=== block 1 ===
## src/rtl/shreg256_seq_pkg.sv

```systemverilog
// Shared constants for the shreg256 sequencer: geometry, FSM state
// encodings and the shift-amount clamp helper.
package shreg256_seq_pkg;

   localparam int WW       = 16;
   localparam int NWORDS   = 16;
   localparam int SAW      = 9;
   localparam int CNTW     = 4;

   localparam logic [SAW-1:0] MAXSHIFT = 9'd256;

   localparam logic [2:0] ST_IDLE   = 3'd0;
   localparam logic [2:0] ST_LOAD   = 3'd1;
   localparam logic [2:0] ST_LOADED = 3'd2;
   localparam logic [2:0] ST_SHIFT  = 3'd3;
   localparam logic [2:0] ST_DONE   = 3'd4;

   // A register of 256 bits is all zero after 256 shifts, so larger
   // requests collapse to the full-width shift.
   function automatic logic [SAW-1:0] clamp_amt(input logic [SAW-1:0] amt);
      logic [SAW-1:0] res;
      if (amt > MAXSHIFT) begin
         res = MAXSHIFT;
      end else begin
         res = amt;
      end
      return res;
   endfunction

endpackage

```

## src/rtl/shreg256_seq_bitcap.sv

```systemverilog
// Collects the bits shifted out of the register MSB into 16-bit words.
// A word is emitted (registered, one cycle later) after every 16th bit;
// a partial word is flushed right-aligned when the shift command ends.
module shreg256_bitcap
   import shreg256_seq_pkg::*;
(
   input  logic          clk,
   input  logic          rst,
   input  logic          i_shift,
   input  logic          i_done,
   input  logic          i_b256,
   output logic [WW-1:0] o_cap_word,
   output logic          o_cap_valid
);

   logic          r_shift_d;
   logic [CNTW:0] r_cnt;
   logic [WW-1:0] r_cap;
   logic [WW-1:0] r_cap_word;
   logic          r_cap_valid;
   logic [CNTW:0] w_cnt_nxt;
   logic [WW-1:0] w_cap_nxt;

   // Fold in the bit that becomes valid the cycle after a shift cycle.
   always_comb begin
      w_cnt_nxt = r_cnt;
      w_cap_nxt = r_cap;
      if (r_shift_d) begin
         w_cnt_nxt = r_cnt + 5'd1;
         w_cap_nxt = {r_cap[WW-2:0], i_b256};
      end else begin
         w_cnt_nxt = r_cnt;
         w_cap_nxt = r_cap;
      end
   end

   // Capture state, full-word emission and end-of-command flush.
   always_ff @(posedge clk) begin
      if (rst) begin
         r_shift_d   <= 1'b0;
         r_cnt       <= 5'd0;
         r_cap       <= 16'h0000;
         r_cap_word  <= 16'h0000;
         r_cap_valid <= 1'b0;
      end else begin
         r_shift_d   <= i_shift;
         r_cap_valid <= 1'b0;
         if (w_cnt_nxt == 5'd16) begin
            r_cap_word  <= w_cap_nxt;
            r_cap_valid <= 1'b1;
            r_cnt       <= 5'd0;
            r_cap       <= 16'h0000;
         end else if (i_done) begin
            if (w_cnt_nxt != 5'd0) begin
               r_cap_word  <= w_cap_nxt;
               r_cap_valid <= 1'b1;
            end else begin
               r_cap_valid <= 1'b0;
            end
            r_cnt <= 5'd0;
            r_cap <= 16'h0000;
         end else begin
            r_cnt <= w_cnt_nxt;
            r_cap <= w_cap_nxt;
         end
      end
   end

   assign o_cap_word  = r_cap_word;
   assign o_cap_valid = r_cap_valid;

endmodule

```

## src/rtl/shreg256_seq.sv

```systemverilog
// Sequencer in front of the 256-bit load/left-shift register: loads an
// operand as 16 words (LSW first), then runs commanded 1-bit-per-cycle
// left shifts and pulses done at the end of each command.
// Optional macro SHREG256_BITCAP_EN adds the cap_word/cap_valid capture
// of bits shifted out of the register MSB.
module shreg256_seq
   import shreg256_seq_pkg::*;
(
   input  logic           clk,
   input  logic           rst,
   input  logic           load_start,
   input  logic [WW-1:0]  in_data,
   input  logic           in_valid,
   output logic           in_ready,
   input  logic [SAW-1:0] shift_amt,
   input  logic           shift_valid,
   output logic           shift_ready,
   output logic           done,
   output logic           loaded,
   output logic [WW-1:0]  sr_regin,
   output logic           sr_we,
   output logic           sr_sel_ls,
   input  logic           sr_b256
`ifdef SHREG256_BITCAP_EN
   ,
   output logic [WW-1:0]  cap_word,
   output logic           cap_valid
`endif
);

   logic [2:0]      r_state;
   logic [CNTW-1:0] r_wcnt;
   logic [SAW-1:0]  r_rem;
   logic            w_word_acc;
   logic [SAW-1:0]  w_amt;

   // A restart request in LOAD takes the cycle, so no word is taken then.
   assign w_word_acc = (r_state == ST_LOAD) && !load_start && in_valid;
   assign w_amt      = clamp_amt(shift_amt);

   // Handshake and register-control outputs decoded from the state.
   always_comb begin
      in_ready    = 1'b0;
      shift_ready = 1'b0;
      done        = 1'b0;
      loaded      = 1'b0;
      sr_regin    = 16'h0000;
      sr_we       = 1'b0;
      sr_sel_ls   = 1'b0;
      case (r_state)
         ST_LOAD: begin
            in_ready = !load_start;
            if (w_word_acc) begin
               sr_we    = 1'b1;
               sr_regin = in_data;
            end else begin
               sr_we    = 1'b0;
               sr_regin = 16'h0000;
            end
         end
         ST_LOADED: begin
            loaded      = 1'b1;
            shift_ready = !load_start;
         end
         ST_SHIFT: begin
            sr_we     = 1'b1;
            sr_sel_ls = 1'b1;
         end
         ST_DONE: begin
            done = 1'b1;
         end
         default: begin
            in_ready = 1'b0;
         end
      endcase
   end

   // FSM with word counter and remaining-shift counter.
   always_ff @(posedge clk) begin
      if (rst) begin
         r_state <= ST_IDLE;
         r_wcnt  <= 4'd0;
         r_rem   <= 9'd0;
      end else begin
         case (r_state)
            ST_IDLE: begin
               if (load_start) begin
                  r_state <= ST_LOAD;
                  r_wcnt  <= 4'd0;
               end else begin
                  r_state <= ST_IDLE;
               end
            end
            ST_LOAD: begin
               if (load_start) begin
                  r_wcnt <= 4'd0;
               end else if (in_valid) begin
                  r_wcnt <= r_wcnt + 4'd1;
                  if (r_wcnt == 4'(NWORDS - 1)) begin
                     r_state <= ST_LOADED;
                  end else begin
                     r_state <= ST_LOAD;
                  end
               end else begin
                  r_wcnt <= r_wcnt;
               end
            end
            ST_LOADED: begin
               if (load_start) begin
                  r_state <= ST_LOAD;
                  r_wcnt  <= 4'd0;
               end else if (shift_valid) begin
                  if (w_amt == 9'd0) begin
                     r_state <= ST_DONE;
                  end else begin
                     r_state <= ST_SHIFT;
                     r_rem   <= w_amt;
                  end
               end else begin
                  r_state <= ST_LOADED;
               end
            end
            ST_SHIFT: begin
               r_rem <= r_rem - 9'd1;
               if (r_rem == 9'd1) begin
                  r_state <= ST_DONE;
               end else begin
                  r_state <= ST_SHIFT;
               end
            end
            ST_DONE: begin
               r_state <= ST_LOADED;
            end
            default: begin
               r_state <= ST_IDLE;
            end
         endcase
      end
   end

`ifdef SHREG256_BITCAP_EN
   shreg256_bitcap u_bitcap (
      .clk         (clk),
      .rst         (rst),
      .i_shift     (sr_we & sr_sel_ls),
      .i_done      (done),
      .i_b256      (sr_b256),
      .o_cap_word  (cap_word),
      .o_cap_valid (cap_valid)
   );
`else
   logic w_unused_b256;
   assign w_unused_b256 = sr_b256;
`endif

endmodule

```

## config.mk

```make
export PLATFORM = sky130hd
export DESIGN_NAME = shreg256_seq
export DESIGN_NICKNAME = d
export VERILOG_FILES = /design/src/rtl/shreg256_seq_pkg.sv /design/src/rtl/shreg256_seq_bitcap.sv /design/src/rtl/shreg256_seq.sv
export SDC_FILE = /design/constraint.sdc
export NUM_CORES = 1
export LEC_CHECK = 0
export CAP_MARGIN = 20
export CORE_ASPECT_RATIO = 0.6
export CORE_UTILIZATION = 45
export CTS_BUF_LIST = sky130_fd_sc_hd__clkbuf_8 sky130_fd_sc_hd__clkbuf_16
export DETAILED_ROUTE_END_ITERATION = 8
export GPL_TIMING_DRIVEN = 0
export PLACE_DENSITY_LB_ADDON = 0.1
export SLEW_MARGIN = 15
export SYNTH_ARGS = -nofsm -noshare
export SYNTH_HDL_FRONTEND = slang
export SYNTH_HIERARCHICAL = 1
export SYNTH_SLANG_ARGS = --single-unit
```

## constraint.sdc

```tcl
create_clock -name clk -period 5 [get_ports clk]
set_input_delay 1.5 -clock clk [delete_from_list [all_inputs] [get_ports clk]]
set_output_delay 1.5 -clock clk [all_outputs]
set_load 0.005 [all_outputs]
```

=== block 2 ===
[src/rtl/serial_parity_pkg.sv]
// Shared definitions for the even-parity serial receiver: state encoding,
// default sizes and the XOR/parity helpers.
package serial_parity_pkg;

  localparam int DATA_W_DEF = 8;
  localparam int CNT_W_DEF  = 8;

  typedef enum logic {
    S_DATA = 1'b0,
    S_PAR  = 1'b1
  } spr_state_t;

  // Two-input XOR gate (gxor) shared by the accumulator and the error check.
  function automatic logic gxor(input logic a, input logic b);
    return a ^ b;
  endfunction

  // Even-parity bit for up to 32 data bits: the bit that makes the total XOR zero.
  function automatic logic even_parity_bit(input logic [31:0] d);
    return ^d;
  endfunction

endpackage

[src/rtl/serial_parity_rx_parity_acc.sv]
// 1-bit registered XOR accumulator: q <= q ^ d when en, cleared by clr or reset.
module parity_acc
  import serial_parity_pkg::*;
(
  input  logic clk,
  input  logic rst_n,
  input  logic en,
  input  logic clr,
  input  logic d,
  output logic q
);

  logic acc_r;
  logic acc_nxt_s;

  // Next value: clear has priority over accumulation.
  always_comb begin
    acc_nxt_s = acc_r;
    if (clr) begin
      acc_nxt_s = 1'b0;
    end else if (en) begin
      acc_nxt_s = gxor(acc_r, d);
    end else begin
      acc_nxt_s = acc_r;
    end
  end

  // Accumulator register with synchronous active-low reset.
  always_ff @(posedge clk) begin
    if (!rst_n) begin
      acc_r <= 1'b0;
    end else begin
      acc_r <= acc_nxt_s;
    end
  end

  assign q = acc_r;

endmodule

[src/rtl/serial_parity_rx.sv]
// Even-parity serial frame receiver (DATA_W data bits LSB first, then parity).
// Optional saturating parity-error counter enabled by macro SPR_ERR_COUNT_EN.
module serial_parity_rx
  import serial_parity_pkg::*;
#(
  parameter int DATA_W = DATA_W_DEF,
  parameter int CNT_W  = CNT_W_DEF
) (
  input  logic              clk,
  input  logic              rst_n,
  input  logic              in_valid,
  input  logic              in_bit,
  output logic              out_valid,
  output logic [DATA_W-1:0] out_data,
  output logic              out_err,
  output logic              busy
`ifdef SPR_ERR_COUNT_EN
  ,
  output logic [CNT_W-1:0]  err_count
`endif
);

  localparam int CNT_BW = (DATA_W > 1) ? $clog2(DATA_W) : 1;
  localparam logic [CNT_BW-1:0] LAST_CNT = CNT_BW'(DATA_W - 1);

  if (DATA_W < 1) begin : g_bad_data_w
    $error("serial_parity_rx: DATA_W must be >= 1");
  end
  if (CNT_W < 1) begin : g_bad_cnt_w
    $error("serial_parity_rx: CNT_W must be >= 1");
  end

  spr_state_t        state_r;
  spr_state_t        state_nxt_s;
  logic [CNT_BW-1:0] bit_cnt_r;
  logic [DATA_W-1:0] shift_r;
  logic [DATA_W-1:0] out_data_r;
  logic              out_valid_r;
  logic              out_err_r;
  logic              busy_r;
  logic              par_acc_s;
  logic              acc_en_s;
  logic              frame_done_s;
  logic              frame_err_s;

  // Next-state and per-cycle strobes; nothing moves without in_valid.
  always_comb begin
    state_nxt_s  = state_r;
    acc_en_s     = 1'b0;
    frame_done_s = 1'b0;
    frame_err_s  = gxor(par_acc_s, in_bit);
    if (in_valid) begin
      case (state_r)
        S_DATA: begin
          acc_en_s = 1'b1;
          if (bit_cnt_r == LAST_CNT) begin
            state_nxt_s = S_PAR;
          end else begin
            state_nxt_s = S_DATA;
          end
        end
        S_PAR: begin
          frame_done_s = 1'b1;
          state_nxt_s  = S_DATA;
        end
        default: begin
          state_nxt_s = S_DATA;
        end
      endcase
    end else begin
      state_nxt_s = state_r;
    end
  end

  // FSM state register.
  always_ff @(posedge clk) begin
    if (!rst_n) begin
      state_r <= S_DATA;
    end else begin
      state_r <= state_nxt_s;
    end
  end

  parity_acc u_parity_acc (
    .clk  (clk),
    .rst_n(rst_n),
    .en   (acc_en_s),
    .clr  (frame_done_s),
    .d    (in_bit),
    .q    (par_acc_s)
  );

  // Bit counter, shift register and registered frame outputs.
  always_ff @(posedge clk) begin
    if (!rst_n) begin
      bit_cnt_r   <= {CNT_BW{1'b0}};
      shift_r     <= {DATA_W{1'b0}};
      out_data_r  <= {DATA_W{1'b0}};
      out_valid_r <= 1'b0;
      out_err_r   <= 1'b0;
      busy_r      <= 1'b0;
    end else begin
      out_valid_r <= 1'b0;
      if (acc_en_s) begin
        shift_r[bit_cnt_r] <= in_bit;
        busy_r             <= 1'b1;
        if (bit_cnt_r != LAST_CNT) begin
          bit_cnt_r <= bit_cnt_r + CNT_BW'(1);
        end else begin
          bit_cnt_r <= bit_cnt_r;
        end
      end else if (frame_done_s) begin
        out_data_r  <= shift_r;
        out_err_r   <= frame_err_s;
        out_valid_r <= 1'b1;
        shift_r     <= {DATA_W{1'b0}};
        bit_cnt_r   <= {CNT_BW{1'b0}};
        busy_r      <= 1'b0;
      end else begin
        busy_r <= busy_r;
      end
    end
  end

`ifdef SPR_ERR_COUNT_EN
  logic [CNT_W-1:0] err_count_r;

  // Saturating count, updated together with the pulse it describes.
  always_ff @(posedge clk) begin
    if (!rst_n) begin
      err_count_r <= {CNT_W{1'b0}};
    end else if (frame_done_s && frame_err_s && (err_count_r != {CNT_W{1'b1}})) begin
      err_count_r <= err_count_r + CNT_W'(1);
    end else begin
      err_count_r <= err_count_r;
    end
  end

  assign err_count = err_count_r;
`endif

  assign out_valid = out_valid_r;
  assign out_data  = out_data_r;
  assign out_err   = out_err_r;
  assign busy      = busy_r;

endmodule

[config.mk]
export PLATFORM = sky130hd
export DESIGN_NAME = serial_parity_rx
export DESIGN_NICKNAME = d
export VERILOG_FILES = /design/src/rtl/serial_parity_pkg.sv /design/src/rtl/serial_parity_rx_parity_acc.sv /design/src/rtl/serial_parity_rx.sv
export SDC_FILE = /design/constraint.sdc
export NUM_CORES = 1
export LEC_CHECK = 0
export CORE_MARGIN = 2
export CORE_UTILIZATION = 55
export CTS_BUF_LIST = sky130_fd_sc_hd__clkbuf_4 sky130_fd_sc_hd__clkbuf_8
export DETAILED_ROUTE_END_ITERATION = 8
export PLACE_DENSITY_LB_ADDON = 0.2
export SETUP_SLACK_MARGIN = 0.15
export SYNTH_ARGS = -nofsm -noshare
export SYNTH_HDL_FRONTEND = slang
export SYNTH_SLANG_ARGS = --single-unit
[constraint.sdc]
create_clock -name clk -period 1.5 [get_ports clk]
set_input_delay 0.225 -clock clk [delete_from_list [all_inputs] [get_ports clk]]
set_output_delay 0.225 -clock clk [all_outputs]
set_load 0.005 [all_outputs]
=== block 3 ===
### config.mk
export PLATFORM = sky130hd
export DESIGN_NAME = addsub_inverse
export DESIGN_NICKNAME = d
export VERILOG_FILES = /design/src/rtl/addsub_checker_pkg.sv /design/src/rtl/addsub_inverse.sv
export SDC_FILE = /design/constraint.sdc
export NUM_CORES = 1
export LEC_CHECK = 0
export CAP_MARGIN = 20
export CORE_AREA = 2 2 39 41
export DETAILED_ROUTE_END_ITERATION = 12
export DIE_AREA = 0 0 41 43
export PLACE_DENSITY_LB_ADDON = 0.15
export SYNTH_ARGS = -nofsm -noshare
export SYNTH_HDL_FRONTEND = slang
export SYNTH_SLANG_ARGS = --single-unit
### constraint.sdc
create_clock -name vclk -period 1.6
set_input_delay 0.16 -clock vclk [all_inputs]
set_output_delay 0.16 -clock vclk [all_outputs]
set_load 0.01 [all_outputs]
### src/rtl/addsub_checker_pkg.sv
// Shared constants for the add/sub result checker.
// Holds the FSM encoding, the default operand width and the error counter limits.
package addsub_checker_pkg;

  localparam int N_DEF = 4;

  localparam int ERR_W = 8;
  localparam logic [ERR_W-1:0] ERR_MAX = 8'd255;

  typedef logic [1:0] state_t;

  localparam state_t IDLE   = 2'd0;
  localparam state_t CALC   = 2'd1;
  localparam state_t REPORT = 2'd2;

endpackage

### src/rtl/addsub_inverse.sv
// Undoes the add/sub operation to recover operand A from ans and b.
// Everything is done at N+1 bits so the recovery never wraps.
module addsub_inverse
  import addsub_checker_pkg::*;
#(
  parameter int N = N_DEF
) (
  input  logic [N:0]   ans,
  input  logic [N-1:0] b,
  input  logic         sel,
  output logic [N:0]   r
);

  logic [N:0] bx;

  assign bx = {b[N-1], b};
  assign r  = sel ? (ans - bx) : (ans + bx);

endmodule

=== block 4 ===
$ cat src/rtl/uart_brg_frac.sv
// uart_brg_frac: prescaler + fractional divider baud generator producing CE_16x / CE_1x enables.
// Define BRG_AUTO_RELOAD_EN to re-sample PS/Div/Frac into the shadows on every terminal event.
module uart_brg_frac #(
    parameter int PS_W   = 4,
    parameter int DIV_W  = 8,
    parameter int FRAC_W = 4,
    parameter int OVS    = 16
) (
    input  logic              Clk,
    input  logic              Rst_N,
    input  logic              En,
    input  logic              Ld,
    input  logic [PS_W-1:0]   PS,
    input  logic [DIV_W-1:0]  Div,
    input  logic [FRAC_W-1:0] Frac,
    output logic              CE_16x,
    output logic              CE_1x
);
    localparam int PH_W = $clog2(OVS);

    logic [PS_W-1:0]   ps_q, ps_cnt, ps_nx;
    logic [DIV_W-1:0]  div_q, div_nx;
    logic [FRAC_W-1:0] frac_q, frac_nx, acc, acc_sum;
    logic [DIV_W:0]    div_cnt;
    logic [PH_W-1:0]   phase;
    logic              tick, term, carry;

    assign tick = En && ps_cnt == '0;
    assign term = tick && div_cnt == '0;
    assign {carry, acc_sum} = {1'b0, acc} + {1'b0, frac_q};

`ifdef BRG_AUTO_RELOAD_EN
    assign ps_nx   = PS;
    assign div_nx  = Div;
    assign frac_nx = Frac;
`else
    assign ps_nx   = ps_q;
    assign div_nx  = div_q;
    assign frac_nx = frac_q;
`endif

    always_ff @(posedge Clk or negedge Rst_N) begin
        if (!Rst_N) begin
            ps_q    <= '0;
            div_q   <= '0;
            frac_q  <= '0;
            ps_cnt  <= '0;
            div_cnt <= '0;
            acc     <= '0;
            phase   <= '0;
            CE_16x  <= 1'b0;
            CE_1x   <= 1'b0;
        end else if (Ld) begin
            ps_q    <= PS;
            div_q   <= Div;
            frac_q  <= Frac;
            ps_cnt  <= PS;
            div_cnt <= {1'b0, Div};
            acc     <= '0;
            phase   <= '0;
            CE_16x  <= 1'b0;
            CE_1x   <= 1'b0;
        end else begin
            CE_16x <= term;
            CE_1x  <= term && phase == PH_W'(OVS - 1);
            if (tick)
                ps_cnt <= term ? ps_nx : ps_q;
            else if (En)
                ps_cnt <= ps_cnt - 1'b1;
            // the carry produced by this period's accumulation stretches the next period
            if (term) begin
                div_cnt <= {1'b0, div_nx} + (DIV_W + 1)'(carry);
                acc     <= acc_sum;
                phase   <= phase + 1'b1;
                ps_q    <= ps_nx;
                div_q   <= div_nx;
                frac_q  <= frac_nx;
            end else if (tick) begin
                div_cnt <= div_cnt - 1'b1;
            end
        end
    end
endmodule

$ cat config.mk
export PLATFORM = sky130hd
export DESIGN_NAME = uart_brg_frac
export DESIGN_NICKNAME = d
export VERILOG_FILES = /design/src/rtl/uart_brg_frac.sv
export SDC_FILE = /design/constraint.sdc
export NUM_CORES = 1
export LEC_CHECK = 0
export ABC_AREA = 1
export CAP_MARGIN = 25
export CORE_MARGIN = 5
export CORE_UTILIZATION = 60
export CTS_BUF_LIST = sky130_fd_sc_hd__clkbuf_4
export DETAILED_ROUTE_END_ITERATION = 16
export PLACE_DENSITY_LB_ADDON = 0.08
export SLEW_MARGIN = 40
export SYNTH_ARGS = -nofsm -noshare
export SYNTH_HDL_FRONTEND = slang
export SYNTH_SLANG_ARGS = --single-unit
export TNS_END_PERCENT = 10
$ cat constraint.sdc
create_clock -name Clk -period 5.6 [get_ports Clk]
set_clock_uncertainty 0.15 [all_clocks]
set_input_delay 1.12 -clock Clk [delete_from_list [all_inputs] [get_ports Clk]]
set_output_delay 1.12 -clock Clk [all_outputs]
set_load 0.02 [all_outputs]
Block 2, selected gate families:
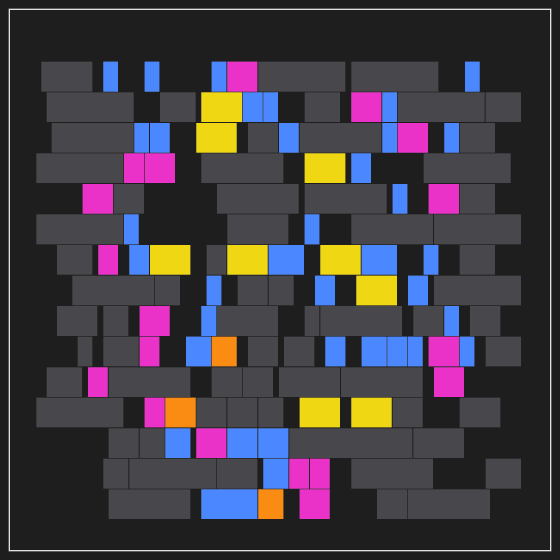
color	family	cells
yellow	mux cells	9
orange	and/or cells	3
magenta	aoi and oai cells	18
blue	nand cells	36

==> reports/writeup.txt, block 2 <==
The flow ran to the end, and the final reports show no timing, DRC or antenna violations. In this run, power in combinational logic comes to 0.103 mW. In this run the layout overhead on the synthesized area is reported as 23.3%.

The top metal layer carrying routed signals was met4. The count of cells along the worst hold path was 2. With the delay of the slowest cell on the worst path at 0.34 ns, the maximum clock path buffer count is 2. According to the floorplan report, the die width is 48.1 µm. Traced cell by cell, the critical path runs through ha_1 > ha_2 > nor3b_1 > o21a_1.

The combinational cell area excluding buffers and inverters is 543 µm². Ranking logic cells in the layout by count gives the top entries 18 x sky130_fd_sc_hd__nand2_1, 13 x sky130_fd_sc_hd__dfxtp_1, 11 x sky130_fd_sc_hd__dfxtp_2, 10 x sky130_fd_sc_hd__dlygate4sd2_1. For the overall power, the log shows 1.23 mW. The commonest cells after synthesis are 24 x sky130_fd_sc_hd__dfxtp_1, 18 x sky130_fd_sc_hd__nand2_1, 9 x sky130_fd_sc_hd__mux2i_1, 9 x sky130_fd_sc_hd__nand3_1, 7 x sky130_fd_sc_hd__a21boi_1. Clock network power for this build is 0.465 mW. In the final report, the number of endpoints failing setup comes to 0. Between clock sinks in the finished design, the worst skew comes to 0.00967 ns.

All stages included, the depth of the critical timing path comes to 4. The global routing report lists combined usage of all routing layers as 22.6%. Measured against the total synthesized area, the mux share comes to 8.42%. For this run, the post-layout net count is 140.

The via count of the first global-routing pass came out at 825. The critical register-to-register path endpoint is bit_cnt_r[2]. Counting plain and timing-repair buffers in the layout gives 23. The global routing stage identified its most utilized layer as met2.

The port buffer count came out at 14. Synthesis handed over a netlist of 115 instances. Routing resource usage on met1 recorded by global route was 28.1%. With fillers left out, the area of the finished cells amounts to 1320 µm². In the synthesized netlist the async set-or-reset flop fraction comes to 0%. In the final layout, multi-input gates take up 41.2% of the cell area.

Entering global routing, the biggest net connects 17 pins. Across all layers, the routed design uses 859 vias. For reference, the clock transition at the flip-flops on the worst setup and hold paths is 0.14 ns.

The run gives 0 as the max-cap violation count. Leaving out the clock tree, the finished layout contains an inverter count of 0. Per-cell via count in the routed design: 5.44. The run gives 24 for the number of sequential cells in the layout. At the end of routability-driven placement, the weighted congestion stood at 0.754.

In the final layout, flip-flops and latches occupy 494 µm². Final period utilization: 83.8%. The run gives 0 ns as the total negative setup slack. The tools report the launch point of the worst path as bit_cnt_r[0].
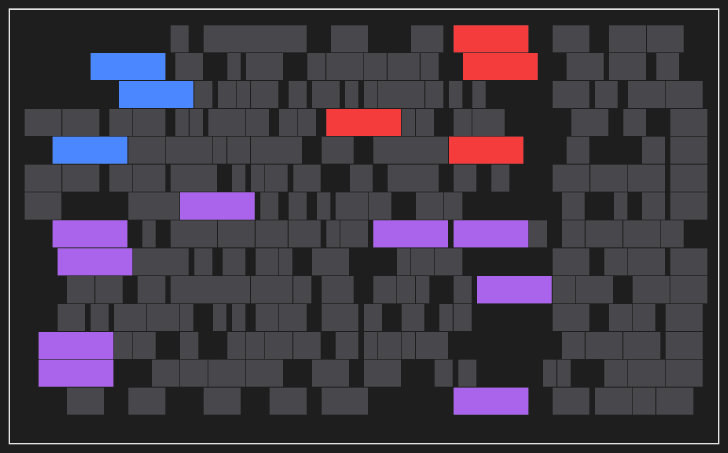
Block 1: sequential cells grouped by signal name
Other cells in gray.
color	netlist name	flops
purple	r_rem	9
blue	r_state	3
red	r_wcnt	4

==> reports/writeup.txt, block 1 <==
Of all nets on the critical path, the largest fanout is 10. Walking the worst path, the cells encountered are clkdlybuf4s50_1 > inv_2 > and3_1 > buf_2 > buf_2 > and3_1 > clkdlybuf4s50_1. The placed wire-length estimate after detailed placement was 2770 µm; the total cell area at the placement stage was 1770 µm². For this run, the post-layout net count is 239.

Across all stage logs, warnings added up to 28. For this run, the register share of the synthesized area comes to 26.4%. In the routed design, unresolved DRC markers number 0. The flow ran to the end, and the final reports show no timing, DRC or antenna violations. After synthesis, the share of flip-flops with an asynchronous set or reset is 0%. After synthesis, the cell types taking the most area are sky130_fd_sc_hd__dfxtp_1 26%, sky130_fd_sc_hd__and3_1 9.3%, sky130_fd_sc_hd__nor2_1 4.3%, sky130_fd_sc_hd__a21oi_1 3.7%, sky130_fd_sc_hd__nand3_1 3.7%.

The combinational cell area excluding buffers and inverters was 820 µm²; the actual transition at the worst max-transition pin was 0.477 ns. The run gives 0.205 GHz as the maximum operating frequency. TritonCTS built the clock tree.

STA shows the worst min-delay path finishing at r_rem[8]. The count of cells in the finished layout, fillers not included, comes to 235. The number of multi-input combinational cells in the layout was 118. Per the power-grid run, VDD falls by no more than 0.000164 V. The logs give 16 for the number of sinks driven by the clock tree and 1 for the H-tree depth. The layout has 6 inverters outside the clock class. The number of nets handed over by synthesis was 184.

In the layout the commonest cells are 51 x sky130_fd_sc_hd__clkdlybuf4s50_1, 18 x sky130_fd_sc_hd__and3_1, 16 x sky130_fd_sc_hd__dfxtp_1, 14 x sky130_fd_sc_hd__nor2_1. The register with the most flip-flops in the layout has 9 of them. Clock buffer instance count of the final layout: 3. For the detailed route wirelength on metal2, the log shows 1510 µm. The total power divided by cell area is 154 nW/µm².

The total core area is 2540 µm², and the worst hold slack across all endpoints is 0.502 ns. The clock-net power was 0.0936 mW; the depth of the worst register-to-register path was 5. The clock transition at the registers of the reported paths works out to 0.05 ns. The first global-routing pass estimated 6230 µm of wire.

Share of Yosys cell area claimed by the top area cell type: 26.4%. The number of buffers added to fix hold violations after cts is 0. The final period utilization works out to 97.8%.

Before any placement, the netlist area is recorded as 1210 µm². Counting endpoints that fail hold in the final report gives 0. The number of standard-cell rows in the floorplan came out at 14. The number of iterations in the first detailed-routing pass was 4.
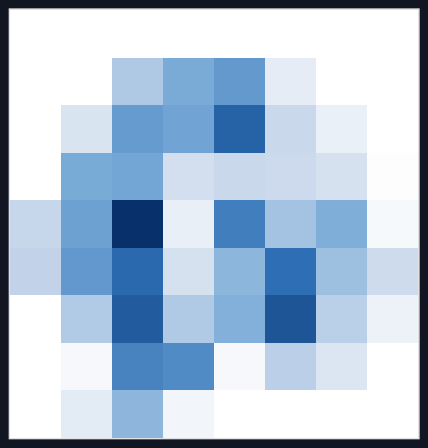
Block 3: local utilization
The die is cut into 8 by 9 equal tiles; white is low, dark blue is high, 0 to 100% covered.
mean over tiles	26%
nearly empty tiles	33%
fullest tile	100%
tiles over 75% full	8.3%

==> reports/writeup.txt, block 3 <==
Buffers inserted to repair hold after CTS numbered 0. The proportion of total power due to net switching came out at 42.6%. Max fanout on the critical path was recorded as 2.

The global-route met1 utilization was 7.62%. The count of cells along the worst hold path came out at 6. The flow ran to the end, but the final reports show violations.

The run gives 54 µm for the met3 layer wire length in the routed design. The tools report the clock network fraction of design power as 0%. Launch point of the worst path: b[0]. The count of buffers not belonging to the clock network in the layout is 21. The minimum setup slack in the final design is -0.0768 ns.

The core region is 1380 µm². The checks that failed: negative setup slack. With the number of warnings in the stage logs at 35, the yosys stat chip area is 226 µm². Ranked by power, first place goes to combinational logic. The tools report the number of iterations in the first detailed-routing pass as 4.

In the synthesized netlist, the dominant kind of combinational cell is adder cells. The count of non-CTS inverters in the layout works out to 5. At the floorplan stage, the core utilization is reported as 16.4%. The cell with the largest stage delay on the worst path was sky130_fd_sc_hd__fa_2.

Looking at the VDD voltage map, the peak drop is 0.000109 V. The critical setup path kind was input pin to output port. The most frequent logic cell in the layout was sky130_fd_sc_hd__buf_4. The area share of xor/xnor cells in the synthesized design is 23.2%, and the number of well taps is 16. Entering global routing, the biggest net connects 6 pins. The summed area of non-filler cells in the final layout is 472 µm², and the total count of hold-check failures in the final report is 0. At floorplan, the net count of the design was reported as 45. In the final report, the number of endpoints failing setup comes to 2. The fraction of final cell area spent on non-clock buffers in this run is 37.7%. The min-delay analysis places its worst path in the category input pin to output port. The final global-route overflow total was 0; the max-cap violation count was 0.

The final antenna diode tally reported by the flow is 0. The post-route utilization of the core is recorded as 34.1%. The register share of the cell area came out at 0%.

In the final layout, the share of cells above drive strength 1 is 48.0%.
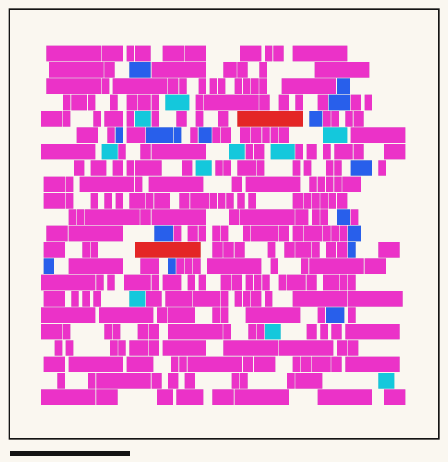
Block 4: cells by drive strength
Bar = 20 µm.
color	size	cells	share
red	x6 and larger	2	0.66%
cyan	x3 and x4	10	3.3%
magenta	x1 and smaller	277	91%
blue	x2	16	5.2%
layout overhead on the synthesized area: 14.9%
final worst setup slack: 2.98 ns
Design Area, Final: 2580 µm²
number of ordinary and repair buffers in the finished layout: 21

==> reports/writeup.txt, block 4 <==
The run finished with clean final reports. Critical register-to-register path endpoint: div_cnt[7]. At the end of the flow the core is filled with cells to 71.0%. The run gives 0.123 mW as the combinational power. The run gives 2.62 ns for the clock period minus final worst setup slack.

Per the detail_route report, the via count comes to 1,904. In the per-layer summary, the met1 wirelength comes to 2310 µm. The flip-flop count of the largest register, all copies and words added was 9. Entering global routing, the biggest net connects 40 pins.

The number of nets in the synthesized netlist is 312. In the final layout, multi-input gates take up 43.5% of the cell area. According to the timing report, the data required time at the worst endpoint equals 5.71 ns. Registers represent a cell area share of 37.8%. The run gives 0 as the final global-route overflow total. Total count of max-transition violations in the final report: 0.

The global routing report lists combined usage of all routing layers as 20.6%.

=== block 5 ===
Block 5, metal 4:
Supply wires on this layer in gray.
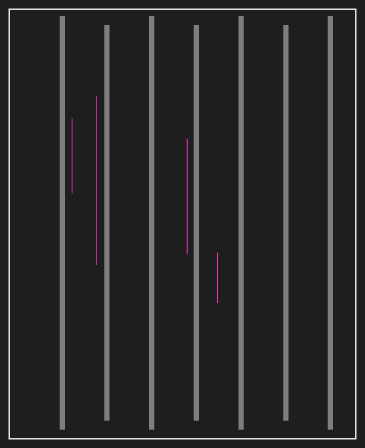

`src/rtl/trap_pkg.sv`:
```
// Shared constants and types for the machine-mode trap sequencer:
// CSR addresses, trap kind encodings, cause codes and sequencer states.
package trap_pkg;

  localparam logic [11:0] MSTATUS = 12'h300;
  localparam logic [11:0] MTVEC   = 12'h305;
  localparam logic [11:0] MEPC    = 12'h341;
  localparam logic [11:0] MCAUSE  = 12'h342;

  localparam int unsigned CAUSE_ECALL  = 11;
  localparam int unsigned CAUSE_EBREAK = 3;

  // Bit positions inside mstatus touched on trap entry/return.
  localparam int unsigned MSTATUS_MIE  = 3;
  localparam int unsigned MSTATUS_MPIE = 7;

  typedef enum logic [1:0] {
    KIND_ECALL  = 2'b00,
    KIND_EBREAK = 2'b01,
    KIND_MRET   = 2'b10,
    KIND_RSVD   = 2'b11
  } trap_kind_e;

  typedef enum logic [3:0] {
    ST_IDLE,
    ST_W_EPC,
    ST_W_CAUSE,
    ST_R_MST,
    ST_W_MST,
    ST_R_TVEC,
    ST_R_EPC,
    ST_REDIRECT,
    ST_DROP
  } state_e;

endpackage

```
`src/rtl/trap_seq.sv`:
```
// Machine-mode trap sequencer: drives CSR traffic for ecall/ebreak/mret and redirects the PC.
// Optional mstatus MIE/MPIE handling is compiled in when TRAP_MSTATUS_EN is defined.
module trap_seq
  import trap_pkg::*;
#(
  parameter int XLEN   = 32,
  parameter int CSR_AW = 12
) (
  input  logic              clk,
  input  logic              rstn,
  input  logic              trap_valid,
  output logic              trap_ready,
  input  logic [1:0]        trap_kind,
  input  logic [XLEN-1:0]   trap_pc,
  output logic              stall,
  output logic              csr_req,
  output logic              csr_we,
  output logic [CSR_AW-1:0] csr_addr,
  output logic [XLEN-1:0]   csr_wdata,
  input  logic              csr_ack,
  input  logic [XLEN-1:0]   csr_rdata,
  output logic              redirect_valid,
  output logic [XLEN-1:0]   redirect_pc
);

  // PCs and vector bases are word aligned: clear the two low bits.
  localparam logic [XLEN-1:0] ALIGN_MASK = ~XLEN'(3);

  state_e          state_q, state_d;
  trap_kind_e      kind_q;
  logic [XLEN-1:0] pc_q;
  logic [XLEN-1:0] target_q;
`ifdef TRAP_MSTATUS_EN
  logic [XLEN-1:0] mst_q;
`endif

  assign trap_ready = (state_q == ST_IDLE);
  assign stall      = (state_q != ST_IDLE);

  // NOTE: sequential state uses non-blocking assignments so every register
  // samples pre-edge values, independent of block ordering.
  always_ff @(posedge clk or negedge rstn) begin
    if (!rstn) begin
      state_q  <= ST_IDLE;
      kind_q   <= KIND_ECALL;
      pc_q     <= '0;
      target_q <= '0;
`ifdef TRAP_MSTATUS_EN
      mst_q    <= '0;
`endif
    end else begin
      state_q <= state_d;
      if (trap_valid && trap_ready) begin
        kind_q <= trap_kind_e'(trap_kind);
        pc_q   <= trap_pc;
      end
      if (csr_ack && ((state_q == ST_R_TVEC) || (state_q == ST_R_EPC))) begin
        target_q <= csr_rdata & ALIGN_MASK;
      end
`ifdef TRAP_MSTATUS_EN
      if (csr_ack && (state_q == ST_R_MST)) begin
        mst_q <= csr_rdata;
      end
`endif
    end
  end

  // NOTE: every output and the next state get a default first, so no path
  // through the case can leave a signal unassigned and infer a latch.
  always_comb begin
    state_d        = state_q;
    csr_req        = 1'b0;
    csr_we         = 1'b0;
    csr_addr       = '0;
    csr_wdata      = '0;
    redirect_valid = 1'b0;
    redirect_pc    = '0;

    unique case (state_q)
      ST_IDLE: begin
        if (trap_valid) begin
          unique case (trap_kind_e'(trap_kind))
            KIND_ECALL, KIND_EBREAK: state_d = ST_W_EPC;
            KIND_MRET:               state_d = ST_R_EPC;
            default:                 state_d = ST_DROP;
          endcase
        end
      end

      ST_W_EPC: begin
        csr_req   = 1'b1;
        csr_we    = 1'b1;
        csr_addr  = CSR_AW'(MEPC);
        csr_wdata = pc_q & ALIGN_MASK;
        if (csr_ack) state_d = ST_W_CAUSE;
      end

      ST_W_CAUSE: begin
        csr_req   = 1'b1;
        csr_we    = 1'b1;
        csr_addr  = CSR_AW'(MCAUSE);
        csr_wdata = (kind_q == KIND_EBREAK) ? XLEN'(CAUSE_EBREAK) : XLEN'(CAUSE_ECALL);
`ifdef TRAP_MSTATUS_EN
        if (csr_ack) state_d = ST_R_MST;
`else
        if (csr_ack) state_d = ST_R_TVEC;
`endif
      end

`ifdef TRAP_MSTATUS_EN
      ST_R_MST: begin
        csr_req  = 1'b1;
        csr_addr = CSR_AW'(MSTATUS);
        if (csr_ack) state_d = ST_W_MST;
      end

      ST_W_MST: begin
        csr_req   = 1'b1;
        csr_we    = 1'b1;
        csr_addr  = CSR_AW'(MSTATUS);
        csr_wdata = mst_q;
        if (kind_q == KIND_MRET) begin
          csr_wdata[MSTATUS_MIE]  = mst_q[MSTATUS_MPIE];
          csr_wdata[MSTATUS_MPIE] = 1'b1;
        end else begin
          csr_wdata[MSTATUS_MPIE] = mst_q[MSTATUS_MIE];
          csr_wdata[MSTATUS_MIE]  = 1'b0;
        end
        if (csr_ack) state_d = (kind_q == KIND_MRET) ? ST_REDIRECT : ST_R_TVEC;
      end
`endif

      ST_R_TVEC: begin
        csr_req  = 1'b1;
        csr_addr = CSR_AW'(MTVEC);
        if (csr_ack) state_d = ST_REDIRECT;
      end

      ST_R_EPC: begin
        csr_req  = 1'b1;
        csr_addr = CSR_AW'(MEPC);
`ifdef TRAP_MSTATUS_EN
        if (csr_ack) state_d = ST_R_MST;
`else
        if (csr_ack) state_d = ST_REDIRECT;
`endif
      end

      ST_REDIRECT: begin
        redirect_valid = 1'b1;
        redirect_pc    = target_q;
        state_d        = ST_IDLE;
      end

      ST_DROP: state_d = ST_IDLE;

      default: state_d = ST_IDLE;
    endcase
  end

endmodule

```
`config.mk`:
```
export PLATFORM = sky130hd
export DESIGN_NAME = trap_seq
export DESIGN_NICKNAME = d
export VERILOG_FILES = /design/src/rtl/trap_pkg.sv /design/src/rtl/trap_seq.sv
export SDC_FILE = /design/constraint.sdc
export NUM_CORES = 1
export LEC_CHECK = 0
export CAP_MARGIN = 10
export CELL_PAD_IN_SITES_DETAIL_PLACEMENT = 2
export CELL_PAD_IN_SITES_GLOBAL_PLACEMENT = 2
export CORE_ASPECT_RATIO = 1.25
export CORE_MARGIN = 2
export CORE_UTILIZATION = 25
export DETAILED_ROUTE_END_ITERATION = 7
export PLACE_DENSITY = 0.92
export SLEW_MARGIN = 20
export SYNTH_ARGS = -nofsm -noshare
export SYNTH_HDL_FRONTEND = slang
export SYNTH_SLANG_ARGS = --single-unit
```
`constraint.sdc`:
```
create_clock -name clk -period 2.5 [get_ports clk]
set_clock_uncertainty 0.15 [all_clocks]
set_input_delay 0.5 -clock clk [delete_from_list [all_inputs] [get_ports clk]]
set_output_delay 0.5 -clock clk [all_outputs]
set_load 0.005 [all_outputs]
```
=== block 6 ===
$ cat src/rtl/hsync_timing_gen.sv
// Horizontal timing generator: hsync, active window, repeated pixel address and line markers.
// Optional macro MEM_ALIGN_EN delays hsync/active/line_start/active_last by one stage to match a 1-cycle memory.
module hsync_timing_gen #(
    parameter int   H_SYNC     = 192,
    parameter int   H_BP       = 96,
    parameter int   H_ACTIVE   = 1280,
    parameter int   H_FP       = 32,
    parameter int   PIX_REPEAT = 10,
    parameter int   ADDR_W     = 7,
    parameter logic SYNC_POL   = 1'b0
) (
    input  logic              clk,
    input  logic              reset,
    input  logic              en,
    output logic              vga_hsync,
    output logic              active,
    output logic              read_mem,
    output logic [ADDR_W-1:0] pixel_addr,
    output logic              line_start,
    output logic              active_last
);

    localparam int H_MAX01 = (H_SYNC > H_BP) ? H_SYNC : H_BP;
    localparam int H_MAX23 = (H_ACTIVE > H_FP) ? H_ACTIVE : H_FP;
    localparam int H_MAX   = (H_MAX01 > H_MAX23) ? H_MAX01 : H_MAX23;
    localparam int CNT_W   = (H_MAX > 1) ? $clog2(H_MAX) : 1;
    localparam int REP_W   = (PIX_REPEAT > 1) ? $clog2(PIX_REPEAT) : 1;

    typedef enum logic [1:0] {S_SYNC, S_BP, S_ACT, S_FP} state_e;

    state_e              state_q, state_d;
    logic [CNT_W-1:0]    cnt_q, cnt_d;
    logic [REP_W-1:0]    rep_q, rep_d;
    logic [ADDR_W-1:0]   addr_q, addr_d;
    logic                act_end;

    logic                hsync_d, active_d, line_start_d, active_last_d;
    logic                hsync_q, active_q, line_start_q, active_last_q;
    logic [ADDR_W-1:0]   pix_d, pix_q;

    always_ff @(posedge clk) begin
        if (reset) begin
            state_q <= S_SYNC;
            cnt_q   <= '0;
            rep_q   <= '0;
            addr_q  <= '0;
        end else if (en) begin
            state_q <= state_d;
            cnt_q   <= cnt_d;
            rep_q   <= rep_d;
            addr_q  <= addr_d;
        end
    end

    assign act_end = (state_q == S_ACT) && (cnt_q == CNT_W'(H_ACTIVE - 1));

    always_comb begin
        state_d = state_q;
        cnt_d   = cnt_q + CNT_W'(1);
        case (state_q)
            S_SYNC: if (cnt_q == CNT_W'(H_SYNC - 1)) begin state_d = S_BP;   cnt_d = '0; end
            S_BP:   if (cnt_q == CNT_W'(H_BP - 1))   begin state_d = S_ACT;  cnt_d = '0; end
            S_ACT:  if (act_end)                     begin state_d = S_FP;   cnt_d = '0; end
            S_FP:   if (cnt_q == CNT_W'(H_FP - 1))   begin state_d = S_SYNC; cnt_d = '0; end
            default:                                 begin state_d = S_SYNC; cnt_d = '0; end
        endcase

        // Address steps every PIX_REPEAT active cycles; cleared outside ACTIVE and on its last cycle.
        rep_d  = '0;
        addr_d = '0;
        if (state_q == S_ACT && !act_end) begin
            if (rep_q == REP_W'(PIX_REPEAT - 1)) begin
                addr_d = addr_q + ADDR_W'(1);
            end else begin
                rep_d  = rep_q + REP_W'(1);
                addr_d = addr_q;
            end
        end
    end

    always_comb begin
        hsync_d       = (state_q == S_SYNC) ? SYNC_POL : ~SYNC_POL;
        active_d      = (state_q == S_ACT);
        pix_d         = addr_q;
        line_start_d  = (state_q == S_SYNC) && (cnt_q == '0);
        active_last_d = act_end;
    end

    // Registered decode of the current position; reset shows the decode of the last line cycle.
    always_ff @(posedge clk) begin
        if (reset) begin
            hsync_q       <= ~SYNC_POL;
            active_q      <= 1'b0;
            pix_q         <= '0;
            line_start_q  <= 1'b0;
            active_last_q <= 1'b0;
        end else if (en) begin
            hsync_q       <= hsync_d;
            active_q      <= active_d;
            pix_q         <= pix_d;
            line_start_q  <= line_start_d;
            active_last_q <= active_last_d;
        end
    end

    assign read_mem   = active_q;
    assign pixel_addr = pix_q;

`ifdef MEM_ALIGN_EN
    logic hsync_al_q, active_al_q, line_start_al_q, active_last_al_q;

    always_ff @(posedge clk) begin
        if (reset) begin
            hsync_al_q       <= ~SYNC_POL;
            active_al_q      <= 1'b0;
            line_start_al_q  <= 1'b0;
            active_last_al_q <= 1'b0;
        end else if (en) begin
            hsync_al_q       <= hsync_q;
            active_al_q      <= active_q;
            line_start_al_q  <= line_start_q;
            active_last_al_q <= active_last_q;
        end
    end

    assign vga_hsync   = hsync_al_q;
    assign active      = active_al_q;
    assign line_start  = line_start_al_q;
    assign active_last = active_last_al_q;
`else
    assign vga_hsync   = hsync_q;
    assign active      = active_q;
    assign line_start  = line_start_q;
    assign active_last = active_last_q;
`endif

endmodule

$ cat config.mk
export PLATFORM = sky130hd
export DESIGN_NAME = hsync_timing_gen
export DESIGN_NICKNAME = d
export VERILOG_FILES = /design/src/rtl/hsync_timing_gen.sv
export SDC_FILE = /design/constraint.sdc
export NUM_CORES = 1
export LEC_CHECK = 0
export CORE_MARGIN = 5
export CORE_UTILIZATION = 55
export DETAILED_ROUTE_END_ITERATION = 7
export HOLD_SLACK_MARGIN = 0.08
export PLACE_DENSITY = 0.76
export SYNTH_ARGS = -nofsm -noshare
export SYNTH_HDL_FRONTEND = slang
export SYNTH_SLANG_ARGS = --single-unit
export TNS_END_PERCENT = 50
$ cat constraint.sdc
create_clock -name clk -period 2.5 [get_ports clk]
set_input_delay 0.25 -clock clk [delete_from_list [all_inputs] [get_ports clk]]
set_output_delay 0.25 -clock clk [all_outputs]
set_load 0.005 [all_outputs]
Block 5, clock routing:
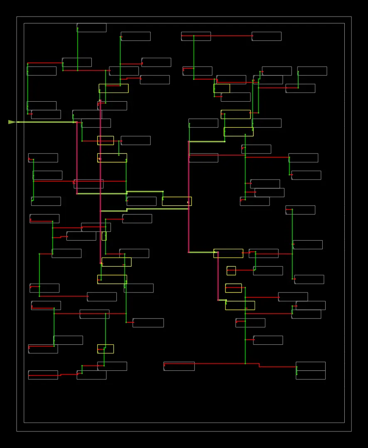
clock sink count: 66
clock buffer count: 14
number of clock buffers inserted by TritonCTS: 9

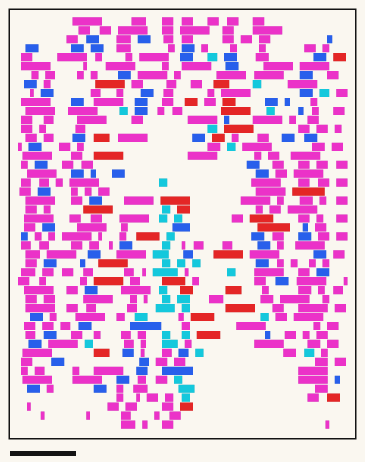
Block 5: cells by drive strength
Bar = 20 µm.
color	size	cells	share
cyan	x3 and x4	35	8.2%
magenta	x1 and smaller	291	68%
red	x6 and larger	29	6.8%
blue	x2	70	16%
final worst setup slack: -0.00366 ns
layout overhead on the synthesized area: 68.4%

## Picture notes: 'metal 4' of block 5
share of all routed wire	1.1%
nets with wire on the layer	2
wire length on this layer	123 µm
main direction	vertical

==> reports/writeup.txt, block 5 <==
The final reports fail on negative setup slack. Per the detail_route report, routed wire per instance is 18.3 µm. The startpoint type of the worst setup path is a flop. Per the detail_route report, DRC violations left total 0. Clock period minus final worst setup slack: 2.50 ns. The critical setup path kind is flop to output port. The global-route met1 utilization was 15.9%; the wire length on met1 was 4000 µm. The combinational share of cell area came out at 27.0%.

Combinational cells account for 45.3% of the total power. The total negative setup slack is -0.00366 ns, and the share of final layout cell area taken by non-clock buffers is 32.4%. The most used standard cell by instance count after synthesis was sky130_fd_sc_hd__dfrtp_1.

The run finished, with violations left. After detailed placement, the design holds a cell count of 556. The run gives -0.00366 ns as the minimum setup slack in the final design.

The area fraction in mux cells was 22.0%. The logs give 0.42 ns for the setup slack on the worst flop-to-flop path and 1650 µm² for the area used by sequential logic in the layout. By area, the combinational part of the netlist is dominated by multiplexers. The logs give 3170 µm² for the post-synthesis instance area and 0.399 GHz for the maximum operating frequency. The layout report lists the clock-cell share of area as 5.46%.

After Yosys synthesis, AND-OR and OR-AND compound gates account for 3.35% of the synthesized area. With the number of inserted diodes at 0, the final wirelength is 10,900 µm. In this run the number of H-tree levels came out at 3. During I/O placement, the number of pins put on the boundary was 151. The average instance in the mapped netlist occupies 12.4 µm². Power attributed to sequential cells is 1.88 mW. Kind of cell with the highest combined delay on the critical path: buffers and inverters. The final report gives the standard cell area, fillers excluded, as 5340 µm².

Ranked by instance count, the synthesized netlist is headed by 66 x sky130_fd_sc_hd__dfrtp_1, 60 x sky130_fd_sc_hd__and2_1, 52 x sky130_fd_sc_hd__mux2_2. The run gives 3 for the number of buffers and inverters on the critical path. The port buffer count works out to 138.

The main area contributors are sky130_fd_sc_hd__dfrtp_1 52%, sky130_fd_sc_hd__mux2_2 18%, sky130_fd_sc_hd__and2_1 12%, sky130_fd_sc_hd__mux2_1 3.6%, sky130_fd_sc_hd__buf_4 2.4%. For the total count of hold-check failures in the final report, the log shows 0. The cell sequence reported for the critical path is nand2b_4 > nor3_4 > buf_4 > clkbuf_16 > and2_1 > dlygate4sd2_1.

Ranking logic cells in the layout by count gives the top entries 71 x sky130_fd_sc_hd__clkdlybuf4s50_1, 64 x sky130_fd_sc_hd__dfrtp_1, 56 x sky130_fd_sc_hd__and2_1, 52 x sky130_fd_sc_hd__mux2_2, 24 x sky130_fd_sc_hd__clkdlybuf4s15_1. Critical register-to-register path endpoint: pc_q[23]. The number of cells in the finished layout apart from fillers is 593, and the switching power summed over all nets is 1.72 mW. The final-report setup violation count was 1. The run gives 6 for the critical path depth.
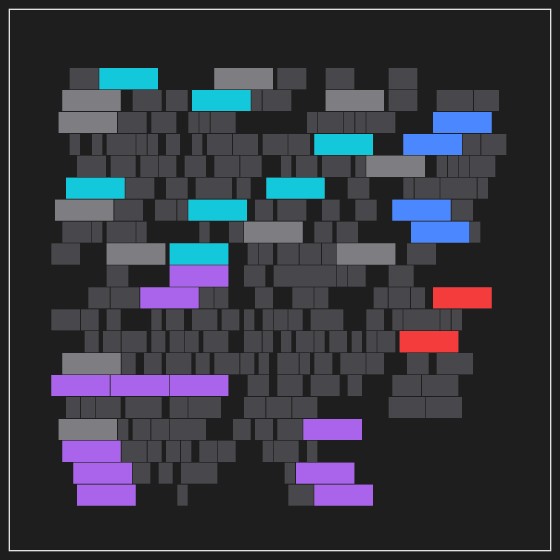
Block 6: sequential cells grouped by signal name
Other sequential cells in the stronger gray, the rest of the logic in the fainter gray.
color	netlist name	flops
blue	rep_q	4
red	state_q	2
purple	cnt_q	11
cyan	addr_q	7

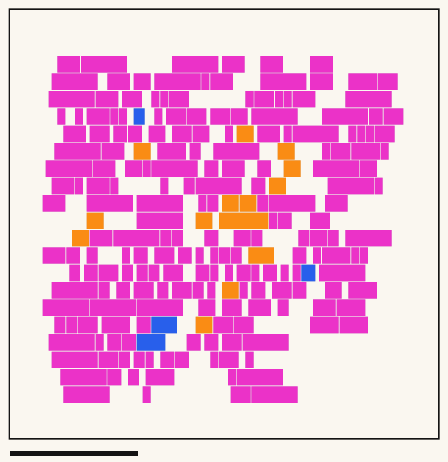
Block 6: cells by drive strength
Bar = 20 µm.
color	size	cells	share
orange	x3 and x4	14	6.4%
magenta	x1 and smaller	201	92%
blue	x2	4	1.8%

==> reports/writeup.txt, block 6 <==
The library cells used most frequently in the layout, excluding fill and tap cells, are 35 x sky130_fd_sc_hd__dfxtp_1, 27 x sky130_fd_sc_hd__nor2_1, 14 x sky130_fd_sc_hd__clkdlybuf4s50_1, 11 x sky130_fd_sc_hd__nor3_1, 11 x sky130_fd_sc_hd__xor2_1. Per the skew report, the later register of the worst-skew pair sees a clock latency of 0.33 ns. The sequential power is 0.571 mW.

The pre-CTS setup slack was 0.266 ns; the fraction of the mapped netlist area in simple logic gates was 26.2%. The area recorded from the Yosys report for this design is 1790 µm². Looking at the clock tree report, the maximum root-to-sink buffer count equals 2. Counting I/O delays and the setup requirement, the final critical path takes 2.26 ns. For the clock buffer instance count of the final layout, the log shows 6. For reference, the top cells by area after synthesis are sky130_fd_sc_hd__dfxtp_1 39%, sky130_fd_sc_hd__ha_1 7.0%, sky130_fd_sc_hd__nor2_1 5.7%, sky130_fd_sc_hd__xor2_1 5.4%, sky130_fd_sc_hd__mux2i_1 3.9%. The flow ran to the end, and the final reports show no timing, DRC or antenna violations. With the max-cap violation count at 0, the area share of xor/xnor cells in the synthesized design is 6.86%. The total power divided by cell area works out to 456 nW/µm².

In the CTS report, the clock slew at the register clock pins of the worst setup and hold paths is listed as 0.11 ns. For the number of top-level pins, the log shows 15. The number of synthesized register bits works out to 35. The violation tally recorded at the end of detailed-routing iteration 0 is 79.

=== block 7 ===
**config.mk**
```make
export PLATFORM = sky130hd
export DESIGN_NAME = data_memory_stage
export DESIGN_NICKNAME = d
export VERILOG_FILES = /design/src/rtl/mips_pkg.sv /design/src/rtl/dm_ram.sv /design/src/rtl/data_memory_stage.sv
export SDC_FILE = /design/constraint.sdc
export NUM_CORES = 2
export LEC_CHECK = 0
export ABC_AREA = 1
export ABC_CLOCK_PERIOD_IN_PS = 2200
export CAP_MARGIN = 20
export CORE_MARGIN = 5
export CORE_UTILIZATION = 57
export DETAILED_ROUTE_END_ITERATION = 7
export PLACE_DENSITY = 0.8
export SYNTH_ARGS = -nofsm -noshare
export SYNTH_HDL_FRONTEND = slang
export SYNTH_SLANG_ARGS = --single-unit
```
**constraint.sdc**
```tcl
create_clock -name clk -period 2.2 [get_ports clk]
set_input_delay 0.44 -clock clk [delete_from_list [all_inputs] [get_ports clk]]
set_output_delay 0.44 -clock clk [all_outputs]
set_load 0.02 [all_outputs]
```
**src/rtl/mips_pkg.sv**
```systemverilog
`default_nettype none
// ============================================================================
//  Module      : mips_pkg
//  Description : Shared width defaults and control encodings for the MIPS core.
//  Revision    : 1.0 - initial release
// ============================================================================
package mips_pkg;

    localparam int c_DATA_W  = 8;
    localparam int c_ADDR_W  = 8;
    localparam int c_RADDR_W = 5;

    // Writeback source select
    localparam logic MUX_ALU = 1'b0;
    localparam logic MUX_MEM = 1'b1;

    // Memory direction
    localparam logic MEM_LOAD  = 1'b0;
    localparam logic MEM_STORE = 1'b1;

endpackage : mips_pkg
`default_nettype wire

```
**src/rtl/dm_ram.sv**
```systemverilog
`default_nettype none
// ============================================================================
//  Module      : dm_ram
//  Description : Single-port synchronous read-first data RAM, 1-cycle latency.
//  Revision    : 1.0 - initial release
// ============================================================================
module dm_ram #(
    parameter int DATA_W = 8,
    parameter int ADDR_W = 8,
    parameter int DEPTH  = 256
) (
    input  logic              clk,
    input  logic              reset,
    input  logic              en,
    input  logic              we,
    input  logic [ADDR_W-1:0] addr,
    input  logic [DATA_W-1:0] din,
    output logic [DATA_W-1:0] dout
);

    localparam int              c_IDX_W = (DEPTH > 1) ? $clog2(DEPTH) : 1;
    localparam logic [ADDR_W:0] c_DEPTH = DEPTH[ADDR_W:0];

    logic [DATA_W-1:0]  r_mem [DEPTH];
    logic               w_in_range;
    logic [c_IDX_W-1:0] w_idx;

    assign w_in_range = ({1'b0, addr} < c_DEPTH);
    assign w_idx      = addr[c_IDX_W-1:0];

    // Array is never reset; a write coinciding with reset is dropped.
    always_ff @(posedge clk) begin
        if (reset && en && we && w_in_range) begin
            r_mem[w_idx] <= din;
        end
    end

    always_ff @(posedge clk or negedge reset) begin
        if (!reset) begin
            dout <= '0;
        end else if (en) begin
            dout <= w_in_range ? r_mem[w_idx] : '0;
        end
    end

endmodule : dm_ram
`default_nettype wire

```
**src/rtl/data_memory_stage.sv**
```systemverilog
`default_nettype none
// ============================================================================
//  Module      : data_memory_stage
//  Description : MEM pipeline stage: EX->MEM register, data RAM, writeback mux.
//  Revision    : 1.0 - initial release
// ============================================================================
module data_memory_stage
    import mips_pkg::*;
#(
    parameter int DATA_W  = c_DATA_W,
    parameter int ADDR_W  = c_ADDR_W,
    parameter int DEPTH   = 256,
    parameter int RADDR_W = c_RADDR_W
) (
    input  logic               clk,
    input  logic               reset,
    input  logic               stall,
    input  logic               flush,
    input  logic               valid_ex,
    input  logic [DATA_W-1:0]  ans_ex,
    input  logic [DATA_W-1:0]  B_Bypass,
    input  logic [RADDR_W-1:0] RW_ex,
    input  logic               mem_en_ex,
    input  logic               mem_rw_ex,
    input  logic               mem_mux_sel_ex,
    output logic [DATA_W-1:0]  mux_ans_dm,
    output logic [RADDR_W-1:0] RW_dm,
    output logic               valid_dm,
    output logic               mem_err_dm
);

    localparam logic [ADDR_W:0] c_DEPTH = DEPTH[ADDR_W:0];

    logic [ADDR_W-1:0] w_addr;
    logic              w_in_range;
    logic              w_live;
    logic              w_acc;
    logic              w_we;
    logic [DATA_W-1:0] w_ram_q;
    logic [DATA_W-1:0] r_ans;
    logic              r_mem_mux_sel;

    assign w_addr     = ans_ex[ADDR_W-1:0];
    assign w_in_range = ({1'b0, w_addr} < c_DEPTH);
    assign w_live     = valid_ex & ~flush;
    assign w_acc      = w_live & mem_en_ex & ~stall;
    assign w_we       = (mem_rw_ex == MEM_STORE);

    dm_ram #(
        .DATA_W (DATA_W),
        .ADDR_W (ADDR_W),
        .DEPTH  (DEPTH)
    ) u_dm_ram (
        .clk   (clk),
        .reset (reset),
        .en    (w_acc),
        .we    (w_we),
        .addr  (w_addr),
        .din   (B_Bypass),
        .dout  (w_ram_q)
    );

    // Stall takes priority over flush: the EX instruction survives a stalled cycle.
    always_ff @(posedge clk or negedge reset) begin
        if (!reset) begin
            r_ans         <= '0;
            RW_dm         <= '0;
            r_mem_mux_sel <= 1'b0;
            valid_dm      <= 1'b0;
            mem_err_dm    <= 1'b0;
        end else if (!stall) begin
            r_ans         <= ans_ex;
            RW_dm         <= w_live ? RW_ex : '0;
            r_mem_mux_sel <= w_live ? mem_mux_sel_ex : MUX_ALU;
            valid_dm      <= w_live;
            mem_err_dm    <= w_live & mem_en_ex & ~w_in_range;
        end
    end

    assign mux_ans_dm = (r_mem_mux_sel == MUX_MEM) ? w_ram_q : r_ans;

endmodule : data_memory_stage
`default_nettype wire

```
=== block 8 ===
### src/rtl/fetch_pkg.sv
// Shared types and constants for the instruction-fetch sequencer.
package fetch_pkg;

    localparam int INSTR_W = 16;
    localparam int ADDR_W  = 16;

    localparam logic [INSTR_W-1:0] HALT_WORD_DEFAULT = 16'hFFFF;

    typedef enum logic [1:0] {
        IDLE   = 2'd0,
        RUN    = 2'd1,
        DRAIN  = 2'd2,
        HALTED = 2'd3
    } fetch_state_t;

    typedef struct packed {
        logic [ADDR_W-1:0]  pc;
        logic [INSTR_W-1:0] instr;
    } fetch_entry_t;

    // Instructions are halfword aligned; the low address bit is never honoured.
    function automatic logic [ADDR_W-1:0] align_pc(input logic [ADDR_W-1:0] addr);
        return {addr[ADDR_W-1:1], 1'b0};
    endfunction

endpackage

### src/rtl/fetch_if.sv
// Fetch-side bus: instruction memory port, execute redirect and decode handoff.
interface fetch_if;
    import fetch_pkg::*;

    logic [ADDR_W-1:0]  imem_addr;
    logic [INSTR_W-1:0] imem_data;
    logic               redirect_valid;
    logic [ADDR_W-1:0]  redirect_addr;
    logic               out_valid;
    logic [INSTR_W-1:0] out_instr;
    logic [ADDR_W-1:0]  out_pc;
    logic               out_ready;

    modport master (
        output imem_addr,
        input  imem_data,
        input  redirect_valid,
        input  redirect_addr,
        output out_valid,
        output out_instr,
        output out_pc,
        input  out_ready
    );

    modport slave (
        input  imem_addr,
        output imem_data,
        output redirect_valid,
        output redirect_addr,
        input  out_valid,
        input  out_instr,
        input  out_pc,
        output out_ready
    );
endinterface

### src/rtl/fetch_fifo.sv
// Two-entry prefetch buffer of {pc, instr}; push and pop may coincide at any occupancy.
module fetch_fifo
    import fetch_pkg::*;
(
    input  logic         clock,
    input  logic         reset,
    input  logic         push,
    input  logic         pop,
    input  logic         flush,
    input  fetch_entry_t wr_data,
    output fetch_entry_t head,
    output logic         full,
    output logic         empty
);

    fetch_entry_t entries [2];
    logic         wr_ptr;
    logic         rd_ptr;
    logic [1:0]   count;

    assign full  = (count == 2'd2);
    assign empty = (count == 2'd0);
    assign head  = entries[rd_ptr];

    // Storage and pointers; flush discards contents but keeps stale data harmlessly.
    always_ff @(posedge clock) begin
        if (reset) begin
            entries[0] <= '0;
            entries[1] <= '0;
            wr_ptr     <= 1'b0;
            rd_ptr     <= 1'b0;
            count      <= 2'd0;
        end else if (flush) begin
            wr_ptr <= 1'b0;
            rd_ptr <= 1'b0;
            count  <= 2'd0;
        end else begin
            if (push) begin
                entries[wr_ptr] <= wr_data;
                wr_ptr          <= ~wr_ptr;
            end
            if (pop) begin
                rd_ptr <= ~rd_ptr;
            end
            count <= count + {1'b0, push} - {1'b0, pop};
        end
    end

endmodule

### src/rtl/fetch_sequencer.sv
// Instruction-fetch controller: owns the PC, prefetches into a 2-entry FIFO,
// applies execute redirects and stops on the halt sentinel or an illegal PC.
//
//   state  | meaning
//   IDLE   | after reset, no fetch until start
//   RUN    | fetching one word per cycle while the FIFO has room
//   DRAIN  | fetch stopped, waiting for decode to empty the FIFO
//   HALTED | fetch finished; start restarts, redirects ignored
module fetch_sequencer
    import fetch_pkg::*;
#(
    parameter logic [ADDR_W-1:0]  RESET_PC  = 16'h0000,
    parameter int                 MEM_WORDS = 1024,
    parameter logic [INSTR_W-1:0] HALT_WORD = HALT_WORD_DEFAULT
) (
    input  logic              clock,
    input  logic              reset,
    input  logic              start,
    fetch_if.master           bus,
    output logic              halted,
    output logic              fault,
    output logic [ADDR_W-1:0] fetch_count
);

    // One bit wider than the PC so 2*MEM_WORDS = 65536 would still compare correctly.
    localparam logic [ADDR_W:0] PC_LIMIT = (ADDR_W + 1)'(2 * MEM_WORDS);

    fetch_state_t      state, state_nxt;
    logic [ADDR_W-1:0] pc, pc_nxt;
    logic              fault_nxt;
    logic              push, flush, count_clr, count_inc;
    logic              pop, can_fetch, in_range;
    logic              fifo_full, fifo_empty;
    fetch_entry_t      head;

    assign pop       = bus.out_valid & bus.out_ready;
    assign can_fetch = ~fifo_full | pop;
    assign in_range  = ({1'b0, pc} < PC_LIMIT);

    fetch_fifo u_fifo (
        .clock   (clock),
        .reset   (reset),
        .push    (push),
        .pop     (pop),
        .flush   (flush),
        .wr_data ('{pc: pc, instr: bus.imem_data}),
        .head    (head),
        .full    (fifo_full),
        .empty   (fifo_empty)
    );

    assign bus.imem_addr = pc;
    assign bus.out_valid = ~fifo_empty;
    assign bus.out_instr = head.instr;
    assign bus.out_pc    = head.pc;
    assign halted        = (state == HALTED);

    // Next-state, PC and FIFO control; redirect outranks enqueue and halt detection.
    always_comb begin
        state_nxt = state;
        pc_nxt    = pc;
        fault_nxt = fault;
        push      = 1'b0;
        flush     = 1'b0;
        count_clr = 1'b0;
        count_inc = 1'b0;
        case (state)
            IDLE, HALTED: begin
                if (start) begin
                    state_nxt = RUN;
                    pc_nxt    = RESET_PC;
                    fault_nxt = 1'b0;
                    count_clr = 1'b1;
                end
            end
            RUN: begin
                if (bus.redirect_valid) begin
                    flush     = 1'b1;
                    pc_nxt    = align_pc(bus.redirect_addr);
                    fault_nxt = 1'b0;
                end else if (can_fetch) begin
                    if (!in_range) begin
                        fault_nxt = 1'b1;
                        state_nxt = DRAIN;
                    end else if (bus.imem_data == HALT_WORD) begin
                        state_nxt = DRAIN;
                    end else begin
                        push      = 1'b1;
                        pc_nxt    = pc + 16'd2;
                        count_inc = 1'b1;
                    end
                end
            end
            DRAIN: begin
                // The sentinel may have been fetched past a taken branch, so a redirect revives fetch.
                if (bus.redirect_valid) begin
                    flush     = 1'b1;
                    pc_nxt    = align_pc(bus.redirect_addr);
                    fault_nxt = 1'b0;
                    state_nxt = RUN;
                end else if (fifo_empty) begin
                    state_nxt = HALTED;
                end
            end
            default: state_nxt = IDLE;
        endcase
    end

    // State, PC, sticky fault and saturating fetch counter.
    always_ff @(posedge clock) begin
        if (reset) begin
            state       <= IDLE;
            pc          <= RESET_PC;
            fault       <= 1'b0;
            fetch_count <= '0;
        end else begin
            state <= state_nxt;
            pc    <= pc_nxt;
            fault <= fault_nxt;
            if (count_clr) begin
                fetch_count <= '0;
            end else if (count_inc && (fetch_count != 16'hFFFF)) begin
                fetch_count <= fetch_count + 16'd1;
            end
        end
    end

endmodule

### src/flat_wrapper.sv
// flat-port wrapper written by rule: the top's interface ports become plain ports
module fetch_sequencer_flat import fetch_pkg::*;
#(
    parameter logic [ADDR_W-1:0]  RESET_PC  = 16'h0000,
    parameter int                 MEM_WORDS = 1024,
    parameter logic [INSTR_W-1:0] HALT_WORD = HALT_WORD_DEFAULT
)
  (clock, reset, start, halted, fault, fetch_count, bus_imem_addr, bus_imem_data, bus_redirect_valid, bus_redirect_addr, bus_out_valid, bus_out_instr, bus_out_pc, bus_out_ready);
  fetch_if bus_i ();
  input  logic clock;
  input  logic reset;
  input  logic start;
  output logic halted;
  output logic fault;
  output logic [ADDR_W-1:0] fetch_count;
  output wire logic [$bits(bus_i.imem_addr)-1:0] bus_imem_addr;
  input wire logic [$bits(bus_i.imem_data)-1:0] bus_imem_data;
  input wire logic [$bits(bus_i.redirect_valid)-1:0] bus_redirect_valid;
  input wire logic [$bits(bus_i.redirect_addr)-1:0] bus_redirect_addr;
  output wire logic [$bits(bus_i.out_valid)-1:0] bus_out_valid;
  output wire logic [$bits(bus_i.out_instr)-1:0] bus_out_instr;
  output wire logic [$bits(bus_i.out_pc)-1:0] bus_out_pc;
  input wire logic [$bits(bus_i.out_ready)-1:0] bus_out_ready;
  assign bus_imem_addr = bus_i.imem_addr;
  assign bus_i.imem_data = bus_imem_data;
  assign bus_i.redirect_valid = bus_redirect_valid;
  assign bus_i.redirect_addr = bus_redirect_addr;
  assign bus_out_valid = bus_i.out_valid;
  assign bus_out_instr = bus_i.out_instr;
  assign bus_out_pc = bus_i.out_pc;
  assign bus_i.out_ready = bus_out_ready;
  fetch_sequencer #(.RESET_PC(RESET_PC), .MEM_WORDS(MEM_WORDS), .HALT_WORD(HALT_WORD)) u_core (.clock(clock), .reset(reset), .start(start), .bus(bus_i), .halted(halted), .fault(fault), .fetch_count(fetch_count));
endmodule
### config.mk
export PLATFORM = sky130hd
export DESIGN_NAME = fetch_sequencer_flat
export DESIGN_NICKNAME = d
export VERILOG_FILES = /design/src/rtl/fetch_pkg.sv /design/src/rtl/fetch_if.sv /design/src/rtl/fetch_fifo.sv /design/src/rtl/fetch_sequencer.sv /design/src/flat_wrapper.sv
export SDC_FILE = /design/constraint.sdc
export NUM_CORES = 1
export LEC_CHECK = 0
export CAP_MARGIN = 0
export CORE_ASPECT_RATIO = 0.9
export CORE_MARGIN = 3
export CORE_UTILIZATION = 39
export DETAILED_ROUTE_END_ITERATION = 8
export GPL_TIMING_DRIVEN = 0
export HOLD_SLACK_MARGIN = 0.05
export PLACE_DENSITY = 0.76
export REMOVE_ABC_BUFFERS = 1
export SLEW_MARGIN = 20
export SYNTH_ARGS = -nofsm -noshare
export SYNTH_HDL_FRONTEND = slang
export SYNTH_SLANG_ARGS = --single-unit
### constraint.sdc
create_clock -name clock -period 3.1 [get_ports clock]
set_input_delay 0.93 -clock clock [delete_from_list [all_inputs] [get_ports clock]]
set_output_delay 0.93 -clock clock [all_outputs]
set_load 0.01 [all_outputs]
=== block 9 ===
<file path="config.mk">
export PLATFORM = sky130hd
export DESIGN_NAME = cache_refill_ctrl
export DESIGN_NICKNAME = d
export VERILOG_FILES = /design/src/rtl/cache_refill_ctrl_pkg.sv /design/src/rtl/cache_refill_ctrl.sv
export SDC_FILE = /design/constraint.sdc
export NUM_CORES = 1
export LEC_CHECK = 0
export CAP_MARGIN = 20
export CELL_PAD_IN_SITES_DETAIL_PLACEMENT = 0
export CELL_PAD_IN_SITES_GLOBAL_PLACEMENT = 1
export CORE_MARGIN = 8
export CORE_UTILIZATION = 26
export CTS_CLUSTER_SIZE = 8
export DETAILED_ROUTE_END_ITERATION = 16
export PLACE_DENSITY_LB_ADDON = 0.1
export SYNTH_ARGS = -nofsm -noshare
export SYNTH_HDL_FRONTEND = slang
export SYNTH_SLANG_ARGS = --single-unit
</file>
<file path="constraint.sdc">
create_clock -name clk -period 1.4 [get_ports clk]
set_clock_uncertainty 0.05 [all_clocks]
set_input_delay 0.35 -clock clk [delete_from_list [all_inputs] [get_ports clk]]
set_output_delay 0.35 -clock clk [all_outputs]
set_load 0.05 [all_outputs]
</file>
<file path="src/rtl/cache_refill_ctrl_pkg.sv">
// ----------------------------------------------------------------------------
// cache_refill_ctrl_pkg
// Shared definitions for the cache miss/refill sequencer:
//   - default address / data widths
//   - FSM state encoding (IDLE=0, IRD=1, DRD=2, DWR=3, IFILL=4, DFILL=5)
// ----------------------------------------------------------------------------
package cache_refill_ctrl_pkg;

    localparam int unsigned ADDR_W_DEF = 32;
    localparam int unsigned DATA_W_DEF = 32;

    typedef enum logic [2:0] {
        StIdle  = 3'd0,
        StIrd   = 3'd1,
        StDrd   = 3'd2,
        StDwr   = 3'd3,
        StIfill = 3'd4,
        StDfill = 3'd5
    } state_e;

endpackage

</file>
<file path="src/rtl/cache_refill_ctrl.sv">
// ----------------------------------------------------------------------------
// cache_refill_ctrl
// Miss/refill sequencer sharing one single-word memory port between the
// instruction cache and the write-through data cache.
//
// Ports:
//   clk, rst                      clock, synchronous active-high reset
//   i_ifetch/i_iaddr/i_ihit       core fetch request and icache hit
//   i_dload/i_dstore/i_daddr/
//   i_dwdata/i_dhit               core load/store request and dcache hit
//   o_ifill_wen/addr/data         icache fill port (one-cycle pulse)
//   o_dfill_wen/addr/data         dcache fill port (one-cycle pulse)
//   o_stall                       core stall (combinational)
//   o_mreq/o_mwe/o_maddr/o_mwdata memory request, registered and held
//   i_mack/i_mrdata               memory acknowledge and read data
// ----------------------------------------------------------------------------
module cache_refill_ctrl
    import cache_refill_ctrl_pkg::*;
#(
    parameter int unsigned ADDR_W = ADDR_W_DEF,
    parameter int unsigned DATA_W = DATA_W_DEF
) (
    input  logic              clk,
    input  logic              rst,
    input  logic              i_ifetch,
    input  logic [ADDR_W-1:0] i_iaddr,
    input  logic              i_ihit,
    input  logic              i_dload,
    input  logic              i_dstore,
    input  logic [ADDR_W-1:0] i_daddr,
    input  logic [DATA_W-1:0] i_dwdata,
    input  logic              i_dhit,
    output logic              o_ifill_wen,
    output logic [ADDR_W-1:0] o_ifill_addr,
    output logic [DATA_W-1:0] o_ifill_data,
    output logic              o_dfill_wen,
    output logic [ADDR_W-1:0] o_dfill_addr,
    output logic [DATA_W-1:0] o_dfill_data,
    output logic              o_stall,
    output logic              o_mreq,
    output logic              o_mwe,
    output logic [ADDR_W-1:0] o_maddr,
    output logic [DATA_W-1:0] o_mwdata,
    input  logic              i_mack,
    input  logic [DATA_W-1:0] i_mrdata
);

    state_e            r_state;
    logic              r_sdone;
    logic              r_mreq;
    logic              r_mwe;
    logic [ADDR_W-1:0] r_maddr;
    logic [DATA_W-1:0] r_mwdata;
    logic              r_ifill_wen;
    logic [ADDR_W-1:0] r_ifill_addr;
    logic [DATA_W-1:0] r_ifill_data;
    logic              r_dfill_wen;
    logic [ADDR_W-1:0] r_dfill_addr;
    logic [DATA_W-1:0] r_dfill_data;

    logic w_store_req;
    logic w_load_miss;
    logic w_fetch_miss;
    logic w_done;

    // sdone masks the store that just completed so the core can advance
    // past it in the cycle after the write ack.
    assign w_store_req  = i_dstore && !r_sdone;
    assign w_load_miss  = i_dload && !i_dhit;
    assign w_fetch_miss = i_ifetch && !i_ihit;
    assign w_done       = r_mreq && i_mack;

    always_ff @(posedge clk) begin
        if (rst) begin
            r_state      <= StIdle;
            r_sdone      <= 1'b0;
            r_mreq       <= 1'b0;
            r_mwe        <= 1'b0;
            r_maddr      <= '0;
            r_mwdata     <= '0;
            r_ifill_wen  <= 1'b0;
            r_ifill_addr <= '0;
            r_ifill_data <= '0;
            r_dfill_wen  <= 1'b0;
            r_dfill_addr <= '0;
            r_dfill_data <= '0;
        end else begin
            r_sdone <= 1'b0;
            unique case (r_state)
                StIdle: begin
                    // Data side has priority; a pending fetch miss keeps the
                    // core stalled and is picked up on a later IDLE cycle.
                    if (w_store_req) begin
                        r_state  <= StDwr;
                        r_mreq   <= 1'b1;
                        r_mwe    <= 1'b1;
                        r_maddr  <= i_daddr;
                        r_mwdata <= i_dwdata;
                    end else if (w_load_miss) begin
                        r_state  <= StDrd;
                        r_mreq   <= 1'b1;
                        r_mwe    <= 1'b0;
                        r_maddr  <= i_daddr;
                        r_mwdata <= '0;
                    end else if (w_fetch_miss) begin
                        r_state  <= StIrd;
                        r_mreq   <= 1'b1;
                        r_mwe    <= 1'b0;
                        r_maddr  <= i_iaddr;
                        r_mwdata <= '0;
                    end
                end
                StIrd, StDrd, StDwr: begin
                    if (w_done) begin
                        r_mreq   <= 1'b0;
                        r_mwe    <= 1'b0;
                        r_maddr  <= '0;
                        r_mwdata <= '0;
                        if (r_state == StIrd) begin
                            r_state      <= StIfill;
                            r_ifill_wen  <= 1'b1;
                            r_ifill_addr <= r_maddr;
                            r_ifill_data <= i_mrdata;
                        end else if (r_state == StDrd) begin
                            r_state      <= StDfill;
                            r_dfill_wen  <= 1'b1;
                            r_dfill_addr <= r_maddr;
                            r_dfill_data <= i_mrdata;
                        end else begin
                            r_state <= StIdle;
                            r_sdone <= 1'b1;
                        end
                    end
                end
                StIfill: begin
                    r_ifill_wen <= 1'b0;
                    r_state     <= StIdle;
                end
                StDfill: begin
                    r_dfill_wen <= 1'b0;
                    r_state     <= StIdle;
                end
                default: begin
                    r_state <= StIdle;
                end
            endcase
        end
    end

    assign o_stall = (r_state != StIdle) || w_store_req || w_load_miss || w_fetch_miss;

    assign o_mreq       = r_mreq;
    assign o_mwe        = r_mwe;
    assign o_maddr      = r_maddr;
    assign o_mwdata     = r_mwdata;
    assign o_ifill_wen  = r_ifill_wen;
    assign o_ifill_addr = r_ifill_addr;
    assign o_ifill_data = r_ifill_data;
    assign o_dfill_wen  = r_dfill_wen;
    assign o_dfill_addr = r_dfill_addr;
    assign o_dfill_data = r_dfill_data;

endmodule

</file>
=== block 10 ===
## src/rtl/game_pkg.sv

```systemverilog
// rtl/game_pkg.sv - shared constants, widths and LFSR helper for the falling-bar game sequencer
package game_pkg;

    // State encoding, visible on the state output
    localparam logic [1:0] ST_IDLE  = 2'd0;
    localparam logic [1:0] ST_PLAY  = 2'd1;
    localparam logic [1:0] ST_PAUSE = 2'd2;
    localparam logic [1:0] ST_OVER  = 2'd3;

    localparam int ROWS    = 9;    // bar rows, bit0 top .. bit8 bottom
    localparam int LIVES_W = 2;    // width of the lives counter
    localparam int PER_W   = 8;    // width of step period and divider
    localparam int HOLE_W  = 4;    // hole / player column width

    // x^4 + x^3 + 1: feedback is the XOR of bits 3 and 2
    localparam logic [HOLE_W-1:0] LFSR_TAPS = 4'b1100;

    function automatic logic [HOLE_W-1:0] lfsr_next(input logic [HOLE_W-1:0] v);
        return {v[HOLE_W-2:0], ^(v & LFSR_TAPS)};
    endfunction

endpackage

```

## src/rtl/game_lfsr.sv

```systemverilog
// rtl/game_lfsr.sv - 4-bit Fibonacci LFSR picking hole columns
//   clk   : rising-edge clock
//   load  : synchronous load of SEED (takes priority over adv)
//   adv   : advance one LFSR step
//   value : current LFSR value, never 0 for a nonzero SEED
module game_lfsr
    import game_pkg::*;
#(
    parameter logic [HOLE_W-1:0] SEED = 4'h9
) (
    input  logic              clk,
    input  logic              load,
    input  logic              adv,
    output logic [HOLE_W-1:0] value
);

    always_ff @(posedge clk) begin
        if (load) begin
            value <= SEED;
        end else if (adv) begin
            value <= lfsr_next(value);
        end
    end

endmodule

```

## src/rtl/game_seq.sv

```systemverilog
// rtl/game_seq.sv - round sequencer: game FSM, speed-ramping bar divider, pass/hit scoring
//   gameclk   : sole clock, rising edge
//   clr       : synchronous active-high reset, overrides all inputs
//   start     : one-cycle pulse, starts a game from IDLE or OVER
//   pause     : level, freezes play while high
//   plrpos    : player column 0..15
//   barpos    : one-hot bar row, bit0 top, bit8 bottom
//   holepos   : hole column of the current bar, 1..15
//   lives     : remaining lives
//   timealive : bars passed, saturating
//   state     : IDLE=0, PLAY=1, PAUSE=2, OVER=3
//   bar_step  : one-cycle pulse per bar move
//   hit       : one-cycle pulse per life lost
//   game_over : high while in OVER
module game_seq
    import game_pkg::*;
#(
    parameter int                START_PERIOD = 16,
    parameter int                MIN_PERIOD   = 4,
    parameter int                LIVES_INIT   = 3,
    parameter logic [HOLE_W-1:0] SEED         = 4'h9
) (
    input  logic               gameclk,
    input  logic               clr,
    input  logic               start,
    input  logic               pause,
    input  logic [HOLE_W-1:0]  plrpos,
    output logic [ROWS-1:0]    barpos,
    output logic [HOLE_W-1:0]  holepos,
    output logic [LIVES_W-1:0] lives,
    output logic [15:0]        timealive,
    output logic [1:0]         state,
    output logic               bar_step,
    output logic               hit,
    output logic               game_over
);

    localparam logic [PER_W-1:0]   START_P = PER_W'(START_PERIOD);
    localparam logic [PER_W-1:0]   MIN_P   = PER_W'(MIN_PERIOD);
    localparam logic [PER_W-1:0]   ONE_P   = PER_W'(1);
    localparam logic [LIVES_W-1:0] LIVES_I = LIVES_W'(LIVES_INIT);
    localparam logic [LIVES_W-1:0] ONE_L   = LIVES_W'(1);
    localparam logic [ROWS-1:0]    TOP_ROW = ROWS'(1);

    logic [1:0]       next_state;
    logic [PER_W-1:0] period;
    logic [PER_W-1:0] div;
    logic [1:0]       pass_cnt;

    logic start_game;
    logic running;
    logic step;
    logic eval;
    logic pass_ok;
    logic miss;
    logic last_life;

    // State register
    always_ff @(posedge gameclk) begin
        if (clr) begin
            state <= ST_IDLE;
        end else begin
            state <= next_state;
        end
    end

    // Decode of the current cycle's events. The divider advances in PAUSE
    // once pause drops, so each PAUSE cycle costs exactly one cycle of delay,
    // and a pause that lands on the wrap cycle defers the step to the resume.
    always_comb begin
        start_game = start && (state == ST_IDLE || state == ST_OVER);
        running    = (state == ST_PLAY || state == ST_PAUSE) && !pause;
        step       = running && (div == period - ONE_P);
        eval       = step && barpos[ROWS-1];
        pass_ok    = eval && (plrpos == holepos);
        miss       = eval && !pass_ok;
        last_life  = (lives == ONE_L);
    end

    // Next-state logic
    always_comb begin
        next_state = state;
        case (state)
            ST_IDLE: begin
                if (start) next_state = ST_PLAY;
            end
            ST_PLAY: begin
                if (miss && last_life) next_state = ST_OVER;
                else if (pause)        next_state = ST_PAUSE;
            end
            ST_PAUSE: begin
                if (miss && last_life) next_state = ST_OVER;
                else if (!pause)       next_state = ST_PLAY;
            end
            ST_OVER: begin
                if (start) next_state = ST_PLAY;
            end
            default: next_state = ST_IDLE;
        endcase
    end

    // Divider, bar position and scoring
    always_ff @(posedge gameclk) begin
        if (clr) begin
            barpos    <= TOP_ROW;
            lives     <= LIVES_I;
            timealive <= '0;
            period    <= START_P;
            div       <= '0;
            pass_cnt  <= '0;
            bar_step  <= 1'b0;
            hit       <= 1'b0;
            game_over <= 1'b0;
        end else begin
            bar_step <= step;
            hit      <= miss;
            if (start_game) begin
                barpos    <= TOP_ROW;
                lives     <= LIVES_I;
                timealive <= '0;
                period    <= START_P;
                div       <= '0;
                pass_cnt  <= '0;
                game_over <= 1'b0;
            end else if (running) begin
                if (step) begin
                    div    <= '0;
                    barpos <= barpos[ROWS-1] ? TOP_ROW : (barpos << 1);
                end else begin
                    div <= div + ONE_P;
                end
                if (pass_ok) begin
                    if (timealive != 16'hFFFF) timealive <= timealive + 16'd1;
                    pass_cnt <= pass_cnt + 2'd1;
                    // every 4th pass speeds the game up by one cycle per step
                    if (pass_cnt == 2'd3 && period > MIN_P) period <= period - ONE_P;
                end
                if (miss) begin
                    lives <= lives - ONE_L;
                    if (last_life) game_over <= 1'b1;
                end
            end
        end
    end

    game_lfsr #(
        .SEED (SEED)
    ) u_lfsr (
        .clk   (gameclk),
        .load  (clr),
        .adv   (eval),
        .value (holepos)
    );

endmodule

```

## config.mk

```make
export PLATFORM = sky130hd
export DESIGN_NAME = game_seq
export DESIGN_NICKNAME = d
export VERILOG_FILES = /design/src/rtl/game_pkg.sv /design/src/rtl/game_lfsr.sv /design/src/rtl/game_seq.sv
export SDC_FILE = /design/constraint.sdc
export NUM_CORES = 1
export LEC_CHECK = 0
export CAP_MARGIN = 20
export CORE_AREA = 4 4 112 71
export DETAILED_ROUTE_END_ITERATION = 8
export DIE_AREA = 0 0 116 75
export GPL_TIMING_DRIVEN = 0
export PLACE_DENSITY = 0.68
export SLEW_MARGIN = 20
export SYNTH_ARGS = -nofsm -noshare
export SYNTH_HDL_FRONTEND = slang
export SYNTH_SLANG_ARGS = --single-unit
export TNS_END_PERCENT = 100
```

## constraint.sdc

```tcl
create_clock -name gameclk -period 8.2 [get_ports gameclk]
set_clock_uncertainty 0.15 [all_clocks]
set_input_delay 1.64 -clock gameclk [delete_from_list [all_inputs] [get_ports gameclk]]
set_output_delay 1.64 -clock gameclk [all_outputs]
set_load 0.02 [all_outputs]
```


==> screenshots <==
Sequential cells grouped by signal name.
Other sequential cells in the stronger gray, the rest of the logic in the fainter gray.
shot_01.png
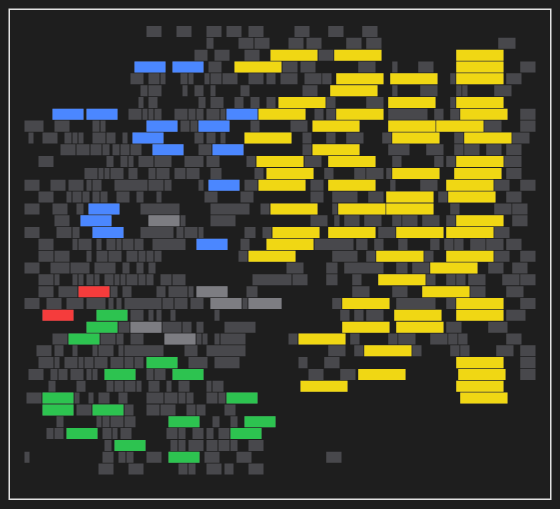
shot_02.png
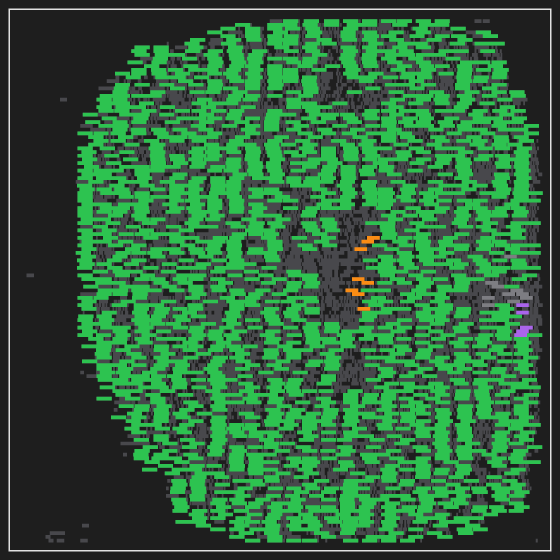
shot_03.png
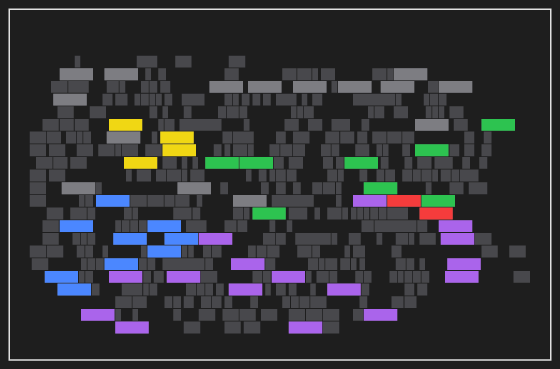
| picture | from |
|---|---|
| shot_01.png | block 8 |
| shot_03.png | block 10 |
| shot_02.png | block 7 |

Block 8, metal 4:
Supply wires on this layer in gray.
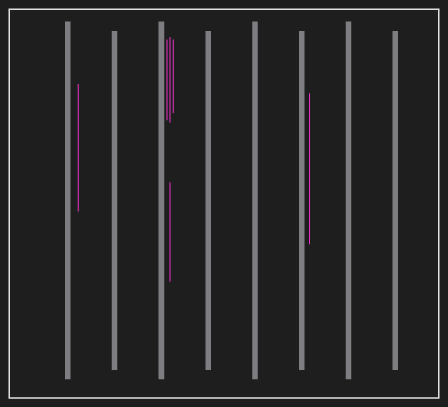
share of all routed wire	1.5%
longest straight run	43.5 µm
wire length on this layer	178 µm
main direction	vertical
nets with wire on the layer	5
overall via count from detail_route: 3,840
Total Routed Length: 12,000 µm

==> reports/writeup.txt, block 8 <==
According to the dpl log, the detail-placed design has an HPWL of 7620 µm. The complex-gate fraction of the synthesized area is 10.1%, and the number of distinct library cells after synthesis is 52. The final report gives the core utilization as 53.7%. The finished cells cover 6540 µm².

The register with the most flip-flops in the layout has 62 of them. After clock tree synthesis, the setup repair step added 5 buffers. In this run the tool buffered the top-level ports with 100 buffer cells. With the data arrival time of the worst path at 3.28 ns, the number of top-level pins is 104. In this run the layout overhead on the synthesized area is reported as 33.3%. The tools report the global-route met2 utilization as 28.7%. The tools report the total count of max-transition violations in the final report as 0. Summed over all sequential cells, the power is 1.69 mW. The timing report shows the most common cell along the critical path to be sky130_fd_sc_hd__ha_1. Per the Yosys statistics, synthesis produced 444 cells.

In the synthesis report, Yosys lists the chip area as 4900 µm². The worst hold path begins at u_core.fetch_count[13]. Of the combinational cells, the family taking the most area is simple AND/OR/NAND/NOR gates. The worst setup path endpoint is u_core.u_fifo.count[1]. The iteration count recorded for the first detailed-route pass is 4. Once routing completed, OpenROAD measured the worst setup slack at 0.0229 ns. Clock skew on the completed layout was measured at 0.00852 ns. The clock-net power was 1.11 mW.

The worst path needs 3.08 ns of the cycle, external delays included. The combinational share of cell area was 34.3%. The area used by sequential logic in the layout was 2640 µm². In the final layout, the fill cell count is 1,100. The worst setup path is launched from an input pin. More flip-flops sit in one register than any other, and that register is u_core.u_fifo.entries. The final antenna diode tally reported by the flow is 0. The most used standard cell by instance count after synthesis is sky130_fd_sc_hd__edfxtp_1. Per the synth log, the flip-flop and latch total comes to 101.

Critical setup path kind: input pin to flop. The run gives 3.30 ns for the required arrival time at the worst endpoint. The flow ran to the end, and the final reports show no timing, DRC or antenna violations. Cell class ranked first by area: registers.
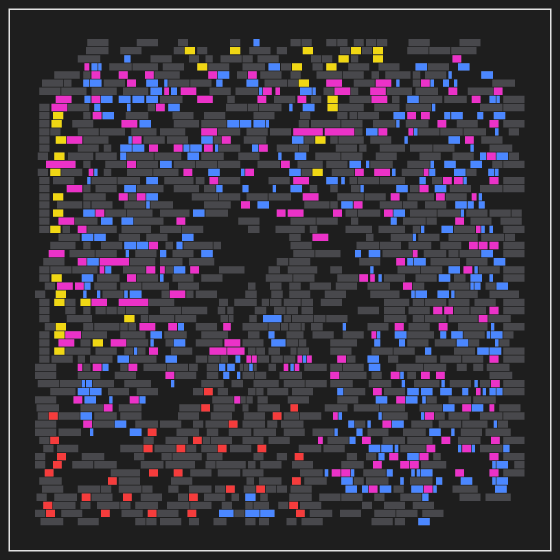
Block 9: selected gate families
color	family	cells
magenta	aoi and oai cells	171
yellow	mux cells	32
blue	nand cells	271
red	non-inverting ao/oa cells	33

==> reports/writeup.txt, block 9 <==
After clock tree synthesis, the repair step resized 173 gates. The run gives 65.6% as the final core utilization. The minimum setup slack in the final design is -0.574 ns, and the met3 layer wire length in the routed design is 2180 µm. For the number of distinct library cells after synthesis, the log shows 32. The synthesis report lists the most area-consuming cells as sky130_fd_sc_hd__dfxtp_1 57%, sky130_fd_sc_hd__nand2_1 14%, sky130_fd_sc_hd__a21oi_1 9.5%, sky130_fd_sc_hd__mux2i_1 4.5%, sky130_fd_sc_hd__a22o_1 4.0%.

The flow ran to the end, but the final reports show violations. The worst setup path is captured at an output port. The layer carrying the most global-route usage was met2.

Setup repair after global routing could not meet its margin everywhere. The capture endpoint of the worst hold path was o_ifill_wen. With the number of antenna violations at the first check in global routing at 0, the wire length on met1 is 14,400 µm. The tools report the launch point of the worst path as i_ihit. The final reports fail on negative setup slack.

The final report lists a non-filler cell total of 1,596. The run gives 0 as the number of inserted diodes. The synthesis-to-layout area growth works out to 149%. The total count of hold-check failures in the final report is 0, and the number of buffers and inverters on the critical path is 2. For the final-report setup violation count, the log shows 200. The layout stage reports a final design area of 17,600 µm². The number of remaining DRC errors was 0; the clock transition at the registers of the reported paths was 0.07 ns.

Summing all flip-flop and latch instances after layout gives 4390 µm². With the H-tree depth at 4, the clock period minus final worst setup slack is 1.97 ns. The most used standard cell by instance count after synthesis is sky130_fd_sc_hd__nand2_1. Count of non-CTS inverters in the layout: 1. Maximum clock path buffer count: 2. In this run the cell area of the synthesized design comes to 7070 µm².

Walking the worst path, the cells encountered are clkdlybuf4s50_1 > nand2b_4 > nand3_2 > or4_4 > buf_8.
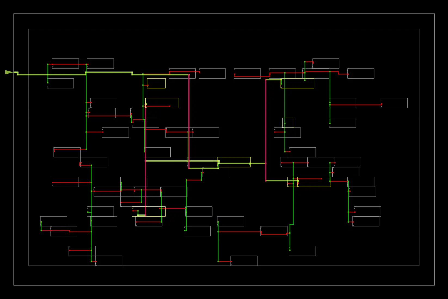
Block 10: clock routing
Clock Power: 0.221 mW
clock sink count: 54
total number of sequential cells: 54
clock buffer count: 6

==> reports/writeup.txt, block 10 <==
For the overall power, the log shows 0.590 mW. met2 track demand over resource after global routing is 21.4%. For this block, the via count after detailed routing is 2,501. The clock transition at the registers of the reported paths was 0.07 ns.

The smallest clock period supported by the final layout is computed as 4.08 ns. After clock tree synthesis, the flow added hold-fix buffers numbering 0. The registers reported with the highest flop counts are timealive (16), barpos (9). Grouping stages by cell kind, the critical path spends the most delay in buffers and inverters.

During tapcell insertion the tool placed 91 well taps. The area used by sequential logic in the layout was 1080 µm². Layer carrying the most global-route usage: met1. The cell class ranked first by area was multi-input combinational cells. The flow ran to the end, and the final reports show no timing, DRC or antenna violations. For the worst-skew pair, the clock arrives at the later sink with an insertion delay of 0.30 ns. The largest single stage delay on the critical path is 0.54 ns.

The final critical path takes up 49.7% of the cycle. Once routing completed, OpenROAD measured the worst setup slack at 4.12 ns. For the via count of the first global-routing pass, the log shows 2,279.
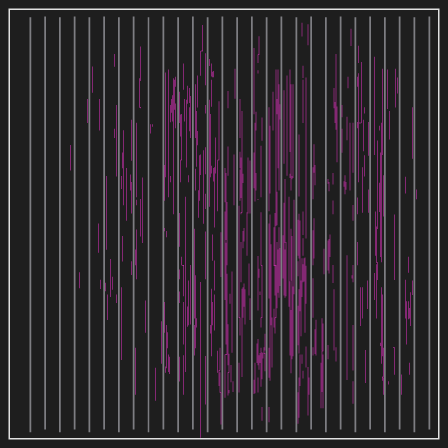
Block 7: metal 4
Supply wires on this layer in gray.
share of all routed wire	5.4%
nets with wire on the layer	235
main direction	vertical
longest straight run	161 µm
wire length on this layer	13,000 µm

==> reports/writeup.txt, block 7 <==
According to the floorplan report, the total die area is 154,000 µm². For hold timing, the worst endpoint is u_dm_ram.r_mem[238][1]. The clock passes through at most 3 buffers. The final core utilization was 67.7%. The number of remaining DRC errors was 2; the critical path depth was 13. The final-stage net count was 7,965; the cell-internal power was 63.4 mW.

The tools report the number of inserted diodes as 1. Of all the cell area in the finished design, the clock network holds 6.13%. After the first detailed-routing iteration, the DRC count stood at 8,858.

The complex-gate fraction of the synthesized area is 1.67%. The flow ran to the end, but the final reports show violations. The global-route met1 utilization is 40.7%, and the number of synthesized flops with an enable pin is 2,048.

For the clock network fraction of design power, the log shows 39.9%. Clock tree synthesis selected as its root buffer the cell sky130_fd_sc_hd__clkbuf_16. Critical setup path kind: input pin to flop. The final reports fail on design-rule violations.

Cells with a size suffix above 1 make up 13.6% of the layout. Across the whole layout, storage elements make up 62.9% of the cell area. Start point of the worst hold path: B_Bypass[1]. The number of sequential cells in the layout is 2,071, and the proportion of total power due to net switching is 22.4%. The tools report the sequential group share of total power as 53.3%. The adder and majority cell fraction of the synthesized area works out to 0%.


==> notes/layouts.md <==
Pictures saved along the way, in no particular order.

Clock routing.
panel A
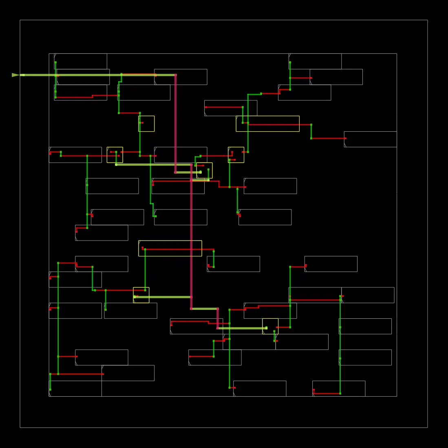
panel B
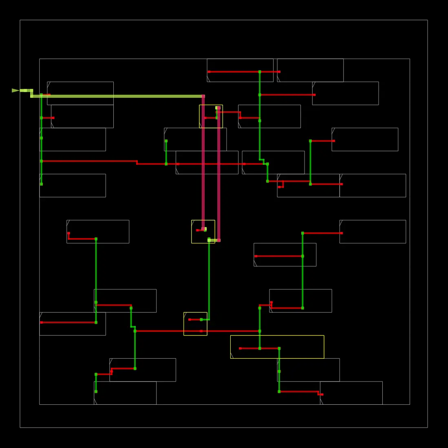
panel C
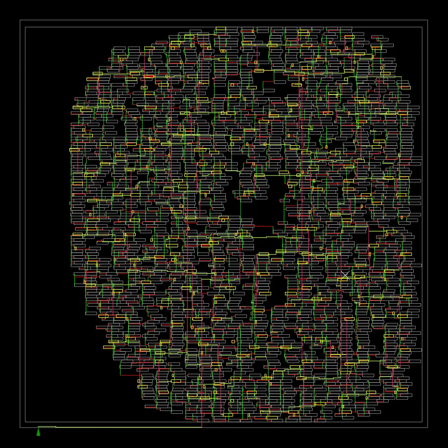
panel D
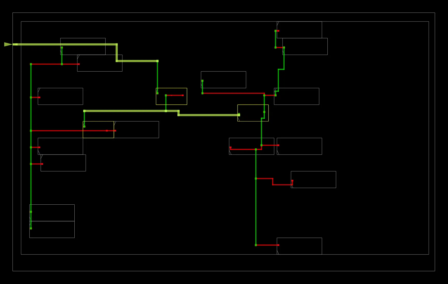
panel E
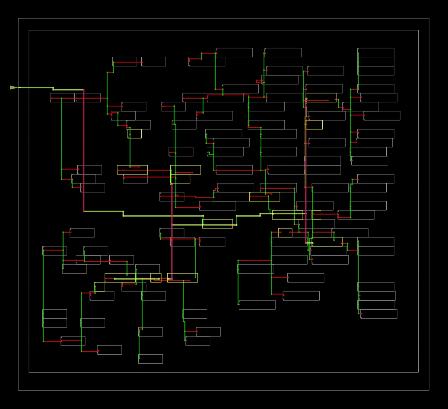
panel F
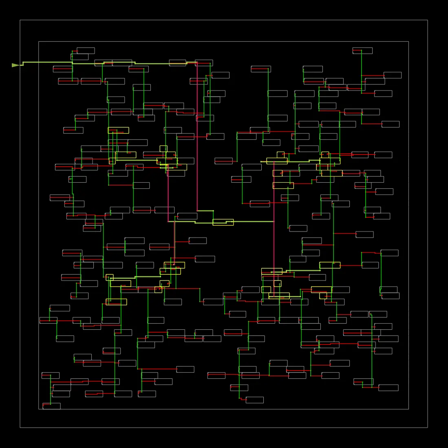
| picture | from |
|---|---|
| panel F | block 9 |
| panel E | block 8 |
| panel A | block 4 |
| panel C | block 7 |
| panel B | block 2 |
| panel D | block 1 |
The one with the most sequential cells is panel C.
The one with the fewest sequential cells is panel D.


==> screenshots <==
Routed clock nets over the placement.
picture 1
Bar = 20 µm.
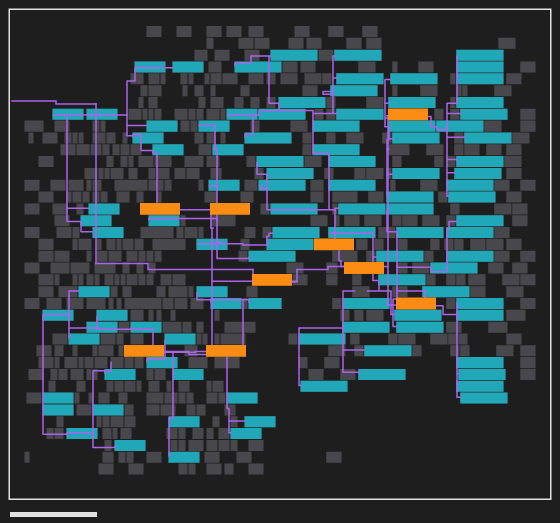
picture 2
Bar = 100 µm.
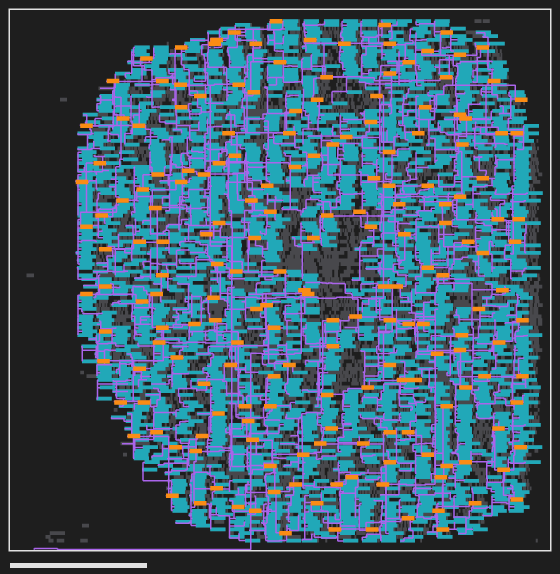
picture 3
Bar = 20 µm.
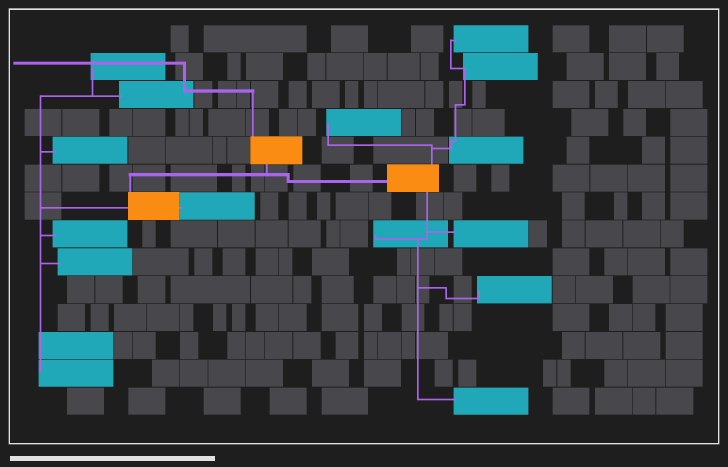
picture 4
Bar = 20 µm.
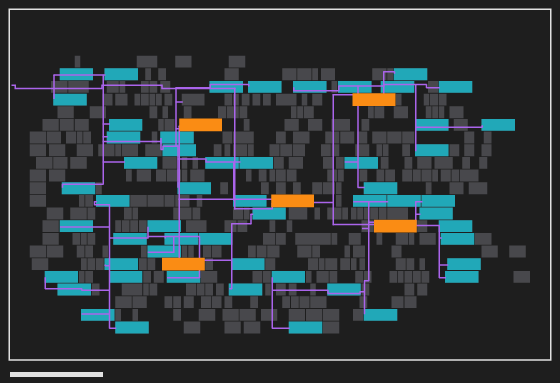
picture 5
Bar = 20 µm.
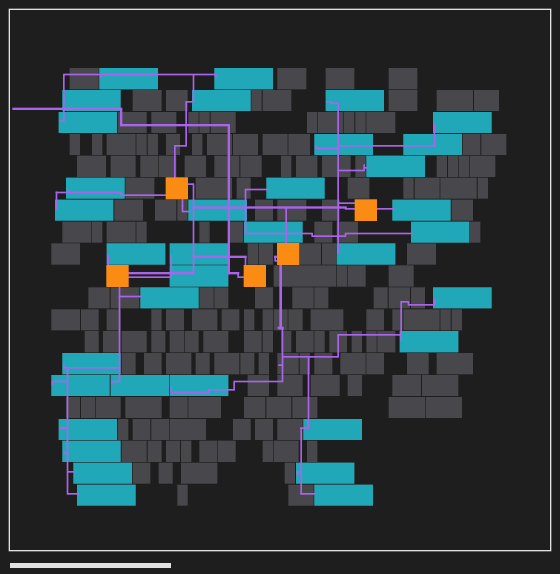
picture 6
Bar = 50 µm.
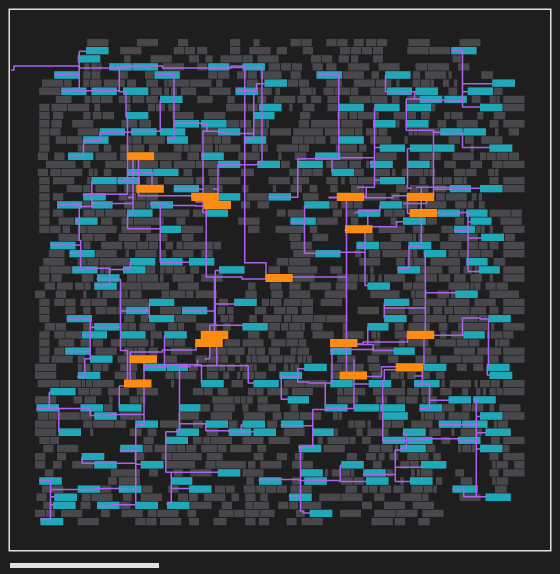
Block 8 is picture 1.
Block 6 is picture 5.
Block 1 is picture 3.
Block 10 is picture 4.
Block 7 is picture 2.
Block 9 is picture 6.
Of these, largest die: picture 2
Of these, most sequential cells: picture 2

Power and IR drop assume default switching activity.
